# ---- design 1 ----
===== src/rtl/lsu_pkg.sv =====
// Shared types, funct3 encodings and access-legality helpers for the load/store unit.
package lsu_pkg;

  typedef enum logic [2:0] {
    StIdle,
    StRead,
    StMerge,
    StWrite,
    StDone
  } state_e;

  typedef enum logic [1:0] {
    SzB,
    SzH,
    SzW,
    SzD
  } size_e;

  localparam logic [2:0] F3_B  = 3'b000;
  localparam logic [2:0] F3_H  = 3'b001;
  localparam logic [2:0] F3_W  = 3'b010;
  localparam logic [2:0] F3_D  = 3'b011;
  localparam logic [2:0] F3_BU = 3'b100;
  localparam logic [2:0] F3_HU = 3'b101;
  localparam logic [2:0] F3_WU = 3'b110;

  function automatic logic is_aligned(size_e size, logic [2:0] off);
    logic ok;
    unique case (size)
      SzB:     ok = 1'b1;
      SzH:     ok = (off[0] == 1'b0);
      SzW:     ok = (off[1:0] == 2'b00);
      default: ok = (off == 3'b000);
    endcase
    return ok;
  endfunction

  // Stores have no unsigned variants; load 111 would be an unsigned doubleword.
  function automatic logic f3_legal(logic is_store, logic [2:0] f3);
    return is_store ? ~f3[2] : (f3 != 3'b111);
  endfunction

endpackage


===== src/rtl/lsu_mem_access_lane_align.sv =====
// Combinational lane steering: load extract/extend and store byte-mask merge.
module lsu_lane_align
  import lsu_pkg::*;
(
  input  size_e       size_i,
  input  logic [2:0]  offset_i,
  input  logic        sign_i,
  input  logic [63:0] rdata_i,
  input  logic [63:0] wdata_i,
  output logic [63:0] load_o,
  output logic [63:0] merge_o
);

  logic [63:0] shifted;
  logic [63:0] wshift;
  logic [7:0]  size_mask;
  logic [7:0]  lane_mask;

  always_comb begin
    shifted = rdata_i >> {offset_i, 3'b000};
    unique case (size_i)
      SzB:     load_o = {{56{sign_i & shifted[7]}}, shifted[7:0]};
      SzH:     load_o = {{48{sign_i & shifted[15]}}, shifted[15:0]};
      SzW:     load_o = {{32{sign_i & shifted[31]}}, shifted[31:0]};
      default: load_o = shifted;
    endcase
  end

  always_comb begin
    unique case (size_i)
      SzB:     size_mask = 8'h01;
      SzH:     size_mask = 8'h03;
      SzW:     size_mask = 8'h0F;
      default: size_mask = 8'hFF;
    endcase
    lane_mask = size_mask << offset_i;
    wshift    = wdata_i << {offset_i, 3'b000};
    merge_o   = rdata_i;
    for (int i = 0; i < 8; i++) begin
      if (lane_mask[i]) merge_o[8*i +: 8] = wshift[8*i +: 8];
    end
  end

endmodule


===== src/rtl/lsu_mem_access.sv =====
// Load/store access FSM: sub-doubleword loads with extension, stores via read-modify-write.
module lsu_mem_access
  import lsu_pkg::*;
#(
  parameter int unsigned MEM_RD_LATENCY = 1
) (
  input  logic        Clk,
  input  logic        Reset,
  input  logic        Req,
  input  logic        IsStore,
  input  logic [2:0]  Funct3,
  input  logic [63:0] Address,
  input  logic [63:0] StoreData,
  output logic        Busy,
  output logic        Done,
  output logic        Fault,
  output logic [63:0] LoadData,
  output logic [63:0] MemAddress,
  output logic [63:0] MemWrData,
  output logic        MemWr,
  input  logic [63:0] MemRdData
);

  localparam logic [1:0] CntInit = 2'(MEM_RD_LATENCY - 1);

  state_e      state_q, state_d;
  logic [63:0] addr_q, addr_d;
  logic [2:0]  f3_q, f3_d;
  logic        store_q, store_d;
  logic [63:0] sdata_q, sdata_d;
  logic [1:0]  cnt_q, cnt_d;
  logic        fault_q, fault_d;
  logic [63:0] load_q, load_d;
  logic [63:0] wbuf_q, wbuf_d;

  logic        in_ok;
  logic [63:0] align_rdata;
  logic [63:0] align_load;
  logic [63:0] align_merge;

  assign in_ok = f3_legal(IsStore, Funct3) && is_aligned(size_e'(Funct3[1:0]), Address[2:0]);

  // The merge step works on the doubleword captured at the end of READ.
  assign align_rdata = (state_q == StMerge) ? wbuf_q : MemRdData;

  lsu_lane_align u_lane_align (
    .size_i   (size_e'(f3_q[1:0])),
    .offset_i (addr_q[2:0]),
    .sign_i   (~f3_q[2]),
    .rdata_i  (align_rdata),
    .wdata_i  (sdata_q),
    .load_o   (align_load),
    .merge_o  (align_merge)
  );

  always_comb begin
    state_d = state_q;
    addr_d  = addr_q;
    f3_d    = f3_q;
    store_d = store_q;
    sdata_d = sdata_q;
    cnt_d   = cnt_q;
    fault_d = fault_q;
    load_d  = load_q;
    wbuf_d  = wbuf_q;
    unique case (state_q)
      StIdle: begin
        if (Req) begin
          addr_d  = Address;
          f3_d    = Funct3;
          store_d = IsStore;
          sdata_d = StoreData;
          fault_d = ~in_ok;
          if (!in_ok) begin
            state_d = StDone;
          end else if (IsStore && (Funct3 == F3_D)) begin
            wbuf_d  = StoreData;
            state_d = StWrite;
          end else begin
            cnt_d   = CntInit;
            state_d = StRead;
          end
        end
      end
      StRead: begin
        if (cnt_q == 2'd0) begin
          if (store_q) begin
            wbuf_d  = MemRdData;
            state_d = StMerge;
          end else begin
            load_d  = align_load;
            state_d = StDone;
          end
        end else begin
          cnt_d = cnt_q - 2'd1;
        end
      end
      StMerge: begin
        wbuf_d  = align_merge;
        state_d = StWrite;
      end
      StWrite: state_d = StDone;
      StDone:  state_d = StIdle;
      default: state_d = StIdle;
    endcase
  end

  always_ff @(posedge Clk or posedge Reset) begin
    if (Reset) begin
      state_q <= StIdle;
      addr_q  <= '0;
      f3_q    <= '0;
      store_q <= 1'b0;
      sdata_q <= '0;
      cnt_q   <= '0;
      fault_q <= 1'b0;
      load_q  <= '0;
      wbuf_q  <= '0;
    end else begin
      state_q <= state_d;
      addr_q  <= addr_d;
      f3_q    <= f3_d;
      store_q <= store_d;
      sdata_q <= sdata_d;
      cnt_q   <= cnt_d;
      fault_q <= fault_d;
      load_q  <= load_d;
      wbuf_q  <= wbuf_d;
    end
  end

  // Strobes decode straight from state so an asynchronous reset kills MemWr at once.
  assign Busy       = (state_q != StIdle);
  assign Done       = (state_q == StDone);
  assign Fault      = Done & fault_q;
  assign MemWr      = (state_q == StWrite);
  assign MemAddress = Busy ? {addr_q[63:3], 3'b000} : 64'd0;
  assign MemWrData  = wbuf_q;
  assign LoadData   = load_q;

endmodule

===== config.mk =====
export PLATFORM = sky130hd
export DESIGN_NAME = lsu_mem_access
export DESIGN_NICKNAME = d
export VERILOG_FILES = /design/src/rtl/lsu_pkg.sv /design/src/rtl/lsu_mem_access_lane_align.sv /design/src/rtl/lsu_mem_access.sv
export SDC_FILE = /design/constraint.sdc
export NUM_CORES = 1
export LEC_CHECK = 0
export CORE_MARGIN = 2
export CORE_UTILIZATION = 31
export CTS_CLUSTER_SIZE = 28
export DETAILED_ROUTE_END_ITERATION = 10
export PLACE_DENSITY = 0.63
export SYNTH_ARGS = -nofsm -noshare
export SYNTH_HDL_FRONTEND = slang
export SYNTH_HIERARCHICAL = 1
export SYNTH_SLANG_ARGS = --single-unit

===== constraint.sdc =====
create_clock -name Clk -period 12 [get_ports Clk]
set_input_delay 3.6 -clock Clk [delete_from_list [all_inputs] [get_ports Clk]]
set_output_delay 3.6 -clock Clk [all_outputs]
set_load 0.03 [all_outputs]

# ---- design 2 ----
===== src/rtl/rr_mux2_stage.sv =====
// rr_mux2_stage: registered two-input round-robin arbitration stage.
// Requesters A and B compete for a single output register; when both are
// valid the one not granted last wins. Define RR_MUX2_STATS_EN to add
// per-input saturating grant counters with a synchronous clear.
//
// state | meaning
// EMPTY | output register holds no beat (z_valid=0)
// FULL  | output register holds a beat waiting for z_ready (z_valid=1)
module rr_mux2_stage #(
    parameter int SIZE = 2
) (
    input  logic            clk,
    input  logic            rst,
    input  logic            a_valid,
    input  logic [SIZE-1:0] a_data,
    output logic            a_ready,
    input  logic            b_valid,
    input  logic [SIZE-1:0] b_data,
    output logic            b_ready,
    output logic            z_valid,
    output logic [SIZE-1:0] z_data,
    output logic            z_src,
    input  logic            z_ready
`ifdef RR_MUX2_STATS_EN
    ,
    input  logic            clr_cnt,
    output logic [7:0]      grant_cnt_a,
    output logic [7:0]      grant_cnt_b
`endif
);

    typedef enum logic {
        EMPTY = 1'b0,
        FULL  = 1'b1
    } state_t;

    state_t state_q, state_d;
    logic   last_q;
    logic   load_ok;
    logic   grant_vld;
    logic   grant_sel;

    assign z_valid = (state_q == FULL);

    // Grant decision, handshake readies and next state. Readies are held low
    // while rst is asserted so no handshake can complete during reset.
    always_comb begin
        state_d   = state_q;
        load_ok   = 1'b0;
        grant_vld = 1'b0;
        grant_sel = 1'b0;
        a_ready   = 1'b0;
        b_ready   = 1'b0;
        load_ok   = !rst && ((state_q == EMPTY) || z_ready);
        if (load_ok) begin
            if (a_valid && b_valid) begin
                grant_vld = 1'b1;
                grant_sel = ~last_q;
            end else if (a_valid) begin
                grant_vld = 1'b1;
                grant_sel = 1'b0;
            end else if (b_valid) begin
                grant_vld = 1'b1;
                grant_sel = 1'b1;
            end
            a_ready = grant_vld && !grant_sel;
            b_ready = grant_vld && grant_sel;
            state_d = grant_vld ? FULL : EMPTY;
        end
    end

    // State, output register and round-robin pointer; data is only captured
    // on a grant so an unqualified input never reaches z_data.
    always_ff @(posedge clk) begin
        if (rst) begin
            state_q <= EMPTY;
            z_data  <= '0;
            z_src   <= 1'b0;
            last_q  <= 1'b1;
        end else begin
            state_q <= state_d;
            if (grant_vld) begin
                z_data <= grant_sel ? b_data : a_data;
                z_src  <= grant_sel;
                last_q <= grant_sel;
            end
        end
    end

`ifdef RR_MUX2_STATS_EN
    // Saturating grant counters; clr_cnt wins over a same-cycle increment.
    always_ff @(posedge clk) begin
        if (rst || clr_cnt) begin
            grant_cnt_a <= 8'd0;
            grant_cnt_b <= 8'd0;
        end else if (grant_vld) begin
            if (!grant_sel && (grant_cnt_a != 8'hFF))
                grant_cnt_a <= grant_cnt_a + 8'd1;
            if (grant_sel && (grant_cnt_b != 8'hFF))
                grant_cnt_b <= grant_cnt_b + 8'd1;
        end
    end
`endif

endmodule


===== config.mk =====
export PLATFORM = sky130hd
export DESIGN_NAME = rr_mux2_stage
export DESIGN_NICKNAME = d
export VERILOG_FILES = /design/src/rtl/rr_mux2_stage.sv
export SDC_FILE = /design/constraint.sdc
export NUM_CORES = 1
export LEC_CHECK = 0
export CORE_AREA = 2 2 39 41
export DETAILED_ROUTE_END_ITERATION = 8
export DIE_AREA = 0 0 41 43
export SLEW_MARGIN = 20
export SYNTH_ARGS = -nofsm -noshare
export SYNTH_HDL_FRONTEND = slang
export SYNTH_SLANG_ARGS = --single-unit
export TNS_END_PERCENT = 10

===== constraint.sdc =====
create_clock -name clk -period 1.7 [get_ports clk]
set_clock_uncertainty 0.2 [all_clocks]
set_input_delay 0.425 -clock clk [delete_from_list [all_inputs] [get_ports clk]]
set_output_delay 0.425 -clock clk [all_outputs]
set_load 0.02 [all_outputs]

# ---- design 3 ----
`src/rtl/input_conditioner.sv`:
```
// input_conditioner: synchronise and debounce buttons/switches, derive press/release pulses, run/stop and single-step
module input_conditioner #(
  parameter int NUM_BTN         = 4,
  parameter int SW_WIDTH        = 8,
  parameter int DEBOUNCE_CYCLES = 1000000,
  parameter int CNT_WIDTH       = 20,
  parameter int STOP_IDX        = 0,
  parameter int STEP_IDX        = 1
) (
  input  logic                clk,
  input  logic                RST,
  input  logic [NUM_BTN-1:0]  raw_btn,
  input  logic [SW_WIDTH-1:0] raw_sw,
  output logic [NUM_BTN-1:0]  btn_level,
  output logic [NUM_BTN-1:0]  btn_press,
  output logic [NUM_BTN-1:0]  btn_release,
  output logic [SW_WIDTH-1:0] sw_level,
  output logic                stop_state,
  output logic                step_pulse
);
  localparam int W = NUM_BTN + SW_WIDTH;
  localparam logic [CNT_WIDTH-1:0] LAST = CNT_WIDTH'(DEBOUNCE_CYCLES - 1);
  logic [W-1:0] s1, s2, stable;
  logic [W-1:0][CNT_WIDTH-1:0] cnt;
  logic [NUM_BTN-1:0] btn_d;
  always_ff @(posedge clk) begin
    if (RST) begin
      s1 <= '0;
      s2 <= '0;
    end else begin
      s1 <= {raw_sw, raw_btn};
      s2 <= s1;
    end
  end
  // any cycle agreeing with the accepted level restarts the stability count
  always_ff @(posedge clk) begin
    if (RST) begin
      stable <= '0;
      cnt    <= '0;
    end else begin
      for (int i = 0; i < W; i++) begin
        if (s2[i] == stable[i]) cnt[i] <= '0;
        else if (cnt[i] == LAST) begin
          stable[i] <= s2[i];
          cnt[i]    <= '0;
        end else cnt[i] <= cnt[i] + CNT_WIDTH'(1);
      end
    end
  end
  assign btn_level = stable[NUM_BTN-1:0];
  assign sw_level  = stable[W-1:NUM_BTN];
  // step samples stop_state before this cycle's toggle
  always_ff @(posedge clk) begin
    if (RST) begin
      btn_d       <= '0;
      btn_press   <= '0;
      btn_release <= '0;
      stop_state  <= 1'b0;
      step_pulse  <= 1'b0;
    end else begin
      btn_d       <= btn_level;
      btn_press   <= btn_level & ~btn_d;
      btn_release <= ~btn_level & btn_d;
      stop_state  <= stop_state ^ btn_press[STOP_IDX];
      step_pulse  <= btn_press[STEP_IDX] & stop_state;
    end
  end
endmodule
```
`config.mk`:
```
export PLATFORM = sky130hd
export DESIGN_NAME = input_conditioner
export DESIGN_NICKNAME = d
export VERILOG_FILES = /design/src/rtl/input_conditioner.sv
export SDC_FILE = /design/constraint.sdc
export NUM_CORES = 1
export LEC_CHECK = 0
export ABC_AREA = 1
export ABC_CLOCK_PERIOD_IN_PS = 1650
export CAP_MARGIN = 20
export CORE_UTILIZATION = 35
export DETAILED_ROUTE_END_ITERATION = 12
export GPL_ROUTABILITY_DRIVEN = 0
export GPL_TIMING_DRIVEN = 1
export PLACE_DENSITY = 0.54
export SETUP_SLACK_MARGIN = 0.2
export SLEW_MARGIN = 5
export SYNTH_ARGS = -nofsm -noshare
export SYNTH_HDL_FRONTEND = slang
export SYNTH_SLANG_ARGS = --single-unit
```
`constraint.sdc`:
```
create_clock -name clk -period 1.65 [get_ports clk]
set_clock_uncertainty 0.1 [all_clocks]
set_input_delay 0.2475 -clock clk [delete_from_list [all_inputs] [get_ports clk]]
set_output_delay 0.2475 -clock clk [all_outputs]
set_load 0.005 [all_outputs]
```

==> notes/layouts.md <==
Pictures saved along the way, in no particular order.

Routed metal, one colour a layer.
(a)
Bar = 50 um.
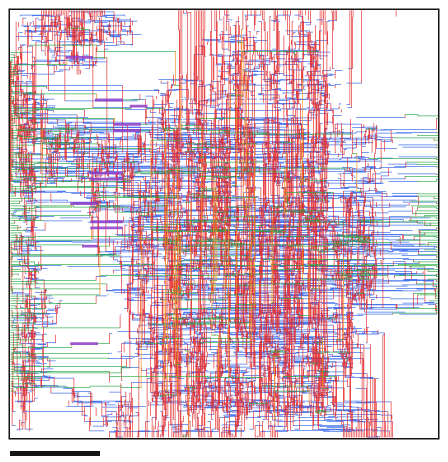
(b)
Bar = 10 um.
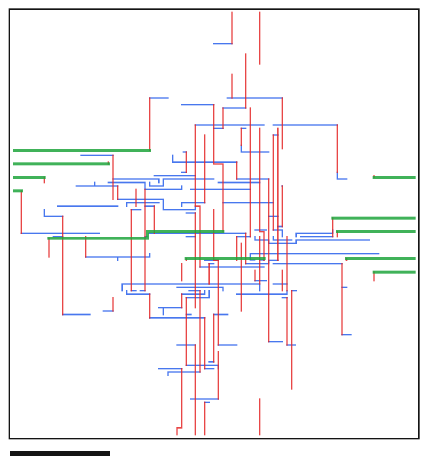
(c)
Bar = 50 um.
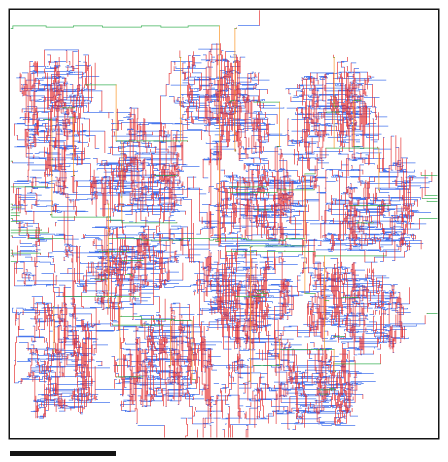
- most wire: (a)
- (a) = design 1
- (c) = design 3
- (b) = design 2

design_2/port_trees.png
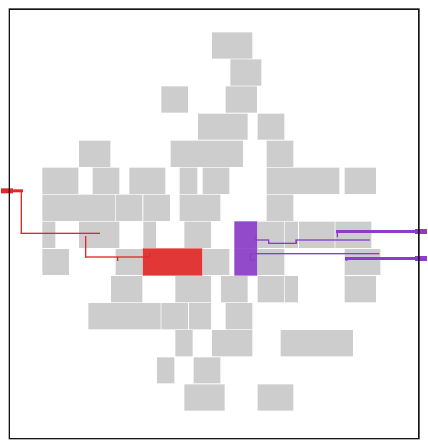
legend:
  red:
    port: b_ready
    bits: 1
    direction: output
    edge: west
    end_cells: 1
    buffers: 1
    wire: 21.9 um
  purple:
    port: a_data
    bits: 2
    direction: input
    edge: east
    end_cells: 2
    buffers: 2
    wire: 41.7 um

==> impl_report.txt, design 2 <==
RUN METRICS
----------------------------------------------------
[Outcome]
  Status ........................ finished, violations left
  Violations in the final reports ........................ negative setup slack

[Cells and area]
  Non-Filler Cell Area, Final ........................ 520 um^2
  Nets@finish ........................ around 64
  Clock buffer count ........................ 4
  Area-dominant class ........................ buffers

[Placement]
  Routability congestion estimate ........................ 0.760
  Estimated wirelength of the detail-placed design ........................ 546 um

[Clocking]
  Number of buffers on the longest clock path ........................ 2
  CTS H-tree depth ........................ 1
  Count of cells resized by post-cts repair ........................ 33
  Number of CTS-inserted buffers ........................ 3

[Power and ir drop]
  Reg power frac ........................ 0.343
  Peak ir drop on the vdd network ........................ 296 uV
  Switching fraction of total power ........................ 0.274

[Synthesis]
  Cell taking the most area after synthesis ........................ sky130_fd_sc_hd__dfxtp_1
  Count leader, synth ........................ sky130_fd_sc_hd__dfxtp_1
  Cells after Synth ........................ 26
  Flip-flops with a built-in enable ........................ 0

[GRT]
  Gr usage total ........................ 0.107
  Via count of the first global-routing pass ........................ 311
  Busiest layer in global routing ........................ met2

[Critical path]
  Minimum setup slack among reg-to-reg paths ........................ 0.19 ns
  Sort of element at the end of the critical path ........................ primary output
  Crit path to ........................ a_ready
  Reg2reg path depth ........................ 4
  Max incr delay on CP ........................ 0.41 ns
  Reg2reg start ........................ z_valid
  Crit-path slowest cell ........................ sky130_fd_sc_hd__or3_4
  WP depth ........................ 4

[Detailed routing]
  Routed wl met2 ........................ 326 um

[STA]
  Number of setup violations in the final report ........................ 2
  Setup ws final ........................ -0.152 ns

[Die]
  Chip width ........................ 41 um

----------------------------------------------------
[design 2: worst min-delay path by stage]
stage,endpoint,slack (ns),cells after the start
2_1_floorplan,last_q,0.25,1
6_report,z_data[1],0.30,2
5_1_grt,z_data[1],0.36,2
3_3_place_gp,z_data[1],0.29,2
4_1_cts,z_data[1],0.31,2
3_5_place_dp,z_data[0],0.30,2
[design 2: registers in the layout, summed over array words and instances, names as in the netlist]
name / cells
z_valid: 1
last_q: 1
z_data: 2
z_src: 1
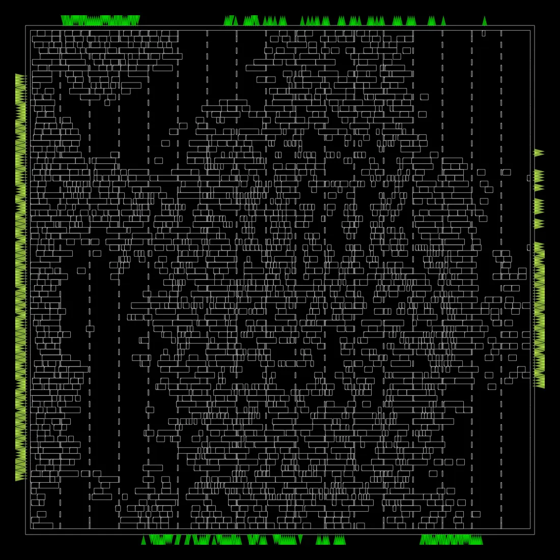
design_1/placed.png
core region area: 54900 um^2
Tap Count: 704

==> impl_report.txt, design 1 <==
RUN METRICS
----------------------------------------------------
[Critical path]
  Worst Path Required ........................ 12.46 ns
  Reg2reg path depth ........................ 11
  Crit-path slowest cell ........................ sky130_fd_sc_hd__a221oi_4
  Start-to-end type of the worst setup path ........................ in2reg

[GRT]
  Global routing usage on met1 ........................ 0.308
  Grt ovf ........................ 0

[Outcome]
  Status ........................ complete, no violations

[Detailed routing]
  Highest signal layer in the routed design ........................ met5
  DR pass1 iterations ........................ 6

[STA]
  Actual slew at the worst max-slew pin ........................ 1.07 ns

[Die]
  Number of placement rows ........................ between 80 and 90
  IO Pins ........................ 395
  Initial core utilization ........................ 0.312

[Placement]
  Placed Area ........................ 21300 um^2

[Cells and area]
  Non-clock buffers, area share ........................ 0.182
  Clock buffer count ........................ 43
  FILL cells ........................ 5362

[Synthesis]
  Area leader share ........................ 0.389
  Yosys warning tally ........................ 6

[Power and ir drop]
  PnR Total Power ........................ 7.54 mW
  Internal power ........................ 3.88 mW
  Reported net switching power ........................ 3.66 mW

[Flow run]
  Total of max-cap violations ........................ 0

----------------------------------------------------
## design 1: power by group through the flow
stage               logic, mW  registers [mW]  clock network, mW
finish                   4.81            1.80              0.924
global route             5.10            1.85              0.979
CTS                      4.79            1.79              0.946
detailed placement       4.77            1.80                  0
global placement         4.72            1.78                  0
floorplan                2.90            1.97                  0
## design 1: worst max-delay path: cells and delay by family
kind | cells | cell delay (ns)
multiplexers | 1 | 0.36
AND/OR/NAND/NOR | 2 | 0.52
buffers and inverters | 2 | 1.39
AND-OR/OR-AND | 1 | 0.87
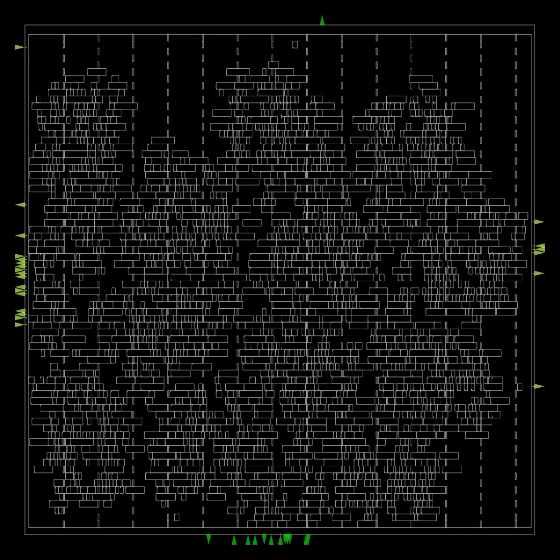
design_3/placed.png
Seq/total area: 0.315
num sequential: 290
number of placement rows: 72
FILL cells: 3845
core region area: 39100 um^2

==> impl_report.txt, design 3 <==
RUN METRICS
----------------------------------------------------
[Outcome]
  Status ........................ complete, no violations

[STA]
  Total Neg Setup Slack ........................ 0 ns
  Setup ws final ........................ 0.0775 ns
  Worst slew margin ........................ 0.688

[Power and ir drop]
  Static leakage power ........................ 6.08 nW
  Peak ir drop on the vdd network ........................ ~730 uV
  PnR Total Power ........................ 15.4 mW

[Clocking]
  Number of CTS-inserted buffers ........................ 35
  Cell at the root of the clock tree ........................ sky130_fd_sc_hd__clkbuf_16
  CTS tree ........................ done

[Cells and area]
  Number of antenna repair diodes ........................ 0
  Clock network area share ........................ 0.0638
  Share of the core filled with cells in the final layout ........................ 0.484

[Die]
  IO Pins ........................ 36
  Chip width ........................ 202 um

[Critical path]
  Critical Path AT ........................ 1.87 ns
  Worst Path Required ........................ 1.95 ns
  Minimum setup slack among reg-to-reg paths ........................ 0.08 ns
  Critical Path Fanout Max ........................ 5
  Crit path to ........................ cnt[152]
  Worst path buffer plus inverter count ........................ 2

[Placement]
  Estimated wirelength of the detail-placed design ........................ roughly 21 mm

[Hold path]
  WHS Endpoint ........................ s2[11]

[Synthesis]
  Xor and xnor area share after synthesis ........................ 0.0711
  Yosys stat cell total ........................ 2033
  Top logic family ........................ simple AND/OR/NAND/NOR gates
  Multiplexer area fraction after synthesis ........................ 0
  Flip-flop and latch count after synthesis ........................ ~290

[GRT]
  Maximum number of pins on one net before global-route repair ........................ 27

----------------------------------------------------
## design 3: synthesized netlist by cell type (all sizes together)
cell type  number
nor3           18
nand3b         18
o21bai         16
nand3         136
or2            22
buf            26
dfxtp         290
and2            6
xnor2          45
nand4          31
inv           207
nand2         491
o21ai          23
nor2b           1
xor2           69
nor2          533
ha             12
a21oi          89
## design 3: report_power, final
part           leakage (nW)  switching, mW  internal (mW)
Clock                 0.604           2.98           5.02
Sequential             2.39         0.0210           7.02
Combinational          3.08          0.178          0.176
Total                  6.08           3.18           12.2

# ---- design 4 ----
design_4/placed.png
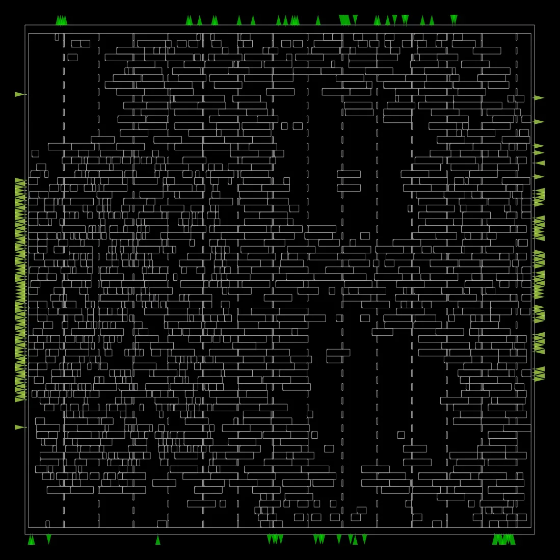

--- config.mk ---
export PLATFORM = sky130hd
export DESIGN_NAME = fetch_unit
export DESIGN_NICKNAME = d
export VERILOG_FILES = /design/src/rtl/cpu_pkg.sv /design/src/rtl/fetch_fifo.sv /design/src/rtl/fetch_unit.sv
export SDC_FILE = /design/constraint.sdc
export NUM_CORES = 1
export LEC_CHECK = 0
export ABC_AREA = 0
export CORE_UTILIZATION = 35
export DETAILED_ROUTE_END_ITERATION = 10
export PLACE_DENSITY = 0.57
export SETUP_SLACK_MARGIN = 0.4
export SYNTH_ARGS = -nofsm -noshare
export SYNTH_HDL_FRONTEND = slang
export SYNTH_SLANG_ARGS = --single-unit
--- constraint.sdc ---
create_clock -name clk -period 11.6 [get_ports clk]
set_clock_uncertainty 0.2 [all_clocks]
set_input_delay 2.32 -clock clk [delete_from_list [all_inputs] [get_ports clk]]
set_output_delay 2.32 -clock clk [all_outputs]
set_load 0.02 [all_outputs]
--- src/rtl/cpu_pkg.sv ---
// Shared CPU constants and the fetch buffer entry type.
package cpu_pkg;

    localparam int unsigned XLEN       = 32;
    localparam int unsigned INST_BYTES = 4;

    typedef struct packed {
        logic [XLEN-1:0] pc;
        logic [XLEN-1:0] data;
    } fetch_entry_t;

endpackage

--- src/rtl/fetch_fifo.sv ---
// Power-of-two synchronous FIFO with flush; push and pop may coincide even when full.
module fetch_fifo #(
    parameter int unsigned DEPTH = 4,
    parameter int unsigned WIDTH = 64
) (
    input  logic                     clk,
    input  logic                     reset,
    input  logic                     push,
    input  logic [WIDTH-1:0]         wdata,
    input  logic                     pop,
    input  logic                     flush,
    output logic [WIDTH-1:0]         rdata,
    output logic                     valid,
    output logic [$clog2(DEPTH):0]   count
);

    localparam int unsigned AW = $clog2(DEPTH);
    localparam logic [AW:0] FULL_CNT = (AW+1)'(DEPTH);

    logic [WIDTH-1:0] mem [DEPTH];
    logic [AW-1:0]    wr_ptr_q, rd_ptr_q;
    logic [AW:0]      count_q;
    logic             do_push, do_pop;

    assign do_pop  = pop && (count_q != '0);
    assign do_push = push && ((count_q != FULL_CNT) || do_pop);

    always_ff @(posedge clk or negedge reset) begin
        if (!reset) begin
            wr_ptr_q <= '0;
            rd_ptr_q <= '0;
            count_q  <= '0;
        end else if (flush) begin
            wr_ptr_q <= '0;
            rd_ptr_q <= '0;
            count_q  <= '0;
        end else begin
            if (do_push) wr_ptr_q <= wr_ptr_q + 1'b1;
            if (do_pop)  rd_ptr_q <= rd_ptr_q + 1'b1;
            case ({do_push, do_pop})
                2'b10:   count_q <= count_q + 1'b1;
                2'b01:   count_q <= count_q - 1'b1;
                default: count_q <= count_q;
            endcase
        end
    end

    // Storage needs no reset: the head is masked to zero whenever the FIFO is empty.
    always_ff @(posedge clk) begin
        if (do_push && !flush) mem[wr_ptr_q] <= wdata;
    end

    assign valid = (count_q != '0);
    assign rdata = valid ? mem[rd_ptr_q] : '0;
    assign count = count_q;

endmodule

--- src/rtl/fetch_unit.sv ---
// Instruction fetch: PC ownership, credit-limited memory requests, prefetch buffer, redirect flush.
module fetch_unit
    import cpu_pkg::*;
#(
    parameter int unsigned DEPTH    = 4,
    parameter logic [31:0] RESET_PC = 32'h0000_0000
) (
    input  logic        clk,
    input  logic        reset,
    output logic        imem_req_valid,
    input  logic        imem_req_ready,
    output logic [31:0] imem_req_addr,
    input  logic        imem_resp_valid,
    input  logic [31:0] imem_resp_data,
    output logic        inst_valid,
    input  logic        inst_ready,
    output logic [31:0] inst_pc,
    output logic [31:0] inst_data,
    input  logic        redirect_valid,
    input  logic [31:0] redirect_pc,
    input  logic        halt
);

    localparam int unsigned CW   = $clog2(2*DEPTH) + 1;
    localparam int unsigned CNTW = $clog2(DEPTH) + 1;

    logic [XLEN-1:0] fetch_pc_q, fetch_pc_d;
    logic [XLEN-1:0] resp_pc_q, resp_pc_d;
    logic [CW-1:0]   pending_q, pending_d;
    logic [CW-1:0]   drop_q, drop_d;
    logic [CNTW-1:0] count;
    logic [CW:0]     in_use;
    logic [XLEN-1:0] target_pc;
    logic            accept, push, pop, drop_hit;
    fetch_entry_t    wentry, rentry;
    logic            unused_redirect_lsbs;

    assign unused_redirect_lsbs = ^redirect_pc[1:0];
    assign target_pc = {redirect_pc[31:2], 2'b00};

    // Buffered plus outstanding-but-wanted words must never exceed the FIFO size.
    assign in_use = (CW+1)'(count) + (CW+1)'(pending_q) - (CW+1)'(drop_q);

    assign imem_req_valid = reset && !halt && !redirect_valid && (in_use < (CW+1)'(DEPTH));
    assign imem_req_addr  = fetch_pc_q;
    assign accept         = imem_req_valid && imem_req_ready;

    assign drop_hit = (drop_q != '0);
    assign push     = imem_resp_valid && !drop_hit && !redirect_valid;
    assign pop      = inst_valid && inst_ready && !redirect_valid;
    assign wentry   = '{pc: resp_pc_q, data: imem_resp_data};

    always_comb begin
        pending_d  = pending_q + CW'(accept) - CW'(imem_resp_valid);
        drop_d     = drop_q;
        fetch_pc_d = fetch_pc_q;
        resp_pc_d  = resp_pc_q;
        if (redirect_valid) begin
            // Everything still in flight after this cycle belongs to the old path.
            drop_d     = pending_q - CW'(imem_resp_valid);
            fetch_pc_d = target_pc;
            resp_pc_d  = target_pc;
        end else begin
            if (imem_resp_valid && drop_hit) drop_d = drop_q - 1'b1;
            if (accept) fetch_pc_d = fetch_pc_q + XLEN'(INST_BYTES);
            if (push)   resp_pc_d  = resp_pc_q + XLEN'(INST_BYTES);
        end
    end

    always_ff @(posedge clk or negedge reset) begin
        if (!reset) begin
            fetch_pc_q <= RESET_PC;
            resp_pc_q  <= RESET_PC;
            pending_q  <= '0;
            drop_q     <= '0;
        end else begin
            fetch_pc_q <= fetch_pc_d;
            resp_pc_q  <= resp_pc_d;
            pending_q  <= pending_d;
            drop_q     <= drop_d;
        end
    end

    fetch_fifo #(
        .DEPTH (DEPTH),
        .WIDTH ($bits(fetch_entry_t))
    ) u_fifo (
        .clk   (clk),
        .reset (reset),
        .push  (push),
        .wdata (wentry),
        .pop   (pop),
        .flush (redirect_valid),
        .rdata (rentry),
        .valid (inst_valid),
        .count (count)
    );

    assign inst_pc   = rentry.pc;
    assign inst_data = rentry.data;

endmodule

# ---- design 5 ----
File: src/rtl/vga_arb_pkg.sv
// Shared types, default widths and helpers for the VGA plot arbiter.
package vga_arb_pkg;

    typedef enum logic {
        IDLE = 1'b0,
        OWN  = 1'b1
    } arb_state_e;

    localparam int DEF_X_W       = 8;
    localparam int DEF_Y_W       = 7;
    localparam int DEF_C_W       = 3;
    localparam int DEF_MAX_BURST = 16;
    localparam int DEF_TIMEOUT   = 64;

    // Bits needed to hold values 0..max_val, never less than one.
    function automatic int cnt_width(input int max_val);
        return (max_val < 2) ? 1 : $clog2(max_val + 1);
    endfunction

endpackage

File: src/rtl/vga_plot_arbiter_rr_pick.sv
// Combinational round-robin selector: the client after rr_ptr has highest
// priority and rr_ptr itself has lowest.
module rr_pick
    import vga_arb_pkg::*;
#(
    parameter int NUM_REQ = 3,
    parameter int IDX_W   = cnt_width(NUM_REQ - 1)
) (
    input  logic [NUM_REQ-1:0] req,
    input  logic [IDX_W-1:0]   rr_ptr,
    output logic [NUM_REQ-1:0] win_onehot,
    output logic [IDX_W-1:0]   win_idx,
    output logic               any_req
);

    int cand;

    always_comb begin
        win_onehot = '0;
        win_idx    = '0;
        any_req    = |req;
        cand       = 0;
        // Scan from the farthest offset down so the nearest requester overwrites last.
        for (int off = NUM_REQ; off >= 1; off--) begin
            cand = (int'(rr_ptr) + off) % NUM_REQ;
            if (req[cand]) begin
                win_onehot       = '0;
                win_onehot[cand] = 1'b1;
                win_idx          = IDX_W'(cand);
            end
        end
    end

endmodule

File: src/rtl/vga_plot_arbiter.sv
// Round-robin owner of the VGA adapter write port with a per-grant pixel budget.
// Optional owner-idle forced release is enabled by defining VGA_ARB_TIMEOUT_EN.
module vga_plot_arbiter
    import vga_arb_pkg::*;
#(
    parameter int NUM_REQ   = 3,
    parameter int X_W       = DEF_X_W,
    parameter int Y_W       = DEF_Y_W,
    parameter int C_W       = DEF_C_W,
    parameter int MAX_BURST = DEF_MAX_BURST,
    parameter int TIMEOUT   = DEF_TIMEOUT
) (
    input  logic                   clock,
    input  logic                   resetn,
    input  logic [NUM_REQ-1:0]     req,
    output logic [NUM_REQ-1:0]     gnt,
    input  logic [NUM_REQ-1:0]     px_valid,
    input  logic [NUM_REQ-1:0]     px_last,
    input  logic [NUM_REQ*X_W-1:0] px_x,
    input  logic [NUM_REQ*Y_W-1:0] px_y,
    input  logic [NUM_REQ*C_W-1:0] px_colour,
    output logic [X_W-1:0]         vga_x,
    output logic [Y_W-1:0]         vga_y,
    output logic [C_W-1:0]         vga_colour,
    output logic                   vga_plot,
    output logic                   busy
);

    localparam int IDX_W   = cnt_width(NUM_REQ - 1);
    localparam int BURST_W = cnt_width(MAX_BURST);
    localparam logic [BURST_W-1:0] BURST_LAST = BURST_W'(MAX_BURST - 1);

    if (MAX_BURST < 1 || TIMEOUT < 1) begin : g_bad_params
        $error("vga_plot_arbiter: MAX_BURST and TIMEOUT must be at least 1");
    end

    arb_state_e         state_q, state_d;
    logic [NUM_REQ-1:0] gnt_q, gnt_d;
    logic [IDX_W-1:0]   owner_q, owner_d;
    logic [IDX_W-1:0]   rr_ptr_q, rr_ptr_d;
    logic [BURST_W-1:0] burst_cnt_q, burst_cnt_d;
    logic [X_W-1:0]     vga_x_q, vga_x_d;
    logic [Y_W-1:0]     vga_y_q, vga_y_d;
    logic [C_W-1:0]     vga_colour_q, vga_colour_d;
    logic               vga_plot_q, vga_plot_d;

    logic [NUM_REQ-1:0] win_onehot;
    logic [IDX_W-1:0]   win_idx;
    logic               any_req;

    rr_pick #(
        .NUM_REQ (NUM_REQ),
        .IDX_W   (IDX_W)
    ) u_rr_pick (
        .req        (req),
        .rr_ptr     (rr_ptr_q),
        .win_onehot (win_onehot),
        .win_idx    (win_idx),
        .any_req    (any_req)
    );

    logic owning, accept, done_last, done_budget, owner_gone, timed_out, drop_grant;

    assign owning      = (state_q == OWN);
    assign accept      = owning && px_valid[owner_q];
    assign done_last   = accept && px_last[owner_q];
    assign done_budget = accept && (burst_cnt_q == BURST_LAST);
    assign owner_gone  = owning && !req[owner_q];
    assign drop_grant  = done_last || done_budget || owner_gone || timed_out;

`ifdef VGA_ARB_TIMEOUT_EN
    localparam int IDLE_W = cnt_width(TIMEOUT);
    localparam logic [IDLE_W-1:0] IDLE_LAST = IDLE_W'(TIMEOUT - 1);

    logic [IDLE_W-1:0] idle_cnt_q, idle_cnt_d;

    // Counts consecutive owner cycles without a pixel; any accepted pixel restarts it.
    assign timed_out = owning && !accept && (idle_cnt_q == IDLE_LAST);

    always_comb begin
        idle_cnt_d = idle_cnt_q;
        if (!owning || accept) idle_cnt_d = '0;
        else                   idle_cnt_d = idle_cnt_q + 1'b1;
    end

    always_ff @(posedge clock or negedge resetn) begin
        if (!resetn) idle_cnt_q <= '0;
        else         idle_cnt_q <= idle_cnt_d;
    end
`else
    assign timed_out = 1'b0;
`endif

    // NOTE: every _d starts from its _q (or a fixed value) so no path leaves it unassigned and infers a latch.
    always_comb begin
        state_d      = state_q;
        gnt_d        = gnt_q;
        owner_d      = owner_q;
        rr_ptr_d     = rr_ptr_q;
        burst_cnt_d  = burst_cnt_q;
        vga_x_d      = vga_x_q;
        vga_y_d      = vga_y_q;
        vga_colour_d = vga_colour_q;
        vga_plot_d   = 1'b0;

        case (state_q)
            IDLE: begin
                if (any_req) begin
                    state_d     = OWN;
                    gnt_d       = win_onehot;
                    owner_d     = win_idx;
                    rr_ptr_d    = win_idx;
                    burst_cnt_d = '0;
                end
            end
            OWN: begin
                // The terminating pixel is still forwarded in the same cycle as release.
                if (accept) begin
                    vga_plot_d   = 1'b1;
                    vga_x_d      = px_x[int'(owner_q)*X_W +: X_W];
                    vga_y_d      = px_y[int'(owner_q)*Y_W +: Y_W];
                    vga_colour_d = px_colour[int'(owner_q)*C_W +: C_W];
                    burst_cnt_d  = burst_cnt_q + 1'b1;
                end
                if (drop_grant) begin
                    state_d = IDLE;
                    gnt_d   = '0;
                end
            end
            default: begin
                state_d = IDLE;
                gnt_d   = '0;
            end
        endcase
    end

    // NOTE: non-blocking assignments so every flop samples the pre-edge values of the others.
    always_ff @(posedge clock or negedge resetn) begin
        if (!resetn) begin
            state_q      <= IDLE;
            gnt_q        <= '0;
            owner_q      <= '0;
            rr_ptr_q     <= IDX_W'(NUM_REQ - 1);
            burst_cnt_q  <= '0;
            vga_x_q      <= '0;
            vga_y_q      <= '0;
            vga_colour_q <= '0;
            vga_plot_q   <= 1'b0;
        end else begin
            state_q      <= state_d;
            gnt_q        <= gnt_d;
            owner_q      <= owner_d;
            rr_ptr_q     <= rr_ptr_d;
            burst_cnt_q  <= burst_cnt_d;
            vga_x_q      <= vga_x_d;
            vga_y_q      <= vga_y_d;
            vga_colour_q <= vga_colour_d;
            vga_plot_q   <= vga_plot_d;
        end
    end

    assign gnt        = gnt_q;
    assign vga_x      = vga_x_q;
    assign vga_y      = vga_y_q;
    assign vga_colour = vga_colour_q;
    assign vga_plot   = vga_plot_q;
    assign busy       = (state_q == OWN);

endmodule

File: config.mk
export PLATFORM = sky130hd
export DESIGN_NAME = vga_plot_arbiter
export DESIGN_NICKNAME = d
export VERILOG_FILES = /design/src/rtl/vga_arb_pkg.sv /design/src/rtl/vga_plot_arbiter_rr_pick.sv /design/src/rtl/vga_plot_arbiter.sv
export SDC_FILE = /design/constraint.sdc
export NUM_CORES = 1
export LEC_CHECK = 0
export CAP_MARGIN = 0
export CORE_ASPECT_RATIO = 1.4
export CORE_MARGIN = 1
export CORE_UTILIZATION = 32
export CTS_CLUSTER_DIAMETER = 200
export CTS_CLUSTER_SIZE = 24
export DETAILED_ROUTE_END_ITERATION = 16
export PLACE_DENSITY = 0.7
export SYNTH_ARGS = -nofsm -noshare
export SYNTH_HDL_FRONTEND = slang
export SYNTH_SLANG_ARGS = --single-unit
File: constraint.sdc
create_clock -name clock -period 5.95 [get_ports clock]
set_input_delay 1.19 -clock clock [delete_from_list [all_inputs] [get_ports clock]]
set_output_delay 1.19 -clock clock [all_outputs]
set_load 0.01 [all_outputs]
design_5/pinout.png
Pins as bars across the die edge, other pins in grey.
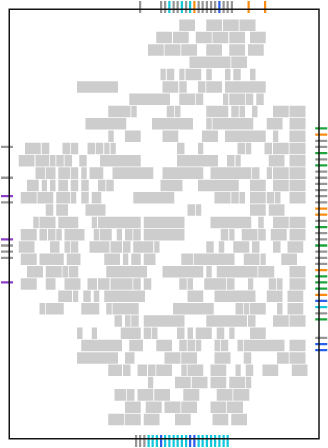
legend:
  cyan:
    port: px_y
    pins: 21
    direction: input
    edge: 17 south, 3 north, 1 east
  orange:
    port: vga_x
    pins: 8
    direction: output
    edge: 5 east, 3 north
  blue:
    port: vga_y
    pins: 7
    direction: output
    edge: 3 east, 3 south, 1 north
  purple:
    port: req
    pins: 3
    direction: input
    edge: west
  green:
    port: px_colour
    pins: 9
    direction: input
    edge: east
all pins by edge: 35 east, 23 south, 21 north, 9 west

==> impl_report.txt, design 5 <==
RUN METRICS
----------------------------------------------------
[Synthesis]
  Yosys stat cell total ........................ 233
  Cell Type Count ........................ 35
  Flip-flop and latch count after synthesis ........................ 31
  Adder-Cell Fraction of Synth Area ........................ 0.0384
  Sequential element share of the synthesized area ........................ 0.397
  Multiplexer area fraction after synthesis ........................ 0.127
  Cells after Synth ........................ roughly 230
  Ranking of synthesized cells by area ........................ sky130_fd_sc_hd__dfrtp_1 (38%), sky130_fd_sc_hd__mux2i_1 (11%), sky130_fd_sc_hd__o21ai_0 (7.4%), sky130_fd_sc_hd__nand2_1 (5.8%), sky130_fd_sc_hd__a21oi_1 (5.6%)
  Xor and xnor area share after synthesis ........................ 0.00896

[STA]
  Worst slew margin ........................ 0.293

[Power and ir drop]
  Combinational gate power ........................ 728 uW
  Power group with the highest consumption ........................ combinational cells
  Clock net power ........................ 154 uW
  Share of total power in the clock network ........................ 0.122
  Reg power frac ........................ 0.306

[Cells and area]
  Number of flip-flops in the largest register ........................ 8
  Multi-input gate area ........................ about 1100 um^2
  Fraction of area in multi-input gates ........................ 0.360
  Non-clock buffers, area share ........................ 0.305

[Hold path]
  WHS Path Cells ........................ 2

[Outcome]
  Status ........................ complete, no violations

[Detailed routing]
  WL final ........................ 5.11 mm
  WL/cell ........................ about 13 um

[Die]
  Die boundary height ........................ 94.5 um

[Critical path]
  Reg2reg path depth ........................ 7
  WP depth ........................ 6

----------------------------------------------------
[design 5: through the flow]
step | util | hold WS [ns]
finish | 0.499 | 0.476
CTS | 0.499 | 0.485
global placement | 0.485 | 0.462
floorplan | - | 0.469
global route | 0.499 | 0.503
detailed placement | 0.485 | 0.471
[design 5: routing by layer]
| layer | GRT usage | wire length, um |
|---|---|---|
| met5 | 0 | 0 |
| met4 | 0.0590 | 94 |
| met3 | 0.0314 | 330 |
| met2 | 0.295 | 2610 |
| met1 | 0.184 | 2070 |
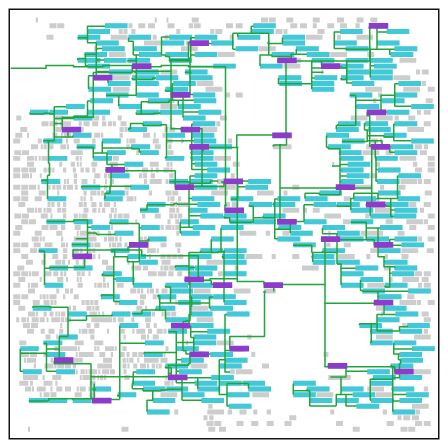
design_4/clock_wires.png
legend:
  green:
    item: clock wires
    length: 3970 um
  cyan:
    item: flip-flops
    count: 323
  purple:
    item: clock-net drivers
    count: 36
routed clock nets: 37

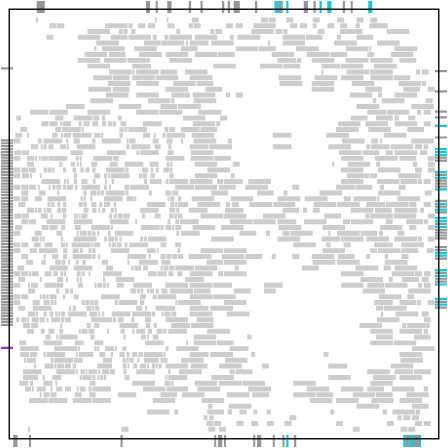
design_4/pinout.png
Pins as bars across the die edge, other pins in grey.
legend:
  cyan:
    port: imem_resp_data
    pins: 32
    direction: input
    edge: 19 east, 8 north, 5 south
  purple:
    port: imem_resp_valid
    pins: 1
    direction: input
    edge: west
number of I/O port buffers: 162
chip width: 202 um

About design_4/placed.png:
FILL cells: 3488
num sequential: 323
Tap Count: 518

==> impl_report.txt, design 4 <==
RUN METRICS
----------------------------------------------------
[Clocking]
  Number of buffers on the longest clock path ........................ 3
  Clock-pin slew of the registers on the worst-case setup and hold paths ........................ 0.06 ns
  CTS H-tree depth ........................ 2
  Insertion delay at the late pin of the worst-skew pair ........................ 0.51 ns
  Number of buffers inserted to repair setup after CTS ........................ 0

[Cells and area]
  Nets@finish ........................ about 1200
  Register with the most flip-flops ........................ u_fifo.mem
  Non-filler cells in the finished layout ........................ 1627
  Number of antenna repair diodes ........................ 0

[Power and ir drop]
  Total sequential power ........................ 1.39 mW
  Combinational gate power ........................ 743 uW
  Part of the total power dissipated in combinational logic ........................ 0.229
  Reg power frac ........................ 0.428

[Synthesis]
  Cell Type Count ........................ 60
  Flip-flop and latch count after synthesis ........................ 323
  Chip area line of the yosys report ........................ roughly 14000 um^2
  Sequential element share of the synthesized area ........................ 0.666
  Multiplexer area fraction after synthesis ........................ 0.110
  Average cell area after synthesis ........................ 15.4 um^2
  Flip-flop cell with the highest count after synthesis ........................ sky130_fd_sc_hd__edfxtp_1

[Critical path]
  Reg2reg path depth ........................ 13
  Beginning of the critical path ........................ redirect_valid
  Reg2reg start ........................ pending_q[2]
  Kind of cell with the highest combined delay on the critical path ........................ buffers and inverters
  Endpoint of the most critical register-to-register path ........................ pending_q[2]

[Outcome]
  Status ........................ complete, no violations

[Detailed routing]
  DR pass1 iterations ........................ 4
  Highest signal layer in the routed design ........................ met4
  DR iter-0 viols ........................ about 500
  Count of vias placed by the detailed router ........................ 8267

[STA]
  Fin Hold WS ........................ about 0.34 ns
  Number of setup violations in the final report ........................ 0

[Hold path]
  Class of the worst hold path ........................ reg2reg
  WHS Path Cells ........................ 2

[Die]
  Total die size ........................ 40800 um^2
  IO Pins ........................ 169

[GRT]
  Global routing usage on met1 ........................ 0.226

----------------------------------------------------
[design 4: final cells by class]
cell class              instances  area (um^2)
fillers                      3488        21700
multi-input cells             512         4350
flip-flops and latches        323         9330
repair buffers                174         1700
clock buffers                  48          998
well taps                     518          648
inverters                      34          128
clock inverters                18          176
[design 4: through the flow]
stage | cell area [um^2] | setup slack (ns) | utilization
4_1_cts | 17300 | 4.81 | 0.444
3_5_place_dp | 16200 | 4.84 | 0.414
2_1_floorplan | 14000 | 5.78 | -
3_3_place_gp | 16200 | 4.84 | 0.414
6_report | 17300 | 4.78 | 0.444
5_1_grt | 17300 | 4.63 | 0.444

==> gallery <==
I/O nets highlighted.
picture 1
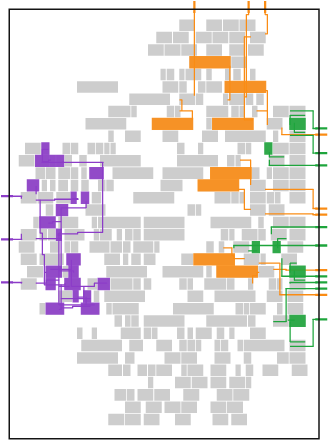
picture 2
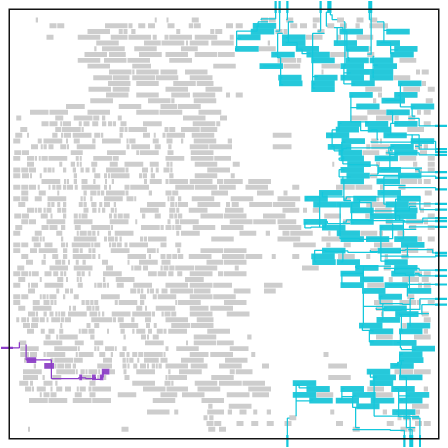
- most cells: picture 2
design 5: picture 1
design 4: picture 2

Key to picture 1:
legend:
  orange:
    port: vga_x
    bits: 8
    direction: output
    edge: 5 east, 3 north
    end_cells: 8
    buffers: 8
    wire: 183 um
  green:
    port: px_colour
    bits: 9
    direction: input
    edge: east
    end_cells: 6
    buffers: 9
    wire: 143 um
  purple:
    port: req
    bits: 3
    direction: input
    edge: west
    end_cells: 21
    buffers: 3
    wire: 200 um


# ---- design 6 ----
design_6/layers.png
Bar = 20 um.
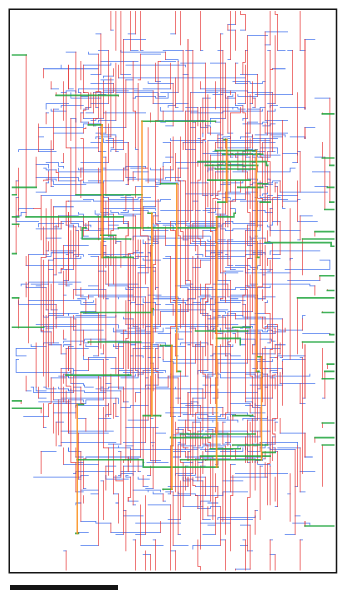

<file path="config.mk">
export PLATFORM = sky130hd
export DESIGN_NAME = row_scan_sequencer
export DESIGN_NICKNAME = d
export VERILOG_FILES = /design/src/rtl/row_scan_sequencer_pkg.sv /design/src/rtl/row_scan_sequencer_timer.sv /design/src/rtl/row_scan_sequencer.sv
export SDC_FILE = /design/constraint.sdc
export NUM_CORES = 1
export LEC_CHECK = 0
export ABC_CLOCK_PERIOD_IN_PS = 2700
export CAP_MARGIN = 15
export CORE_ASPECT_RATIO = 1.75
export CORE_UTILIZATION = 51
export DETAILED_ROUTE_END_ITERATION = 10
export MAX_ROUTING_LAYER = met4
export PLACE_DENSITY = 0.77
export SLEW_MARGIN = 20
export SYNTH_ARGS = -nofsm -noshare
export SYNTH_HDL_FRONTEND = slang
export SYNTH_SLANG_ARGS = --single-unit
export TNS_END_PERCENT = 5
</file>
<file path="constraint.sdc">
create_clock -name clk -period 2.7 [get_ports clk]
set_clock_uncertainty 0.05 [all_clocks]
set_input_delay 0.54 -clock clk [delete_from_list [all_inputs] [get_ports clk]]
set_output_delay 0.54 -clock clk [all_outputs]
set_load 0.05 [all_outputs]
</file>
<file path="src/rtl/row_scan_sequencer_pkg.sv">
// Shared types and default timing for the row scan sequencer.
// Defaults are also used by the detector testbenches.
package row_scan_sequencer_pkg;

   localparam int ADDR_W_DEF      = 5;
   localparam int RST_CYCLES_DEF  = 2;
   localparam int SCAN_CYCLES_DEF = 19;

   typedef enum logic [2:0] {
      IDLE,
      CLEAR,
      SCAN,
      SAMPLE,
      DONE
   } state_t;

   function automatic int max_int(input int a, input int b);
      return (a > b) ? a : b;
   endfunction

endpackage

</file>
<file path="src/rtl/row_scan_sequencer_timer.sv">
// phase_timer: loadable down-counter shared by the CLEAR and SCAN phases.
// Ports: clk, rst_n, load/value (reload), tc (count is zero).
module phase_timer #(
   parameter int W = 5
) (
   input  logic         clk,
   input  logic         rst_n,
   input  logic         load,
   input  logic [W-1:0] value,
   output logic         tc
);

   logic [W-1:0] cnt;

   // Loading N-1 makes a phase last N cycles; the count then
   // parks at zero until the next load.
   always_ff @(posedge clk or negedge rst_n) begin
      if (!rst_n) begin
         cnt <= '0;
      end else if (load) begin
         cnt <= value;
      end else if (cnt != '0) begin
         cnt <= cnt - W'(1);
      end
   end

   assign tc = (cnt == '0);

endmodule

</file>
<file path="src/rtl/row_scan_sequencer.sv">
// Walks a row range: per row, reset detector, scan, sample det_odd.
// Ports: clk, rst_n, start/abort, first/last_addr, detector side
// (det_addr, det_rst_n, det_odd), busy, done, odd_mask, odd_count.
module row_scan_sequencer
   import row_scan_sequencer_pkg::*;
#(
   parameter int ADDR_W      = ADDR_W_DEF,
   parameter int RST_CYCLES  = RST_CYCLES_DEF,
   parameter int SCAN_CYCLES = SCAN_CYCLES_DEF
) (
   input  logic                  clk,
   input  logic                  rst_n,
   input  logic                  start,
   input  logic                  abort,
   input  logic [ADDR_W-1:0]     first_addr,
   input  logic [ADDR_W-1:0]     last_addr,
   output logic [ADDR_W-1:0]     det_addr,
   output logic                  det_rst_n,
   input  logic                  det_odd,
   output logic                  busy,
   output logic                  done,
   output logic [(1<<ADDR_W)-1:0] odd_mask,
   output logic [ADDR_W:0]       odd_count
);

   localparam int MAXC = max_int(RST_CYCLES, SCAN_CYCLES);
   localparam int TW   = $clog2(MAXC + 1);
   localparam logic [TW-1:0] RST_LD  = TW'(RST_CYCLES - 1);
   localparam logic [TW-1:0] SCAN_LD = TW'(SCAN_CYCLES - 1);

   state_t            state;
   logic [ADDR_W-1:0] last_q;
   logic              accept;
   logic              is_last;
   logic              tmr_load;
   logic [TW-1:0]     tmr_val;
   logic              tmr_tc;

   // abort beats start when both arrive in IDLE
   assign accept  = (state == IDLE) && start && !abort;
   assign is_last = (det_addr == last_q);

   // Timer reloads on the edge that enters CLEAR or SCAN.
   always_comb begin
      tmr_load = 1'b0;
      tmr_val  = RST_LD;
      case (state)
         IDLE:   tmr_load = accept;
         CLEAR: begin
            if (tmr_tc) begin
               tmr_load = 1'b1;
               tmr_val  = SCAN_LD;
            end
         end
         SAMPLE: tmr_load = !is_last;
         default: ;
      endcase
   end

   phase_timer #(
      .W (TW)
   ) u_timer (
      .clk   (clk),
      .rst_n (rst_n),
      .load  (tmr_load),
      .value (tmr_val),
      .tc    (tmr_tc)
   );

   always_ff @(posedge clk or negedge rst_n) begin
      if (!rst_n) begin
         state     <= IDLE;
         last_q    <= '0;
         det_addr  <= '0;
         det_rst_n <= 1'b0;
         busy      <= 1'b0;
         done      <= 1'b0;
         odd_mask  <= '0;
         odd_count <= '0;
      end else begin
         done <= 1'b0;
         if (abort && state != IDLE) begin
            // partial results are kept
            state     <= IDLE;
            busy      <= 1'b0;
            det_rst_n <= 1'b0;
         end else begin
            case (state)
               IDLE: begin
                  det_rst_n <= 1'b0;
                  if (accept) begin
                     last_q    <= last_addr;
                     det_addr  <= first_addr;
                     odd_mask  <= '0;
                     odd_count <= '0;
                     busy      <= 1'b1;
                     state     <= CLEAR;
                  end
               end
               CLEAR: begin
                  if (tmr_tc) begin
                     det_rst_n <= 1'b1;
                     state     <= SCAN;
                  end
               end
               SCAN: begin
                  if (tmr_tc) begin
                     state <= SAMPLE;
                  end
               end
               SAMPLE: begin
                  // detector stays out of reset until the
                  // sample edge so Odd is still valid here
                  odd_mask[det_addr] <= det_odd;
                  odd_count <= odd_count + (ADDR_W+1)'(det_odd);
                  det_rst_n <= 1'b0;
                  if (is_last) begin
                     busy  <= 1'b0;
                     done  <= 1'b1;
                     state <= DONE;
                  end else begin
                     det_addr <= det_addr + ADDR_W'(1);
                     state    <= CLEAR;
                  end
               end
               DONE: begin
                  det_rst_n <= 1'b0;
                  state     <= IDLE;
               end
               default: state <= IDLE;
            endcase
         end
      end
   end

endmodule

</file>
# ---- design 7 ----
===== config.mk =====
export PLATFORM = sky130hd
export DESIGN_NAME = uart_tr
export DESIGN_NICKNAME = d
export VERILOG_FILES = /design/src/rtl/uart_pkg.sv /design/src/rtl/uart_baud_gen.sv /design/src/rtl/uart_tr.sv
export SDC_FILE = /design/constraint.sdc
export NUM_CORES = 1
export LEC_CHECK = 0
export ABC_AREA = 1
export CAP_MARGIN = 20
export CORE_ASPECT_RATIO = 1.1
export CORE_MARGIN = 5
export CORE_UTILIZATION = 60
export CTS_CLUSTER_SIZE = 14
export DETAILED_ROUTE_END_ITERATION = 7
export PLACE_DENSITY = 0.82
export SLEW_MARGIN = 20
export SYNTH_ARGS = -nofsm -noshare
export SYNTH_HDL_FRONTEND = slang
export SYNTH_SLANG_ARGS = --single-unit

===== constraint.sdc =====
create_clock -name sys_clk -period 3.45 [get_ports sys_clk]
set_clock_uncertainty 0.15 [all_clocks]
set_input_delay 0.69 -clock sys_clk [delete_from_list [all_inputs] [get_ports sys_clk]]
set_output_delay 0.69 -clock sys_clk [all_outputs]
set_load 0.1 [all_outputs]

===== src/rtl/uart_pkg.sv =====
// uart_pkg -- shared definitions for the uart_tr transmitter.
//   uart_state_t : transmitter FSM states (IDLE, START, DATA, STOP)
//   bit_cyc()    : sys_clk cycles per serial bit (integer truncation)
//   cnt_width()  : counter width able to hold 0..n-1 (never below 1 bit)
package uart_pkg;

  typedef enum logic [1:0] {
    IDLE  = 2'd0,
    START = 2'd1,
    DATA  = 2'd2,
    STOP  = 2'd3
  } uart_state_t;

  function automatic int bit_cyc(input int sys_clk_freq, input int bps);
    return sys_clk_freq / bps;
  endfunction

  // A one-cycle bit period would give clog2 = 0; keep at least one bit.
  function automatic int cnt_width(input int n);
    return (n > 1) ? $clog2(n) : 1;
  endfunction

endpackage


===== src/rtl/uart_baud_gen.sv =====
// uart_baud_gen -- bit-period timer for the UART transmitter.
//   sys_clk     : clock, rising edge
//   sys_reset_n : synchronous active-low reset
//   enable      : counts while high, counter held at 0 while low
//   bit_tick    : high in the last cycle of every bit period
module uart_baud_gen #(
  parameter int BIT_CYC = 5208,
  parameter int CNT_W   = 13
) (
  input  logic sys_clk,
  input  logic sys_reset_n,
  input  logic enable,
  output logic bit_tick
);

  localparam logic [CNT_W-1:0] LAST = CNT_W'(BIT_CYC - 1);

  logic [CNT_W-1:0] baud_cnt;

  always_ff @(posedge sys_clk) begin
    if (!sys_reset_n || !enable) begin
      baud_cnt <= '0;
    end else if (baud_cnt == LAST) begin
      baud_cnt <= '0;
    end else begin
      baud_cnt <= baud_cnt + 1'b1;
    end
  end

  assign bit_tick = enable && (baud_cnt == LAST);

endmodule


===== src/rtl/uart_tr.sv =====
// uart_tr -- UART transmitter: 1 start bit, width data bits LSB first,
// 1 stop bit, no parity.
//   sys_clk      : clock, rising edge
//   sys_reset_n  : synchronous active-low reset (aborts any frame)
//   uart_tx_en   : transmit request, honoured only in IDLE
//   uart_tx_data : payload, captured with an accepted request
//   uart_tx_out  : registered serial line, idle high
//   uart_tx_done : one-cycle pulse in the last cycle of the stop bit
module uart_tr
  import uart_pkg::*;
#(
  parameter int width        = 8,
  parameter int BPS          = 9_600,
  parameter int SYS_CLK_FREQ = 50_000_000
) (
  input  logic             sys_clk,
  input  logic             sys_reset_n,
  input  logic             uart_tx_en,
  input  logic [width-1:0] uart_tx_data,
  output logic             uart_tx_out,
  output logic             uart_tx_done
);

  localparam int BIT_CYC = bit_cyc(SYS_CLK_FREQ, BPS);
  localparam int BAUD_W  = cnt_width(BIT_CYC);
  localparam int BIT_W   = cnt_width(width);
  localparam logic [BIT_W-1:0] LAST_BIT = BIT_W'(width - 1);

  uart_state_t      state;
  logic [width-1:0] shift_reg;
  logic [BIT_W-1:0] bit_cnt;
  logic             tx_out_reg;
  logic             bit_tick;

  // The timer runs in every state but IDLE, so the edge that accepts a
  // request starts a full bit period for the start bit.
  uart_baud_gen #(
    .BIT_CYC (BIT_CYC),
    .CNT_W   (BAUD_W)
  ) u_baud_gen (
    .sys_clk     (sys_clk),
    .sys_reset_n (sys_reset_n),
    .enable      (state != IDLE),
    .bit_tick    (bit_tick)
  );

  always_ff @(posedge sys_clk) begin
    if (!sys_reset_n) begin
      state      <= IDLE;
      shift_reg  <= '0;
      bit_cnt    <= '0;
      tx_out_reg <= 1'b1;
    end else begin
      case (state)
        IDLE: begin
          bit_cnt <= '0;
          if (uart_tx_en) begin
            state      <= START;
            shift_reg  <= uart_tx_data;
            tx_out_reg <= 1'b0;
          end
        end
        START: begin
          if (bit_tick) begin
            state      <= DATA;
            tx_out_reg <= shift_reg[0];
          end
        end
        DATA: begin
          if (bit_tick) begin
            if (bit_cnt == LAST_BIT) begin
              state      <= STOP;
              bit_cnt    <= '0;
              tx_out_reg <= 1'b1;
            end else begin
              // Drive the next bit straight from shift_reg[1] so the line
              // changes on the same edge the register shifts.
              bit_cnt    <= bit_cnt + 1'b1;
              shift_reg  <= shift_reg >> 1;
              tx_out_reg <= shift_reg[1];
            end
          end
        end
        STOP: begin
          if (bit_tick) begin
            state <= IDLE;
          end
        end
        default: begin
          state      <= IDLE;
          tx_out_reg <= 1'b1;
        end
      endcase
    end
  end

  assign uart_tx_out  = tx_out_reg;
  // Decoded from registered state/counter only, so it is a clean pulse.
  assign uart_tx_done = (state == STOP) && bit_tick;

endmodule


# ---- design 8 ----
--- src/rtl/fsync_pkg.sv ---
// Shared definitions for the serial frame-synchronization controller:
// FSM state encoding and the default sync / loss-of-sync words.
package fsync_pkg;

   typedef enum logic {
      ST_HUNT   = 1'b0,
      ST_SYNCED = 1'b1
   } fsync_state_e;

   localparam logic [4:0] SECUENCIA_DEF    = 5'b10100;
   localparam logic [4:0] SEC_REINICIO_DEF = 5'b00000;

endpackage

--- src/rtl/sync_shift_cmp.sv ---
// W-bit serial shift register with saturating fill counter, exposing the
// window ending at the current bit and its compares against the two key words.
module sync_shift_cmp
   import fsync_pkg::*;
#(
   parameter int unsigned    W            = 5,
   parameter logic [W-1:0]   SECUENCIA    = SECUENCIA_DEF,
   parameter logic [W-1:0]   SEC_REINICIO = SEC_REINICIO_DEF
) (
   input  logic         clk,
   input  logic         rst,
   input  logic         en,
   input  logic         s_in,
   input  logic         clr_fill,
   output logic [W-1:0] win,
   output logic         fill_ok,
   output logic         match_sync,
   output logic         match_reinicio
);

   localparam int unsigned FW = $clog2(W + 1);

   logic [W-1:0]  sr_q, sr_d;
   logic [FW-1:0] fill_q, fill_d;

   assign win            = {sr_q[W-2:0], s_in};
   assign fill_ok        = (fill_q >= FW'(W - 1));
   assign match_sync     = (win == SECUENCIA);
   assign match_reinicio = (win == SEC_REINICIO);

   // Clearing fill on loss of lock makes stale register content unusable for relock.
   always_comb begin
      sr_d   = sr_q;
      fill_d = fill_q;
      if (en) begin
         sr_d = win;
         if (clr_fill) begin
            fill_d = '0;
         end else if (fill_q != FW'(W)) begin
            fill_d = fill_q + 1'b1;
         end
      end
   end

   always_ff @(posedge clk or negedge rst) begin
      if (!rst) begin
         sr_q   <= '0;
         fill_q <= '0;
      end else begin
         sr_q   <= sr_d;
         fill_q <= fill_d;
      end
   end

endmodule

--- src/rtl/frame_sync_ctrl.sv ---
// Frame-sync controller: hunts for the sync word, then slices the serial
// stream into W-bit words until LOSS_N consecutive loss-of-sync words arrive.
module frame_sync_ctrl
   import fsync_pkg::*;
#(
   parameter int unsigned    W            = 5,
   parameter logic [W-1:0]   SECUENCIA    = SECUENCIA_DEF,
   parameter logic [W-1:0]   SEC_REINICIO = SEC_REINICIO_DEF,
   parameter int unsigned    LOSS_N       = 1
) (
   input  logic                            clk,
   input  logic                            rst,
   input  logic                            en,
   input  logic                            s_in,
   output logic                            valido,
   output logic [W-1:0]                    word_out,
   output logic                            word_valid,
   output logic                            sync_lost,
   output logic [$clog2(LOSS_N+1)-1:0]     bad_cnt
);

   localparam int unsigned CW = $clog2(W);
   localparam int unsigned BW = $clog2(LOSS_N + 1);
   localparam logic [CW-1:0] LAST_BIT  = CW'(W - 1);
   localparam logic [BW-1:0] LOSS_LAST = BW'(LOSS_N - 1);

   fsync_state_e  state_q, state_d;
   logic [CW-1:0] bit_cnt_q, bit_cnt_d;
   logic [BW-1:0] bad_cnt_q, bad_cnt_d;
   logic [W-1:0]  word_q, word_d;
   logic          valido_q, valido_d;
   logic          word_valid_q, word_valid_d;
   logic          sync_lost_q, sync_lost_d;

   logic [W-1:0]  win;
   logic          fill_ok;
   logic          match_sync;
   logic          match_reinicio;
   logic          clr_fill;

   sync_shift_cmp #(
      .W            (W),
      .SECUENCIA    (SECUENCIA),
      .SEC_REINICIO (SEC_REINICIO)
   ) u_shift (
      .clk            (clk),
      .rst            (rst),
      .en             (en),
      .s_in           (s_in),
      .clr_fill       (clr_fill),
      .win            (win),
      .fill_ok        (fill_ok),
      .match_sync     (match_sync),
      .match_reinicio (match_reinicio)
   );

   always_comb begin
      state_d      = state_q;
      bit_cnt_d    = bit_cnt_q;
      bad_cnt_d    = bad_cnt_q;
      word_d       = word_q;
      word_valid_d = 1'b0;
      sync_lost_d  = 1'b0;
      clr_fill     = 1'b0;

      if (en) begin
         unique case (state_q)
            ST_HUNT: begin
               if (fill_ok && match_sync) begin
                  state_d   = ST_SYNCED;
                  bit_cnt_d = '0;
                  bad_cnt_d = '0;
               end
            end
            ST_SYNCED: begin
               if (bit_cnt_q == LAST_BIT) begin
                  bit_cnt_d = '0;
                  if (!match_reinicio) begin
                     word_d       = win;
                     word_valid_d = 1'b1;
                     bad_cnt_d    = '0;
                  end else if (bad_cnt_q != LOSS_LAST) begin
                     bad_cnt_d = bad_cnt_q + 1'b1;
                  end else begin
                     state_d     = ST_HUNT;
                     sync_lost_d = 1'b1;
                     bad_cnt_d   = '0;
                     clr_fill    = 1'b1;
                  end
               end else begin
                  bit_cnt_d = bit_cnt_q + 1'b1;
               end
            end
            default: state_d = ST_HUNT;
         endcase
      end

      valido_d = (state_d == ST_SYNCED);
   end

   always_ff @(posedge clk or negedge rst) begin
      if (!rst) begin
         state_q      <= ST_HUNT;
         bit_cnt_q    <= '0;
         bad_cnt_q    <= '0;
         word_q       <= '0;
         valido_q     <= 1'b0;
         word_valid_q <= 1'b0;
         sync_lost_q  <= 1'b0;
      end else begin
         state_q      <= state_d;
         bit_cnt_q    <= bit_cnt_d;
         bad_cnt_q    <= bad_cnt_d;
         word_q       <= word_d;
         valido_q     <= valido_d;
         word_valid_q <= word_valid_d;
         sync_lost_q  <= sync_lost_d;
      end
   end

   assign valido     = valido_q;
   assign word_out   = word_q;
   assign word_valid = word_valid_q;
   assign sync_lost  = sync_lost_q;
   assign bad_cnt    = bad_cnt_q;

endmodule

--- config.mk ---
export PLATFORM = sky130hd
export DESIGN_NAME = frame_sync_ctrl
export DESIGN_NICKNAME = d
export VERILOG_FILES = /design/src/rtl/fsync_pkg.sv /design/src/rtl/sync_shift_cmp.sv /design/src/rtl/frame_sync_ctrl.sv
export SDC_FILE = /design/constraint.sdc
export NUM_CORES = 1
export LEC_CHECK = 0
export CAP_MARGIN = 20
export CORE_UTILIZATION = 41
export CTS_CLUSTER_DIAMETER = 60
export DETAILED_ROUTE_END_ITERATION = 7
export GPL_TIMING_DRIVEN = 0
export HOLD_SLACK_MARGIN = 0.08
export PLACE_DENSITY_LB_ADDON = 0.15
export SLEW_MARGIN = 10
export SYNTH_ARGS = -nofsm -noshare
export SYNTH_HDL_FRONTEND = slang
export SYNTH_SLANG_ARGS = --single-unit
--- constraint.sdc ---
create_clock -name clk -period 1.6 [get_ports clk]
set_input_delay 0.32 -clock clk [delete_from_list [all_inputs] [get_ports clk]]
set_output_delay 0.32 -clock clk [all_outputs]
set_load 0.01 [all_outputs]
# ---- design 9 ----
<file path="config.mk">
export PLATFORM = sky130hd
export DESIGN_NAME = core_sequencer_flat
export DESIGN_NICKNAME = d
export VERILOG_FILES = /design/src/rtl/core_sequencer_if.sv /design/src/rtl/core_sequencer.sv /design/src/flat_wrapper.sv
export SDC_FILE = /design/constraint.sdc
export NUM_CORES = 1
export LEC_CHECK = 0
export ABC_AREA = 0
export CORE_ASPECT_RATIO = 1.4
export CORE_MARGIN = 4
export CORE_UTILIZATION = 43
export DETAILED_ROUTE_END_ITERATION = 8
export PLACE_DENSITY = 0.72
export RECOVER_POWER = 50
export SLEW_MARGIN = 20
export SYNTH_ARGS = -nofsm -noshare
export SYNTH_HDL_FRONTEND = slang
export SYNTH_SLANG_ARGS = --single-unit
</file>
<file path="constraint.sdc">
create_clock -name clk -period 1.8 [get_ports clk]
set_input_delay 0.18 -clock clk [delete_from_list [all_inputs] [get_ports clk]]
set_output_delay 0.18 -clock clk [all_outputs]
set_load 0.1 [all_outputs]
</file>
<file path="src/rtl/core_sequencer_if.sv">
// rtl/core_sequencer_if.sv - handshake and control bundle between the core sequencer and the datapath
interface core_sequencer_if #(parameter int RET_W = 16);
  logic             imem_req;
  logic             imem_ack;
  logic             ir_load;
  logic             dec_ldst;
  logic             dec_snl;
  logic             dec_write_en;
  logic             dec_set_flags;
  logic             dec_to_pc;
  logic             dec_halt;
  logic             dec_en;
  logic             dec_branch;
  logic [3:0]       dec_branch_cond;
  logic [3:0]       nzcv;
  logic             dmem_req;
  logic             dmem_we;
  logic             dmem_ack;
  logic             pc_inc;
  logic             pc_load;
  logic             rf_we;
  logic             flags_we;
  logic             halted;
  logic [2:0]       state;
  logic [RET_W-1:0] retired;

  modport master (
    input  imem_ack, dec_ldst, dec_snl, dec_write_en, dec_set_flags, dec_to_pc,
           dec_halt, dec_en, dec_branch, dec_branch_cond, nzcv, dmem_ack,
    output imem_req, ir_load, dmem_req, dmem_we, pc_inc, pc_load, rf_we,
           flags_we, halted, state, retired
  );

  modport slave (
    output imem_ack, dec_ldst, dec_snl, dec_write_en, dec_set_flags, dec_to_pc,
           dec_halt, dec_en, dec_branch, dec_branch_cond, nzcv, dmem_ack,
    input  imem_req, ir_load, dmem_req, dmem_we, pc_inc, pc_load, rf_we,
           flags_we, halted, state, retired
  );
endinterface

</file>
<file path="src/rtl/core_sequencer.sv">
// rtl/core_sequencer.sv - multi-cycle fetch/decode/execute/memory/writeback control FSM
module core_sequencer #(
  parameter int RET_W = 16
) (
  input logic              clk,
  input logic              rst_n,
  core_sequencer_if.master bus
);
  localparam logic [2:0] IDLE   = 3'd0;
  localparam logic [2:0] FETCH  = 3'd1;
  localparam logic [2:0] DECODE = 3'd2;
  localparam logic [2:0] EXEC   = 3'd3;
  localparam logic [2:0] MEM    = 3'd4;
  localparam logic [2:0] WB     = 3'd5;
  localparam logic [2:0] HALT   = 3'd6;

  logic [2:0]       stateQ, stateD;
  logic             ldstQ, snlQ, writeEnQ, setFlagsQ, toPcQ, enQ, branchQ;
  logic [3:0]       condQ, nzcvQ;
  logic [RET_W-1:0] retiredQ;
  logic             condMet, taken, retire;
  logic             flagN, flagZ, flagC, flagV;

  // Branch decision only ever sees the flags captured in DECODE.
  assign {flagN, flagZ, flagC, flagV} = nzcvQ;

  always_comb begin
    condMet = 1'b0;
    case (condQ)
      4'd0:    condMet = flagZ;
      4'd1:    condMet = !flagZ;
      4'd2:    condMet = flagC;
      4'd3:    condMet = !flagC;
      4'd4:    condMet = flagN;
      4'd5:    condMet = !flagN;
      4'd6:    condMet = flagV;
      4'd7:    condMet = !flagV;
      4'd8:    condMet = flagC & !flagZ;
      4'd9:    condMet = !flagC | flagZ;
      4'd10:   condMet = (flagN == flagV);
      4'd11:   condMet = (flagN != flagV);
      4'd12:   condMet = !flagZ & (flagN == flagV);
      4'd13:   condMet = flagZ | (flagN != flagV);
      4'd14:   condMet = 1'b1;
      default: condMet = 1'b0;
    endcase
  end

  assign taken = branchQ & condMet;

  always_comb begin
    stateD       = stateQ;
    bus.imem_req = 1'b0;
    bus.ir_load  = 1'b0;
    bus.dmem_req = 1'b0;
    bus.dmem_we  = 1'b0;
    bus.pc_inc   = 1'b0;
    bus.pc_load  = 1'b0;
    bus.rf_we    = 1'b0;
    bus.flags_we = 1'b0;
    bus.halted   = 1'b0;
    case (stateQ)
      IDLE: stateD = FETCH;
      FETCH: begin
        bus.imem_req = 1'b1;
        if (bus.imem_ack) begin
          bus.ir_load = 1'b1;
          stateD      = DECODE;
        end
      end
      DECODE: stateD = bus.dec_halt ? HALT : EXEC;
      EXEC: begin
        stateD = FETCH;
        if (!enQ) begin
          bus.pc_inc = 1'b1;
        end else begin
          bus.flags_we = setFlagsQ;
          if (ldstQ) begin
            stateD = MEM;
          end else if (branchQ) begin
            bus.pc_load = taken;
            bus.pc_inc  = !taken;
          end else if (toPcQ) begin
            bus.pc_load = 1'b1;
          end else begin
            bus.rf_we  = writeEnQ;
            bus.pc_inc = 1'b1;
          end
        end
      end
      MEM: begin
        bus.dmem_req = 1'b1;
        bus.dmem_we  = snlQ;
        if (bus.dmem_ack) begin
          if (snlQ) begin
            bus.pc_inc = 1'b1;
            stateD     = FETCH;
          end else begin
            stateD = WB;
          end
        end
      end
      WB: begin
        bus.rf_we  = 1'b1;
        bus.pc_inc = 1'b1;
        stateD     = FETCH;
      end
      HALT: bus.halted = 1'b1;
      default: stateD = IDLE;
    endcase
  end

  // Every completed instruction, no-ops included, returns to FETCH from one of these.
  assign retire = (stateD == FETCH) && ((stateQ == EXEC) || (stateQ == MEM) || (stateQ == WB));

  always_ff @(posedge clk or negedge rst_n) begin
    if (!rst_n) begin
      stateQ    <= IDLE;
      retiredQ  <= '0;
      ldstQ     <= 1'b0;
      snlQ      <= 1'b0;
      writeEnQ  <= 1'b0;
      setFlagsQ <= 1'b0;
      toPcQ     <= 1'b0;
      enQ       <= 1'b0;
      branchQ   <= 1'b0;
      condQ     <= '0;
      nzcvQ     <= '0;
    end else begin
      stateQ <= stateD;
      if (retire) begin
        retiredQ <= retiredQ + 1'b1;
      end
      if (stateQ == DECODE) begin
        ldstQ     <= bus.dec_ldst;
        snlQ      <= bus.dec_snl;
        writeEnQ  <= bus.dec_write_en;
        setFlagsQ <= bus.dec_set_flags;
        toPcQ     <= bus.dec_to_pc;
        enQ       <= bus.dec_en;
        branchQ   <= bus.dec_branch;
        condQ     <= bus.dec_branch_cond;
        nzcvQ     <= bus.nzcv;
      end
    end
  end

  assign bus.state   = stateQ;
  assign bus.retired = retiredQ;
endmodule

</file>
<file path="src/flat_wrapper.sv">
// flat-port wrapper written by rule: the top's interface ports become plain ports
module core_sequencer_flat 
#(
  parameter int RET_W = 16
)
  (clk, rst_n, bus_imem_ack, bus_dec_ldst, bus_dec_snl, bus_dec_write_en, bus_dec_set_flags, bus_dec_to_pc, bus_dec_halt, bus_dec_en, bus_dec_branch, bus_dec_branch_cond, bus_nzcv, bus_dmem_ack, bus_imem_req, bus_ir_load, bus_dmem_req, bus_dmem_we, bus_pc_inc, bus_pc_load, bus_rf_we, bus_flags_we, bus_halted, bus_state, bus_retired);
  core_sequencer_if #(.RET_W(RET_W)) bus_i ();
  input logic clk;
  input logic rst_n;
  input wire logic [$bits(bus_i.imem_ack)-1:0] bus_imem_ack;
  input wire logic [$bits(bus_i.dec_ldst)-1:0] bus_dec_ldst;
  input wire logic [$bits(bus_i.dec_snl)-1:0] bus_dec_snl;
  input wire logic [$bits(bus_i.dec_write_en)-1:0] bus_dec_write_en;
  input wire logic [$bits(bus_i.dec_set_flags)-1:0] bus_dec_set_flags;
  input wire logic [$bits(bus_i.dec_to_pc)-1:0] bus_dec_to_pc;
  input wire logic [$bits(bus_i.dec_halt)-1:0] bus_dec_halt;
  input wire logic [$bits(bus_i.dec_en)-1:0] bus_dec_en;
  input wire logic [$bits(bus_i.dec_branch)-1:0] bus_dec_branch;
  input wire logic [$bits(bus_i.dec_branch_cond)-1:0] bus_dec_branch_cond;
  input wire logic [$bits(bus_i.nzcv)-1:0] bus_nzcv;
  input wire logic [$bits(bus_i.dmem_ack)-1:0] bus_dmem_ack;
  output wire logic [$bits(bus_i.imem_req)-1:0] bus_imem_req;
  output wire logic [$bits(bus_i.ir_load)-1:0] bus_ir_load;
  output wire logic [$bits(bus_i.dmem_req)-1:0] bus_dmem_req;
  output wire logic [$bits(bus_i.dmem_we)-1:0] bus_dmem_we;
  output wire logic [$bits(bus_i.pc_inc)-1:0] bus_pc_inc;
  output wire logic [$bits(bus_i.pc_load)-1:0] bus_pc_load;
  output wire logic [$bits(bus_i.rf_we)-1:0] bus_rf_we;
  output wire logic [$bits(bus_i.flags_we)-1:0] bus_flags_we;
  output wire logic [$bits(bus_i.halted)-1:0] bus_halted;
  output wire logic [$bits(bus_i.state)-1:0] bus_state;
  output wire logic [$bits(bus_i.retired)-1:0] bus_retired;
  assign bus_i.imem_ack = bus_imem_ack;
  assign bus_i.dec_ldst = bus_dec_ldst;
  assign bus_i.dec_snl = bus_dec_snl;
  assign bus_i.dec_write_en = bus_dec_write_en;
  assign bus_i.dec_set_flags = bus_dec_set_flags;
  assign bus_i.dec_to_pc = bus_dec_to_pc;
  assign bus_i.dec_halt = bus_dec_halt;
  assign bus_i.dec_en = bus_dec_en;
  assign bus_i.dec_branch = bus_dec_branch;
  assign bus_i.dec_branch_cond = bus_dec_branch_cond;
  assign bus_i.nzcv = bus_nzcv;
  assign bus_i.dmem_ack = bus_dmem_ack;
  assign bus_imem_req = bus_i.imem_req;
  assign bus_ir_load = bus_i.ir_load;
  assign bus_dmem_req = bus_i.dmem_req;
  assign bus_dmem_we = bus_i.dmem_we;
  assign bus_pc_inc = bus_i.pc_inc;
  assign bus_pc_load = bus_i.pc_load;
  assign bus_rf_we = bus_i.rf_we;
  assign bus_flags_we = bus_i.flags_we;
  assign bus_halted = bus_i.halted;
  assign bus_state = bus_i.state;
  assign bus_retired = bus_i.retired;
  core_sequencer #(.RET_W(RET_W)) u_core (.clk(clk), .rst_n(rst_n), .bus(bus_i));
endmodule
</file>
design_7/pinout.png
Pins as bars across the die edge, other pins in grey.
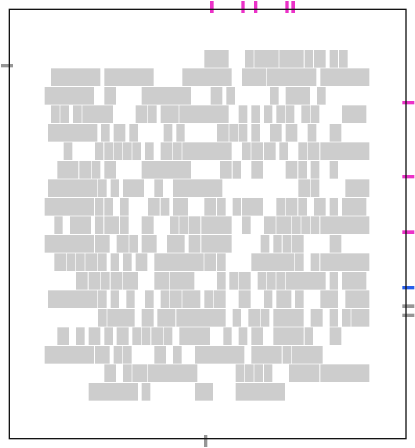
legend:
  magenta:
    port: uart_tx_data
    pins: 8
    direction: input
    edge: 5 north, 3 east
  blue:
    port: uart_tx_en
    pins: 1
    direction: input
    edge: east
all pins by edge: 6 east, 5 north, 1 west, 1 south
number of I/O port buffers: 12
die boundary height: 62.9 um
chip width: 58.1 um

==> impl_report.txt, design 7 <==
RUN METRICS
----------------------------------------------------
[Outcome]
  Status ........................ complete, no violations

[Die]
  IO Pins ........................ 13
  Total die size ........................ 3660 um^2

[Synthesis]
  Cell taking the most area after synthesis ........................ sky130_fd_sc_hd__dfxtp_1
  Netlist area before placement ........................ 1530 um^2
  Cell Type Count ........................ 27
  Post-Synth AOI/OAI Area ........................ 0.0950
  Chip area line of the yosys report ........................ 1530 um^2

[GRT]
  First-pass GRT wire length ........................ roughly 5.2 mm

[Hold path]
  Class of the worst hold path ........................ reg2reg

[Detailed routing]
  DR iter-0 viols ........................ 60
  Count of vias placed by the detailed router ........................ between 1000 and 1500
  Detailed-routing wirelength on met1 ........................ 1.35 mm

[Critical path]
  Crit-path slowest cell ........................ sky130_fd_sc_hd__dfxtp_1
  Crit start category ........................ flip-flop
  Max incr delay on CP ........................ 0.38 ns
  Worst Path Required ........................ 2.61 ns
  Worst path buffer plus inverter count ........................ 2
  Beginning of the critical path ........................ u_baud_gen.baud_cnt[0]
  Crit path to ........................ uart_tx_done

[Placement]
  Number of cells after detailed placement ........................ 264
  Worst slack at placement ........................ 1.15 ns

[Cells and area]
  Non-Filler Cell Area, Final ........................ 1690 um^2
  Seq/total area ........................ 0.321

[STA]
  Number of setup violations in the final report ........................ 0
  Unrepaired setup endpoints after global routing ........................ no
  Setup ws final ........................ roughly 0.82 ns
  Final Critical Period ........................ about 2.6 ns

[Clocking]
  Number of buffers added to fix hold violations after cts ........................ 0
  Total number of clock tree sinks ........................ 27
  Count of cells resized by post-cts repair ........................ 0

----------------------------------------------------
[design 7: kinds of logic after synthesis]
group,count (synthesis)
compound gates,26
buf+inv,30
simple gates,131
fa+ha+maj,8
xor+xnor,3
flops,27
[design 7: power by group]
part           internal [mW]  switching, mW  leakage [nW]
logic                  0.146          0.301         0.431
clock network         0.0444         0.0961        0.0139
registers              0.375         0.0388         0.220
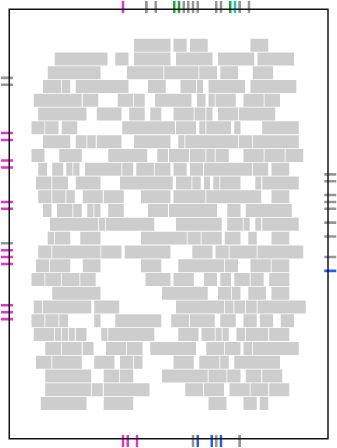
design_9/pinout.png
Pins as bars across the die edge, other pins in grey.
legend:
  blue:
    port: bus_nzcv
    pins: 4
    direction: input
    edge: 3 south, 1 east
  magenta:
    port: bus_retired
    pins: 16
    direction: output
    edge: 12 west, 3 south, 1 north
  green:
    port: bus_state
    pins: 3
    direction: output
    edge: north
  cyan:
    port: bus_dmem_req
    pins: 1
    direction: output
    edge: north

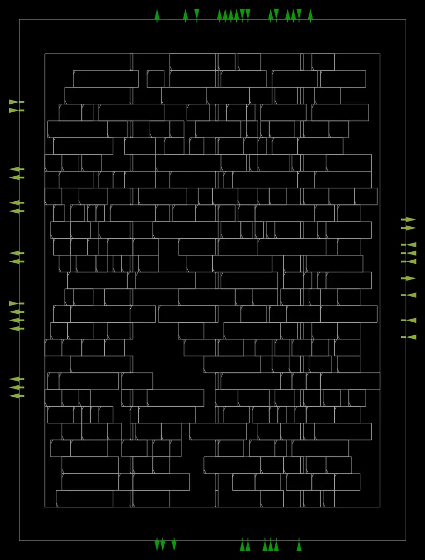
design_9/placed.png
Tap Count: 43
num sequential: 34
Seq/total area: 0.305
FILL cells: 291
core region area: 3990 um^2

==> impl_report.txt, design 9 <==
RUN METRICS
----------------------------------------------------
[Outcome]
  Status ........................ finished, violations left
  Violations in the final reports ........................ negative setup slack

[Synthesis]
  Top logic family ........................ simple AND/OR/NAND/NOR gates
  Cells after Synth ........................ 164
  Yosys stat cell total ........................ 164
  Simple share ........................ 0.207

[Hold path]
  Class of the worst hold path ........................ in2reg

[Cells and area]
  Sequential cell area in the final layout ........................ 885 um^2
  Commonest cells after routing, fill and taps aside ........................ sky130_fd_sc_hd__buf_4 (25), sky130_fd_sc_hd__dfrtp_1 (19), sky130_fd_sc_hd__clkdlybuf4s50_1 (18)
  Number of flip-flops in the largest register ........................ 16
  Area growth, synth to finish ........................ 61.4%
  Non-filler cells in the finished layout ........................ 281
  Number of antenna repair diodes ........................ 0

[Die]
  Die boundary height ........................ 84.5 um
  Chip width ........................ 62.6 um

[GRT]
  Antenna violations before repair ........................ 0
  Grt ovf ........................ 0
  Via count of the first global-routing pass ........................ around 1600

[Power and ir drop]
  Peak ir drop on the vdd network ........................ 1820 uV
  Share of total power in the clock network ........................ 0.124
  PnR Total Power ........................ ~6 mW
  Combinational gate power ........................ 3.74 mW

[STA]
  Number of setup violations in the final report ........................ 9
  Hold violation count in the final report ........................ 0
  Peak Freq ........................ 0.438 GHz
  Setup ws final ........................ -0.485 ns

[Critical path]
  WP depth ........................ 7
  Worst Path Required ........................ 1.62 ns

[Placement]
  Number of cells after detailed placement ........................ roughly 260
  Routability congestion estimate ........................ 0.869

[Clocking]
  CTS H-tree depth ........................ 2

----------------------------------------------------
-- design 9: metal layers --
metal,vias up,wire length [um],GRT usage
li1,710,-,-
met1,750,1660,0.189
met2,39,2560,0.321
met3,8,201,0.0522
met4,0,91,0.0823
met5,-,0,0
-- design 9: layout make-up --
type	count	share of cell area
multi-input combinational	115	0.356
tap	43	0.0186
timing repair buffer	72	0.269
clock buffer	7	0.0298
clock inverter	1	0.0104
inverter	9	0.0117
sequential	34	0.305
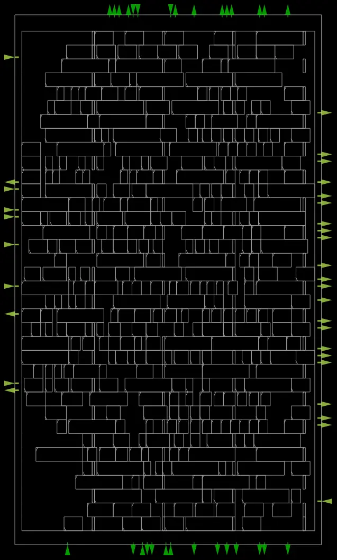
design_6/placed.png
non-filler cells in the finished layout: 472
Tap Count: 76
Seq/total area: 0.381

## Picture notes: design_6/layers.png
legend:
  orange:
    layer: M4
    wire_length: 284 um
  red:
    layer: M2
    wire_length: 4280 um
  green:
    layer: M3
    wire_length: 418 um
  blue:
    layer: M1
    wire_length: 2870 um
WL/cell: 16.6 um
count of vias placed by the detailed router: 2768
WL final: 7.85 mm
gr usage total: 0.283

==> impl_report.txt, design 6 <==
RUN METRICS
----------------------------------------------------
[Outcome]
  Status ........................ complete, no violations

[Clocking]
  Count of cells resized by post-cts repair ........................ 0
  Insertion delay at the late pin of the worst-skew pair ........................ 0.35 ns
  Number of buffers on the longest clock path ........................ 2
  Number of buffers inserted to repair setup after CTS ........................ 0
  Number of CTS-inserted buffers ........................ 9
  Cell at the root of the clock tree ........................ sky130_fd_sc_hd__clkbuf_8
  Number of buffers added to fix hold violations after cts ........................ 0

[Synthesis]
  Cell taking the most area after synthesis ........................ sky130_fd_sc_hd__dfrtp_1
  Flip-flop cell with the highest count after synthesis ........................ sky130_fd_sc_hd__dfrtp_1
  Count leader, synth ........................ sky130_fd_sc_hd__dfrtp_1
  Yosys stat cell total ........................ 329
  Cells after Synth ........................ between 300 and 400
  Sequential element share of the synthesized area ........................ 0.488
  Top cells by instance count after synthesis ........................ sky130_fd_sc_hd__dfrtp_1 (59), sky130_fd_sc_hd__o21ai_0 (39), sky130_fd_sc_hd__a21oi_1 (36), sky130_fd_sc_hd__nand2_1 (32), sky130_fd_sc_hd__o21ai_1 (28)
  Flip-flops with a built-in enable ........................ 0
  Cell Type Count ........................ around 43

[Cells and area]
  Count of multi-input gates ........................ 239
  FILL cells ........................ 474
  Nets@finish ........................ around 410
  Non-clock buffer count ........................ between 70 and 80
  Non-clock buffers, area share ........................ 0.187
  Clock buffer count ........................ 12
  Num sequential ........................ 59
  Non-Filler Cell Area, Final ........................ 3880 um^2
  Number of antenna repair diodes ........................ 0

[Flow run]
  Total of max-cap violations ........................ 0

[Detailed routing]
  Routed length on met3 ........................ 417 um
  Remaining antenna violation count after routing ........................ 0
  Highest signal layer in the routed design ........................ met4

[STA]
  Total Neg Setup Slack ........................ 0 ns
  Final critical-path share of the clock period ........................ 0.890

[GRT]
  Via count of the first global-routing pass ........................ 2756
  First-pass GRT wire length ........................ about 13 mm

[Critical path]
  Critical Path AT ........................ 1.81 ns
  Critical Path Fanout Max ........................ 11

[Placement]
  Placed Area ........................ 3720 um^2
  Number of cells after detailed placement ........................ between 400 and 500
  Worst slack at placement ........................ between 0.1 and 0.15 ns

[Power and ir drop]
  Reported net switching power ........................ 1.23 mW
  PnR Total Power ........................ 2.98 mW

[Hold path]
  Class of the worst hold path ........................ in2async

----------------------------------------------------
## design 6: cells by family (layout without fill, tap and decap cells)
| family | after synthesis | in the layout | synth area share |
|---|---|---|---|
| buffers and inverters | 31 | 98 | 0.0534 |
| AOI/OAI and AO/OA | 125 | 125 | 0.235 |
| adders and majority gates | 7 | 7 | 0.0290 |
| DFF | 59 | 59 | 0.488 |
| xor gates and xnor gates | 11 | 11 | 0.0319 |
| and+or+nand+nor | 94 | 94 | 0.155 |
| muxes | 2 | 2 | 0.00745 |
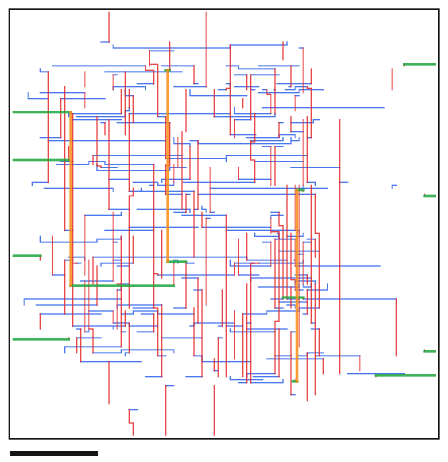
design_8/layers.png
Bar = 10 um.
legend:
  blue:
    layer: M1
    wire_length: 754 um
  orange:
    layer: M4
    wire_length: 63.2 um
  green:
    layer: M3
    wire_length: 51.5 um
  red:
    layer: M2
    wire_length: 759 um

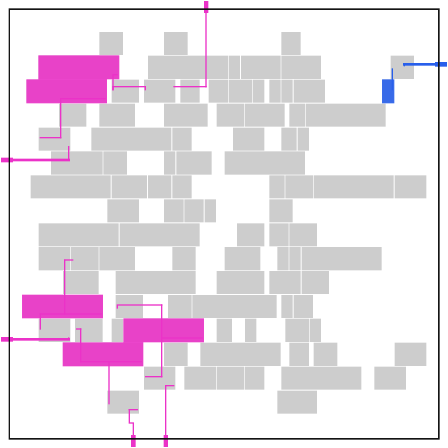
design_8/port_trees.png
legend:
  magenta:
    port: word_out
    bits: 5
    direction: output
    edge: 2 west, 2 south, 1 north
    end_cells: 5
    buffers: 5
    wire: 107 um
  blue:
    port: bad_cnt
    bits: 1
    direction: output
    edge: east
    end_cells: 1
    buffers: 1
    wire: 6.00 um
IO Pins: 13
number of I/O port buffers: 10

==> impl_report.txt, design 8 <==
RUN METRICS
----------------------------------------------------
[STA]
  Actual slew at the worst max-slew pin ........................ 0.789 ns

[Outcome]
  Status ........................ complete, no violations

[Clocking]
  CTS tree ........................ done
  CTS H-tree depth ........................ 1
  Clock-pin slew of the registers on the worst-case setup and hold paths ........................ 0.11 ns
  Number of buffers on the longest clock path ........................ 2
  Insertion delay at the late pin of the worst-skew pair ........................ 0.30 ns

[Power and ir drop]
  Internal power ........................ 1.19 mW
  Clock net power ........................ 286 uW

[Critical path]
  Kind of cell with the highest combined delay on the critical path ........................ buffers and inverters
  Worst path buffer plus inverter count ........................ 1
  Crit-path slowest cell ........................ sky130_fd_sc_hd__clkdlybuf4s50_1
  Crit path to ........................ valido
  Reg2reg start ........................ bit_cnt_q[0]

[Cells and area]
  Count of multi-input gates ........................ 49
  Clock buffer count ........................ 4
  Top logic cell by instance count in the layout ........................ sky130_fd_sc_hd__dfrtp_1

[Synthesis]
  Top cells by instance count after synthesis ........................ sky130_fd_sc_hd__dfrtp_1 (18), sky130_fd_sc_hd__a22o_1 (5), sky130_fd_sc_hd__ha_1 (5), sky130_fd_sc_hd__inv_1 (5)
  Ranking of synthesized cells by area ........................ sky130_fd_sc_hd__dfrtp_1 (50%), sky130_fd_sc_hd__ha_1 (7.0%), sky130_fd_sc_hd__mux2_1 (5.0%), sky130_fd_sc_hd__a22o_1 (4.9%), sky130_fd_sc_hd__o221ai_1 (2.9%)

----------------------------------------------------
## design 8: sequential cells by signal, summed over array words and instances, names as in the netlist
| name | cells |
|---|---|
| bit_cnt_q | 3 |
| u_shift.sr_q | 4 |
| word_out | 5 |
| sync_lost | 1 |
| u_shift.fill_q | 3 |
| valido | 1 |
| word_valid | 1 |
## design 8: layer usage
metal	GRT usage	routed length, um	up-vias
met5	0	0	-
met4	0.103	63	0
met3	0.0189	51	6
met2	0.238	758	14
met1	0.191	753	316
li1	-	-	312


## Gallery

Placed standard cells.
shot_01.png
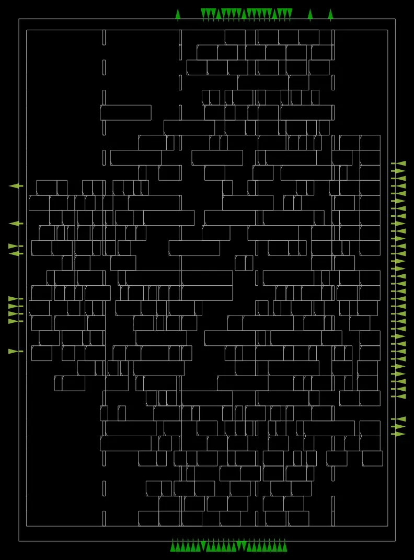
shot_02.png
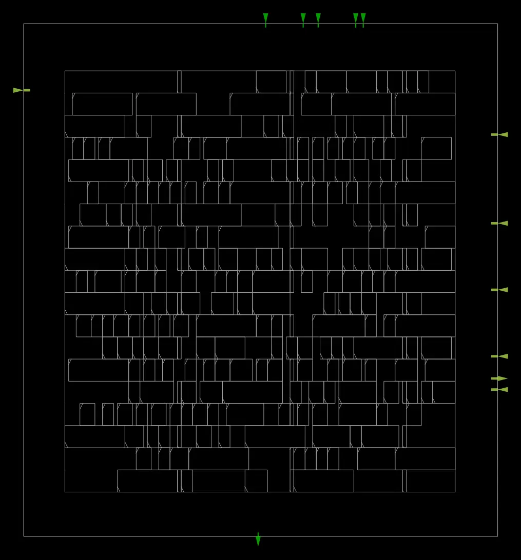
shot_03.png
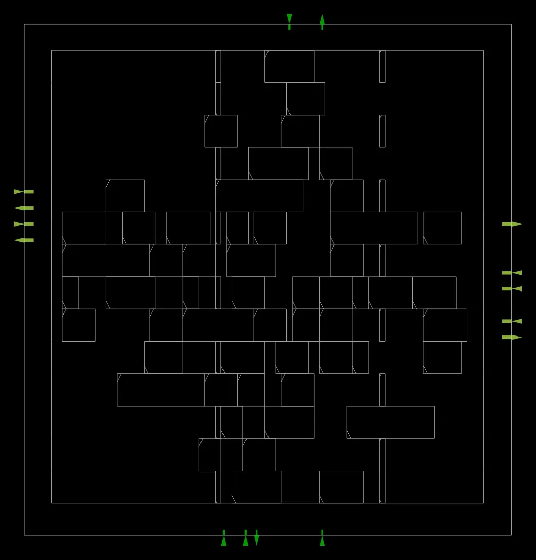
shot_04.png
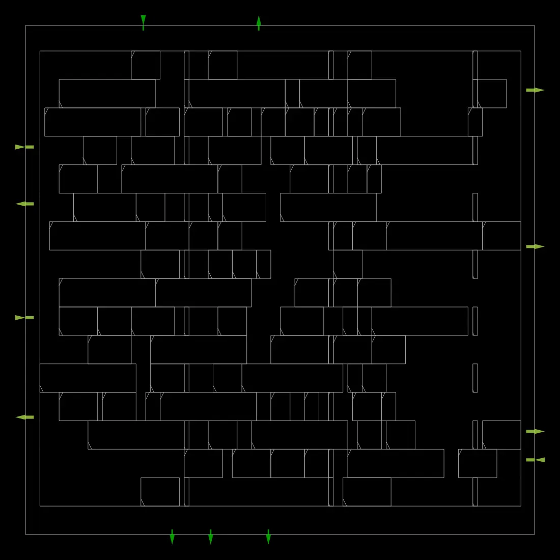
design 8 -> shot_04.png
design 2 -> shot_03.png
design 5 -> shot_01.png
design 7 -> shot_02.png
Of these, fewest cells: shot_03.png


## Gallery

I/O pins on the die edge.
Pins as bars across the die edge, other pins in grey.
Plate I
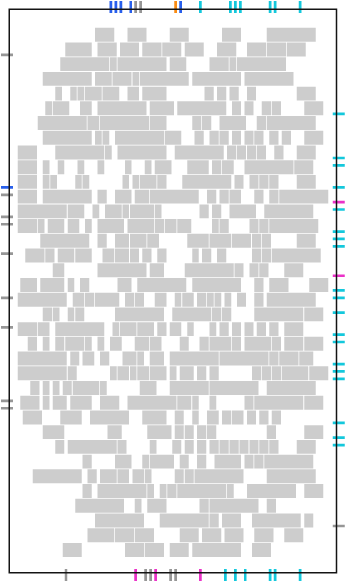
Plate II
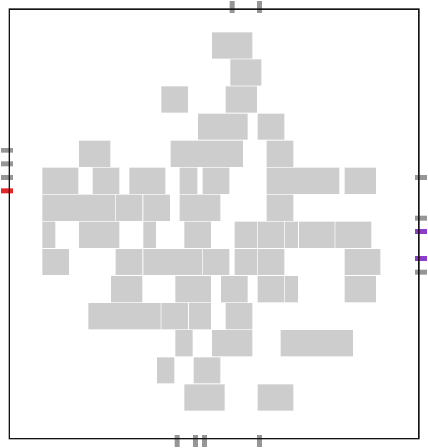
Plate III
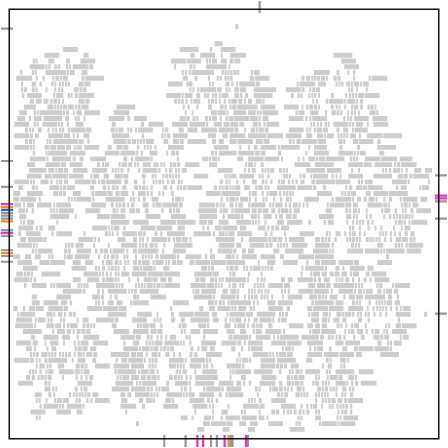
Plate IV
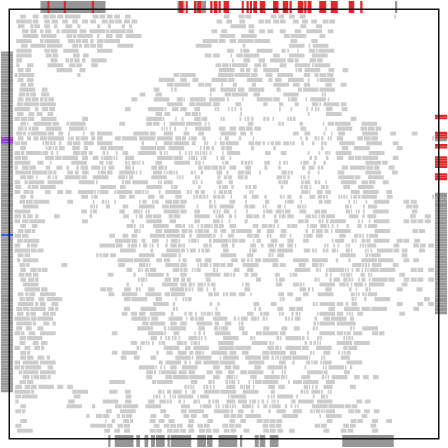
Plate V
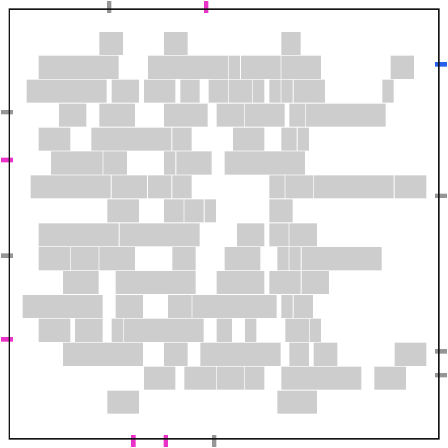
- most pins: Plate IV
design 2 -> Plate II
design 1 -> Plate IV
design 6 -> Plate I
design 8 -> Plate V
design 3 -> Plate III

Power is estimated from default activity; no workload was simulated.
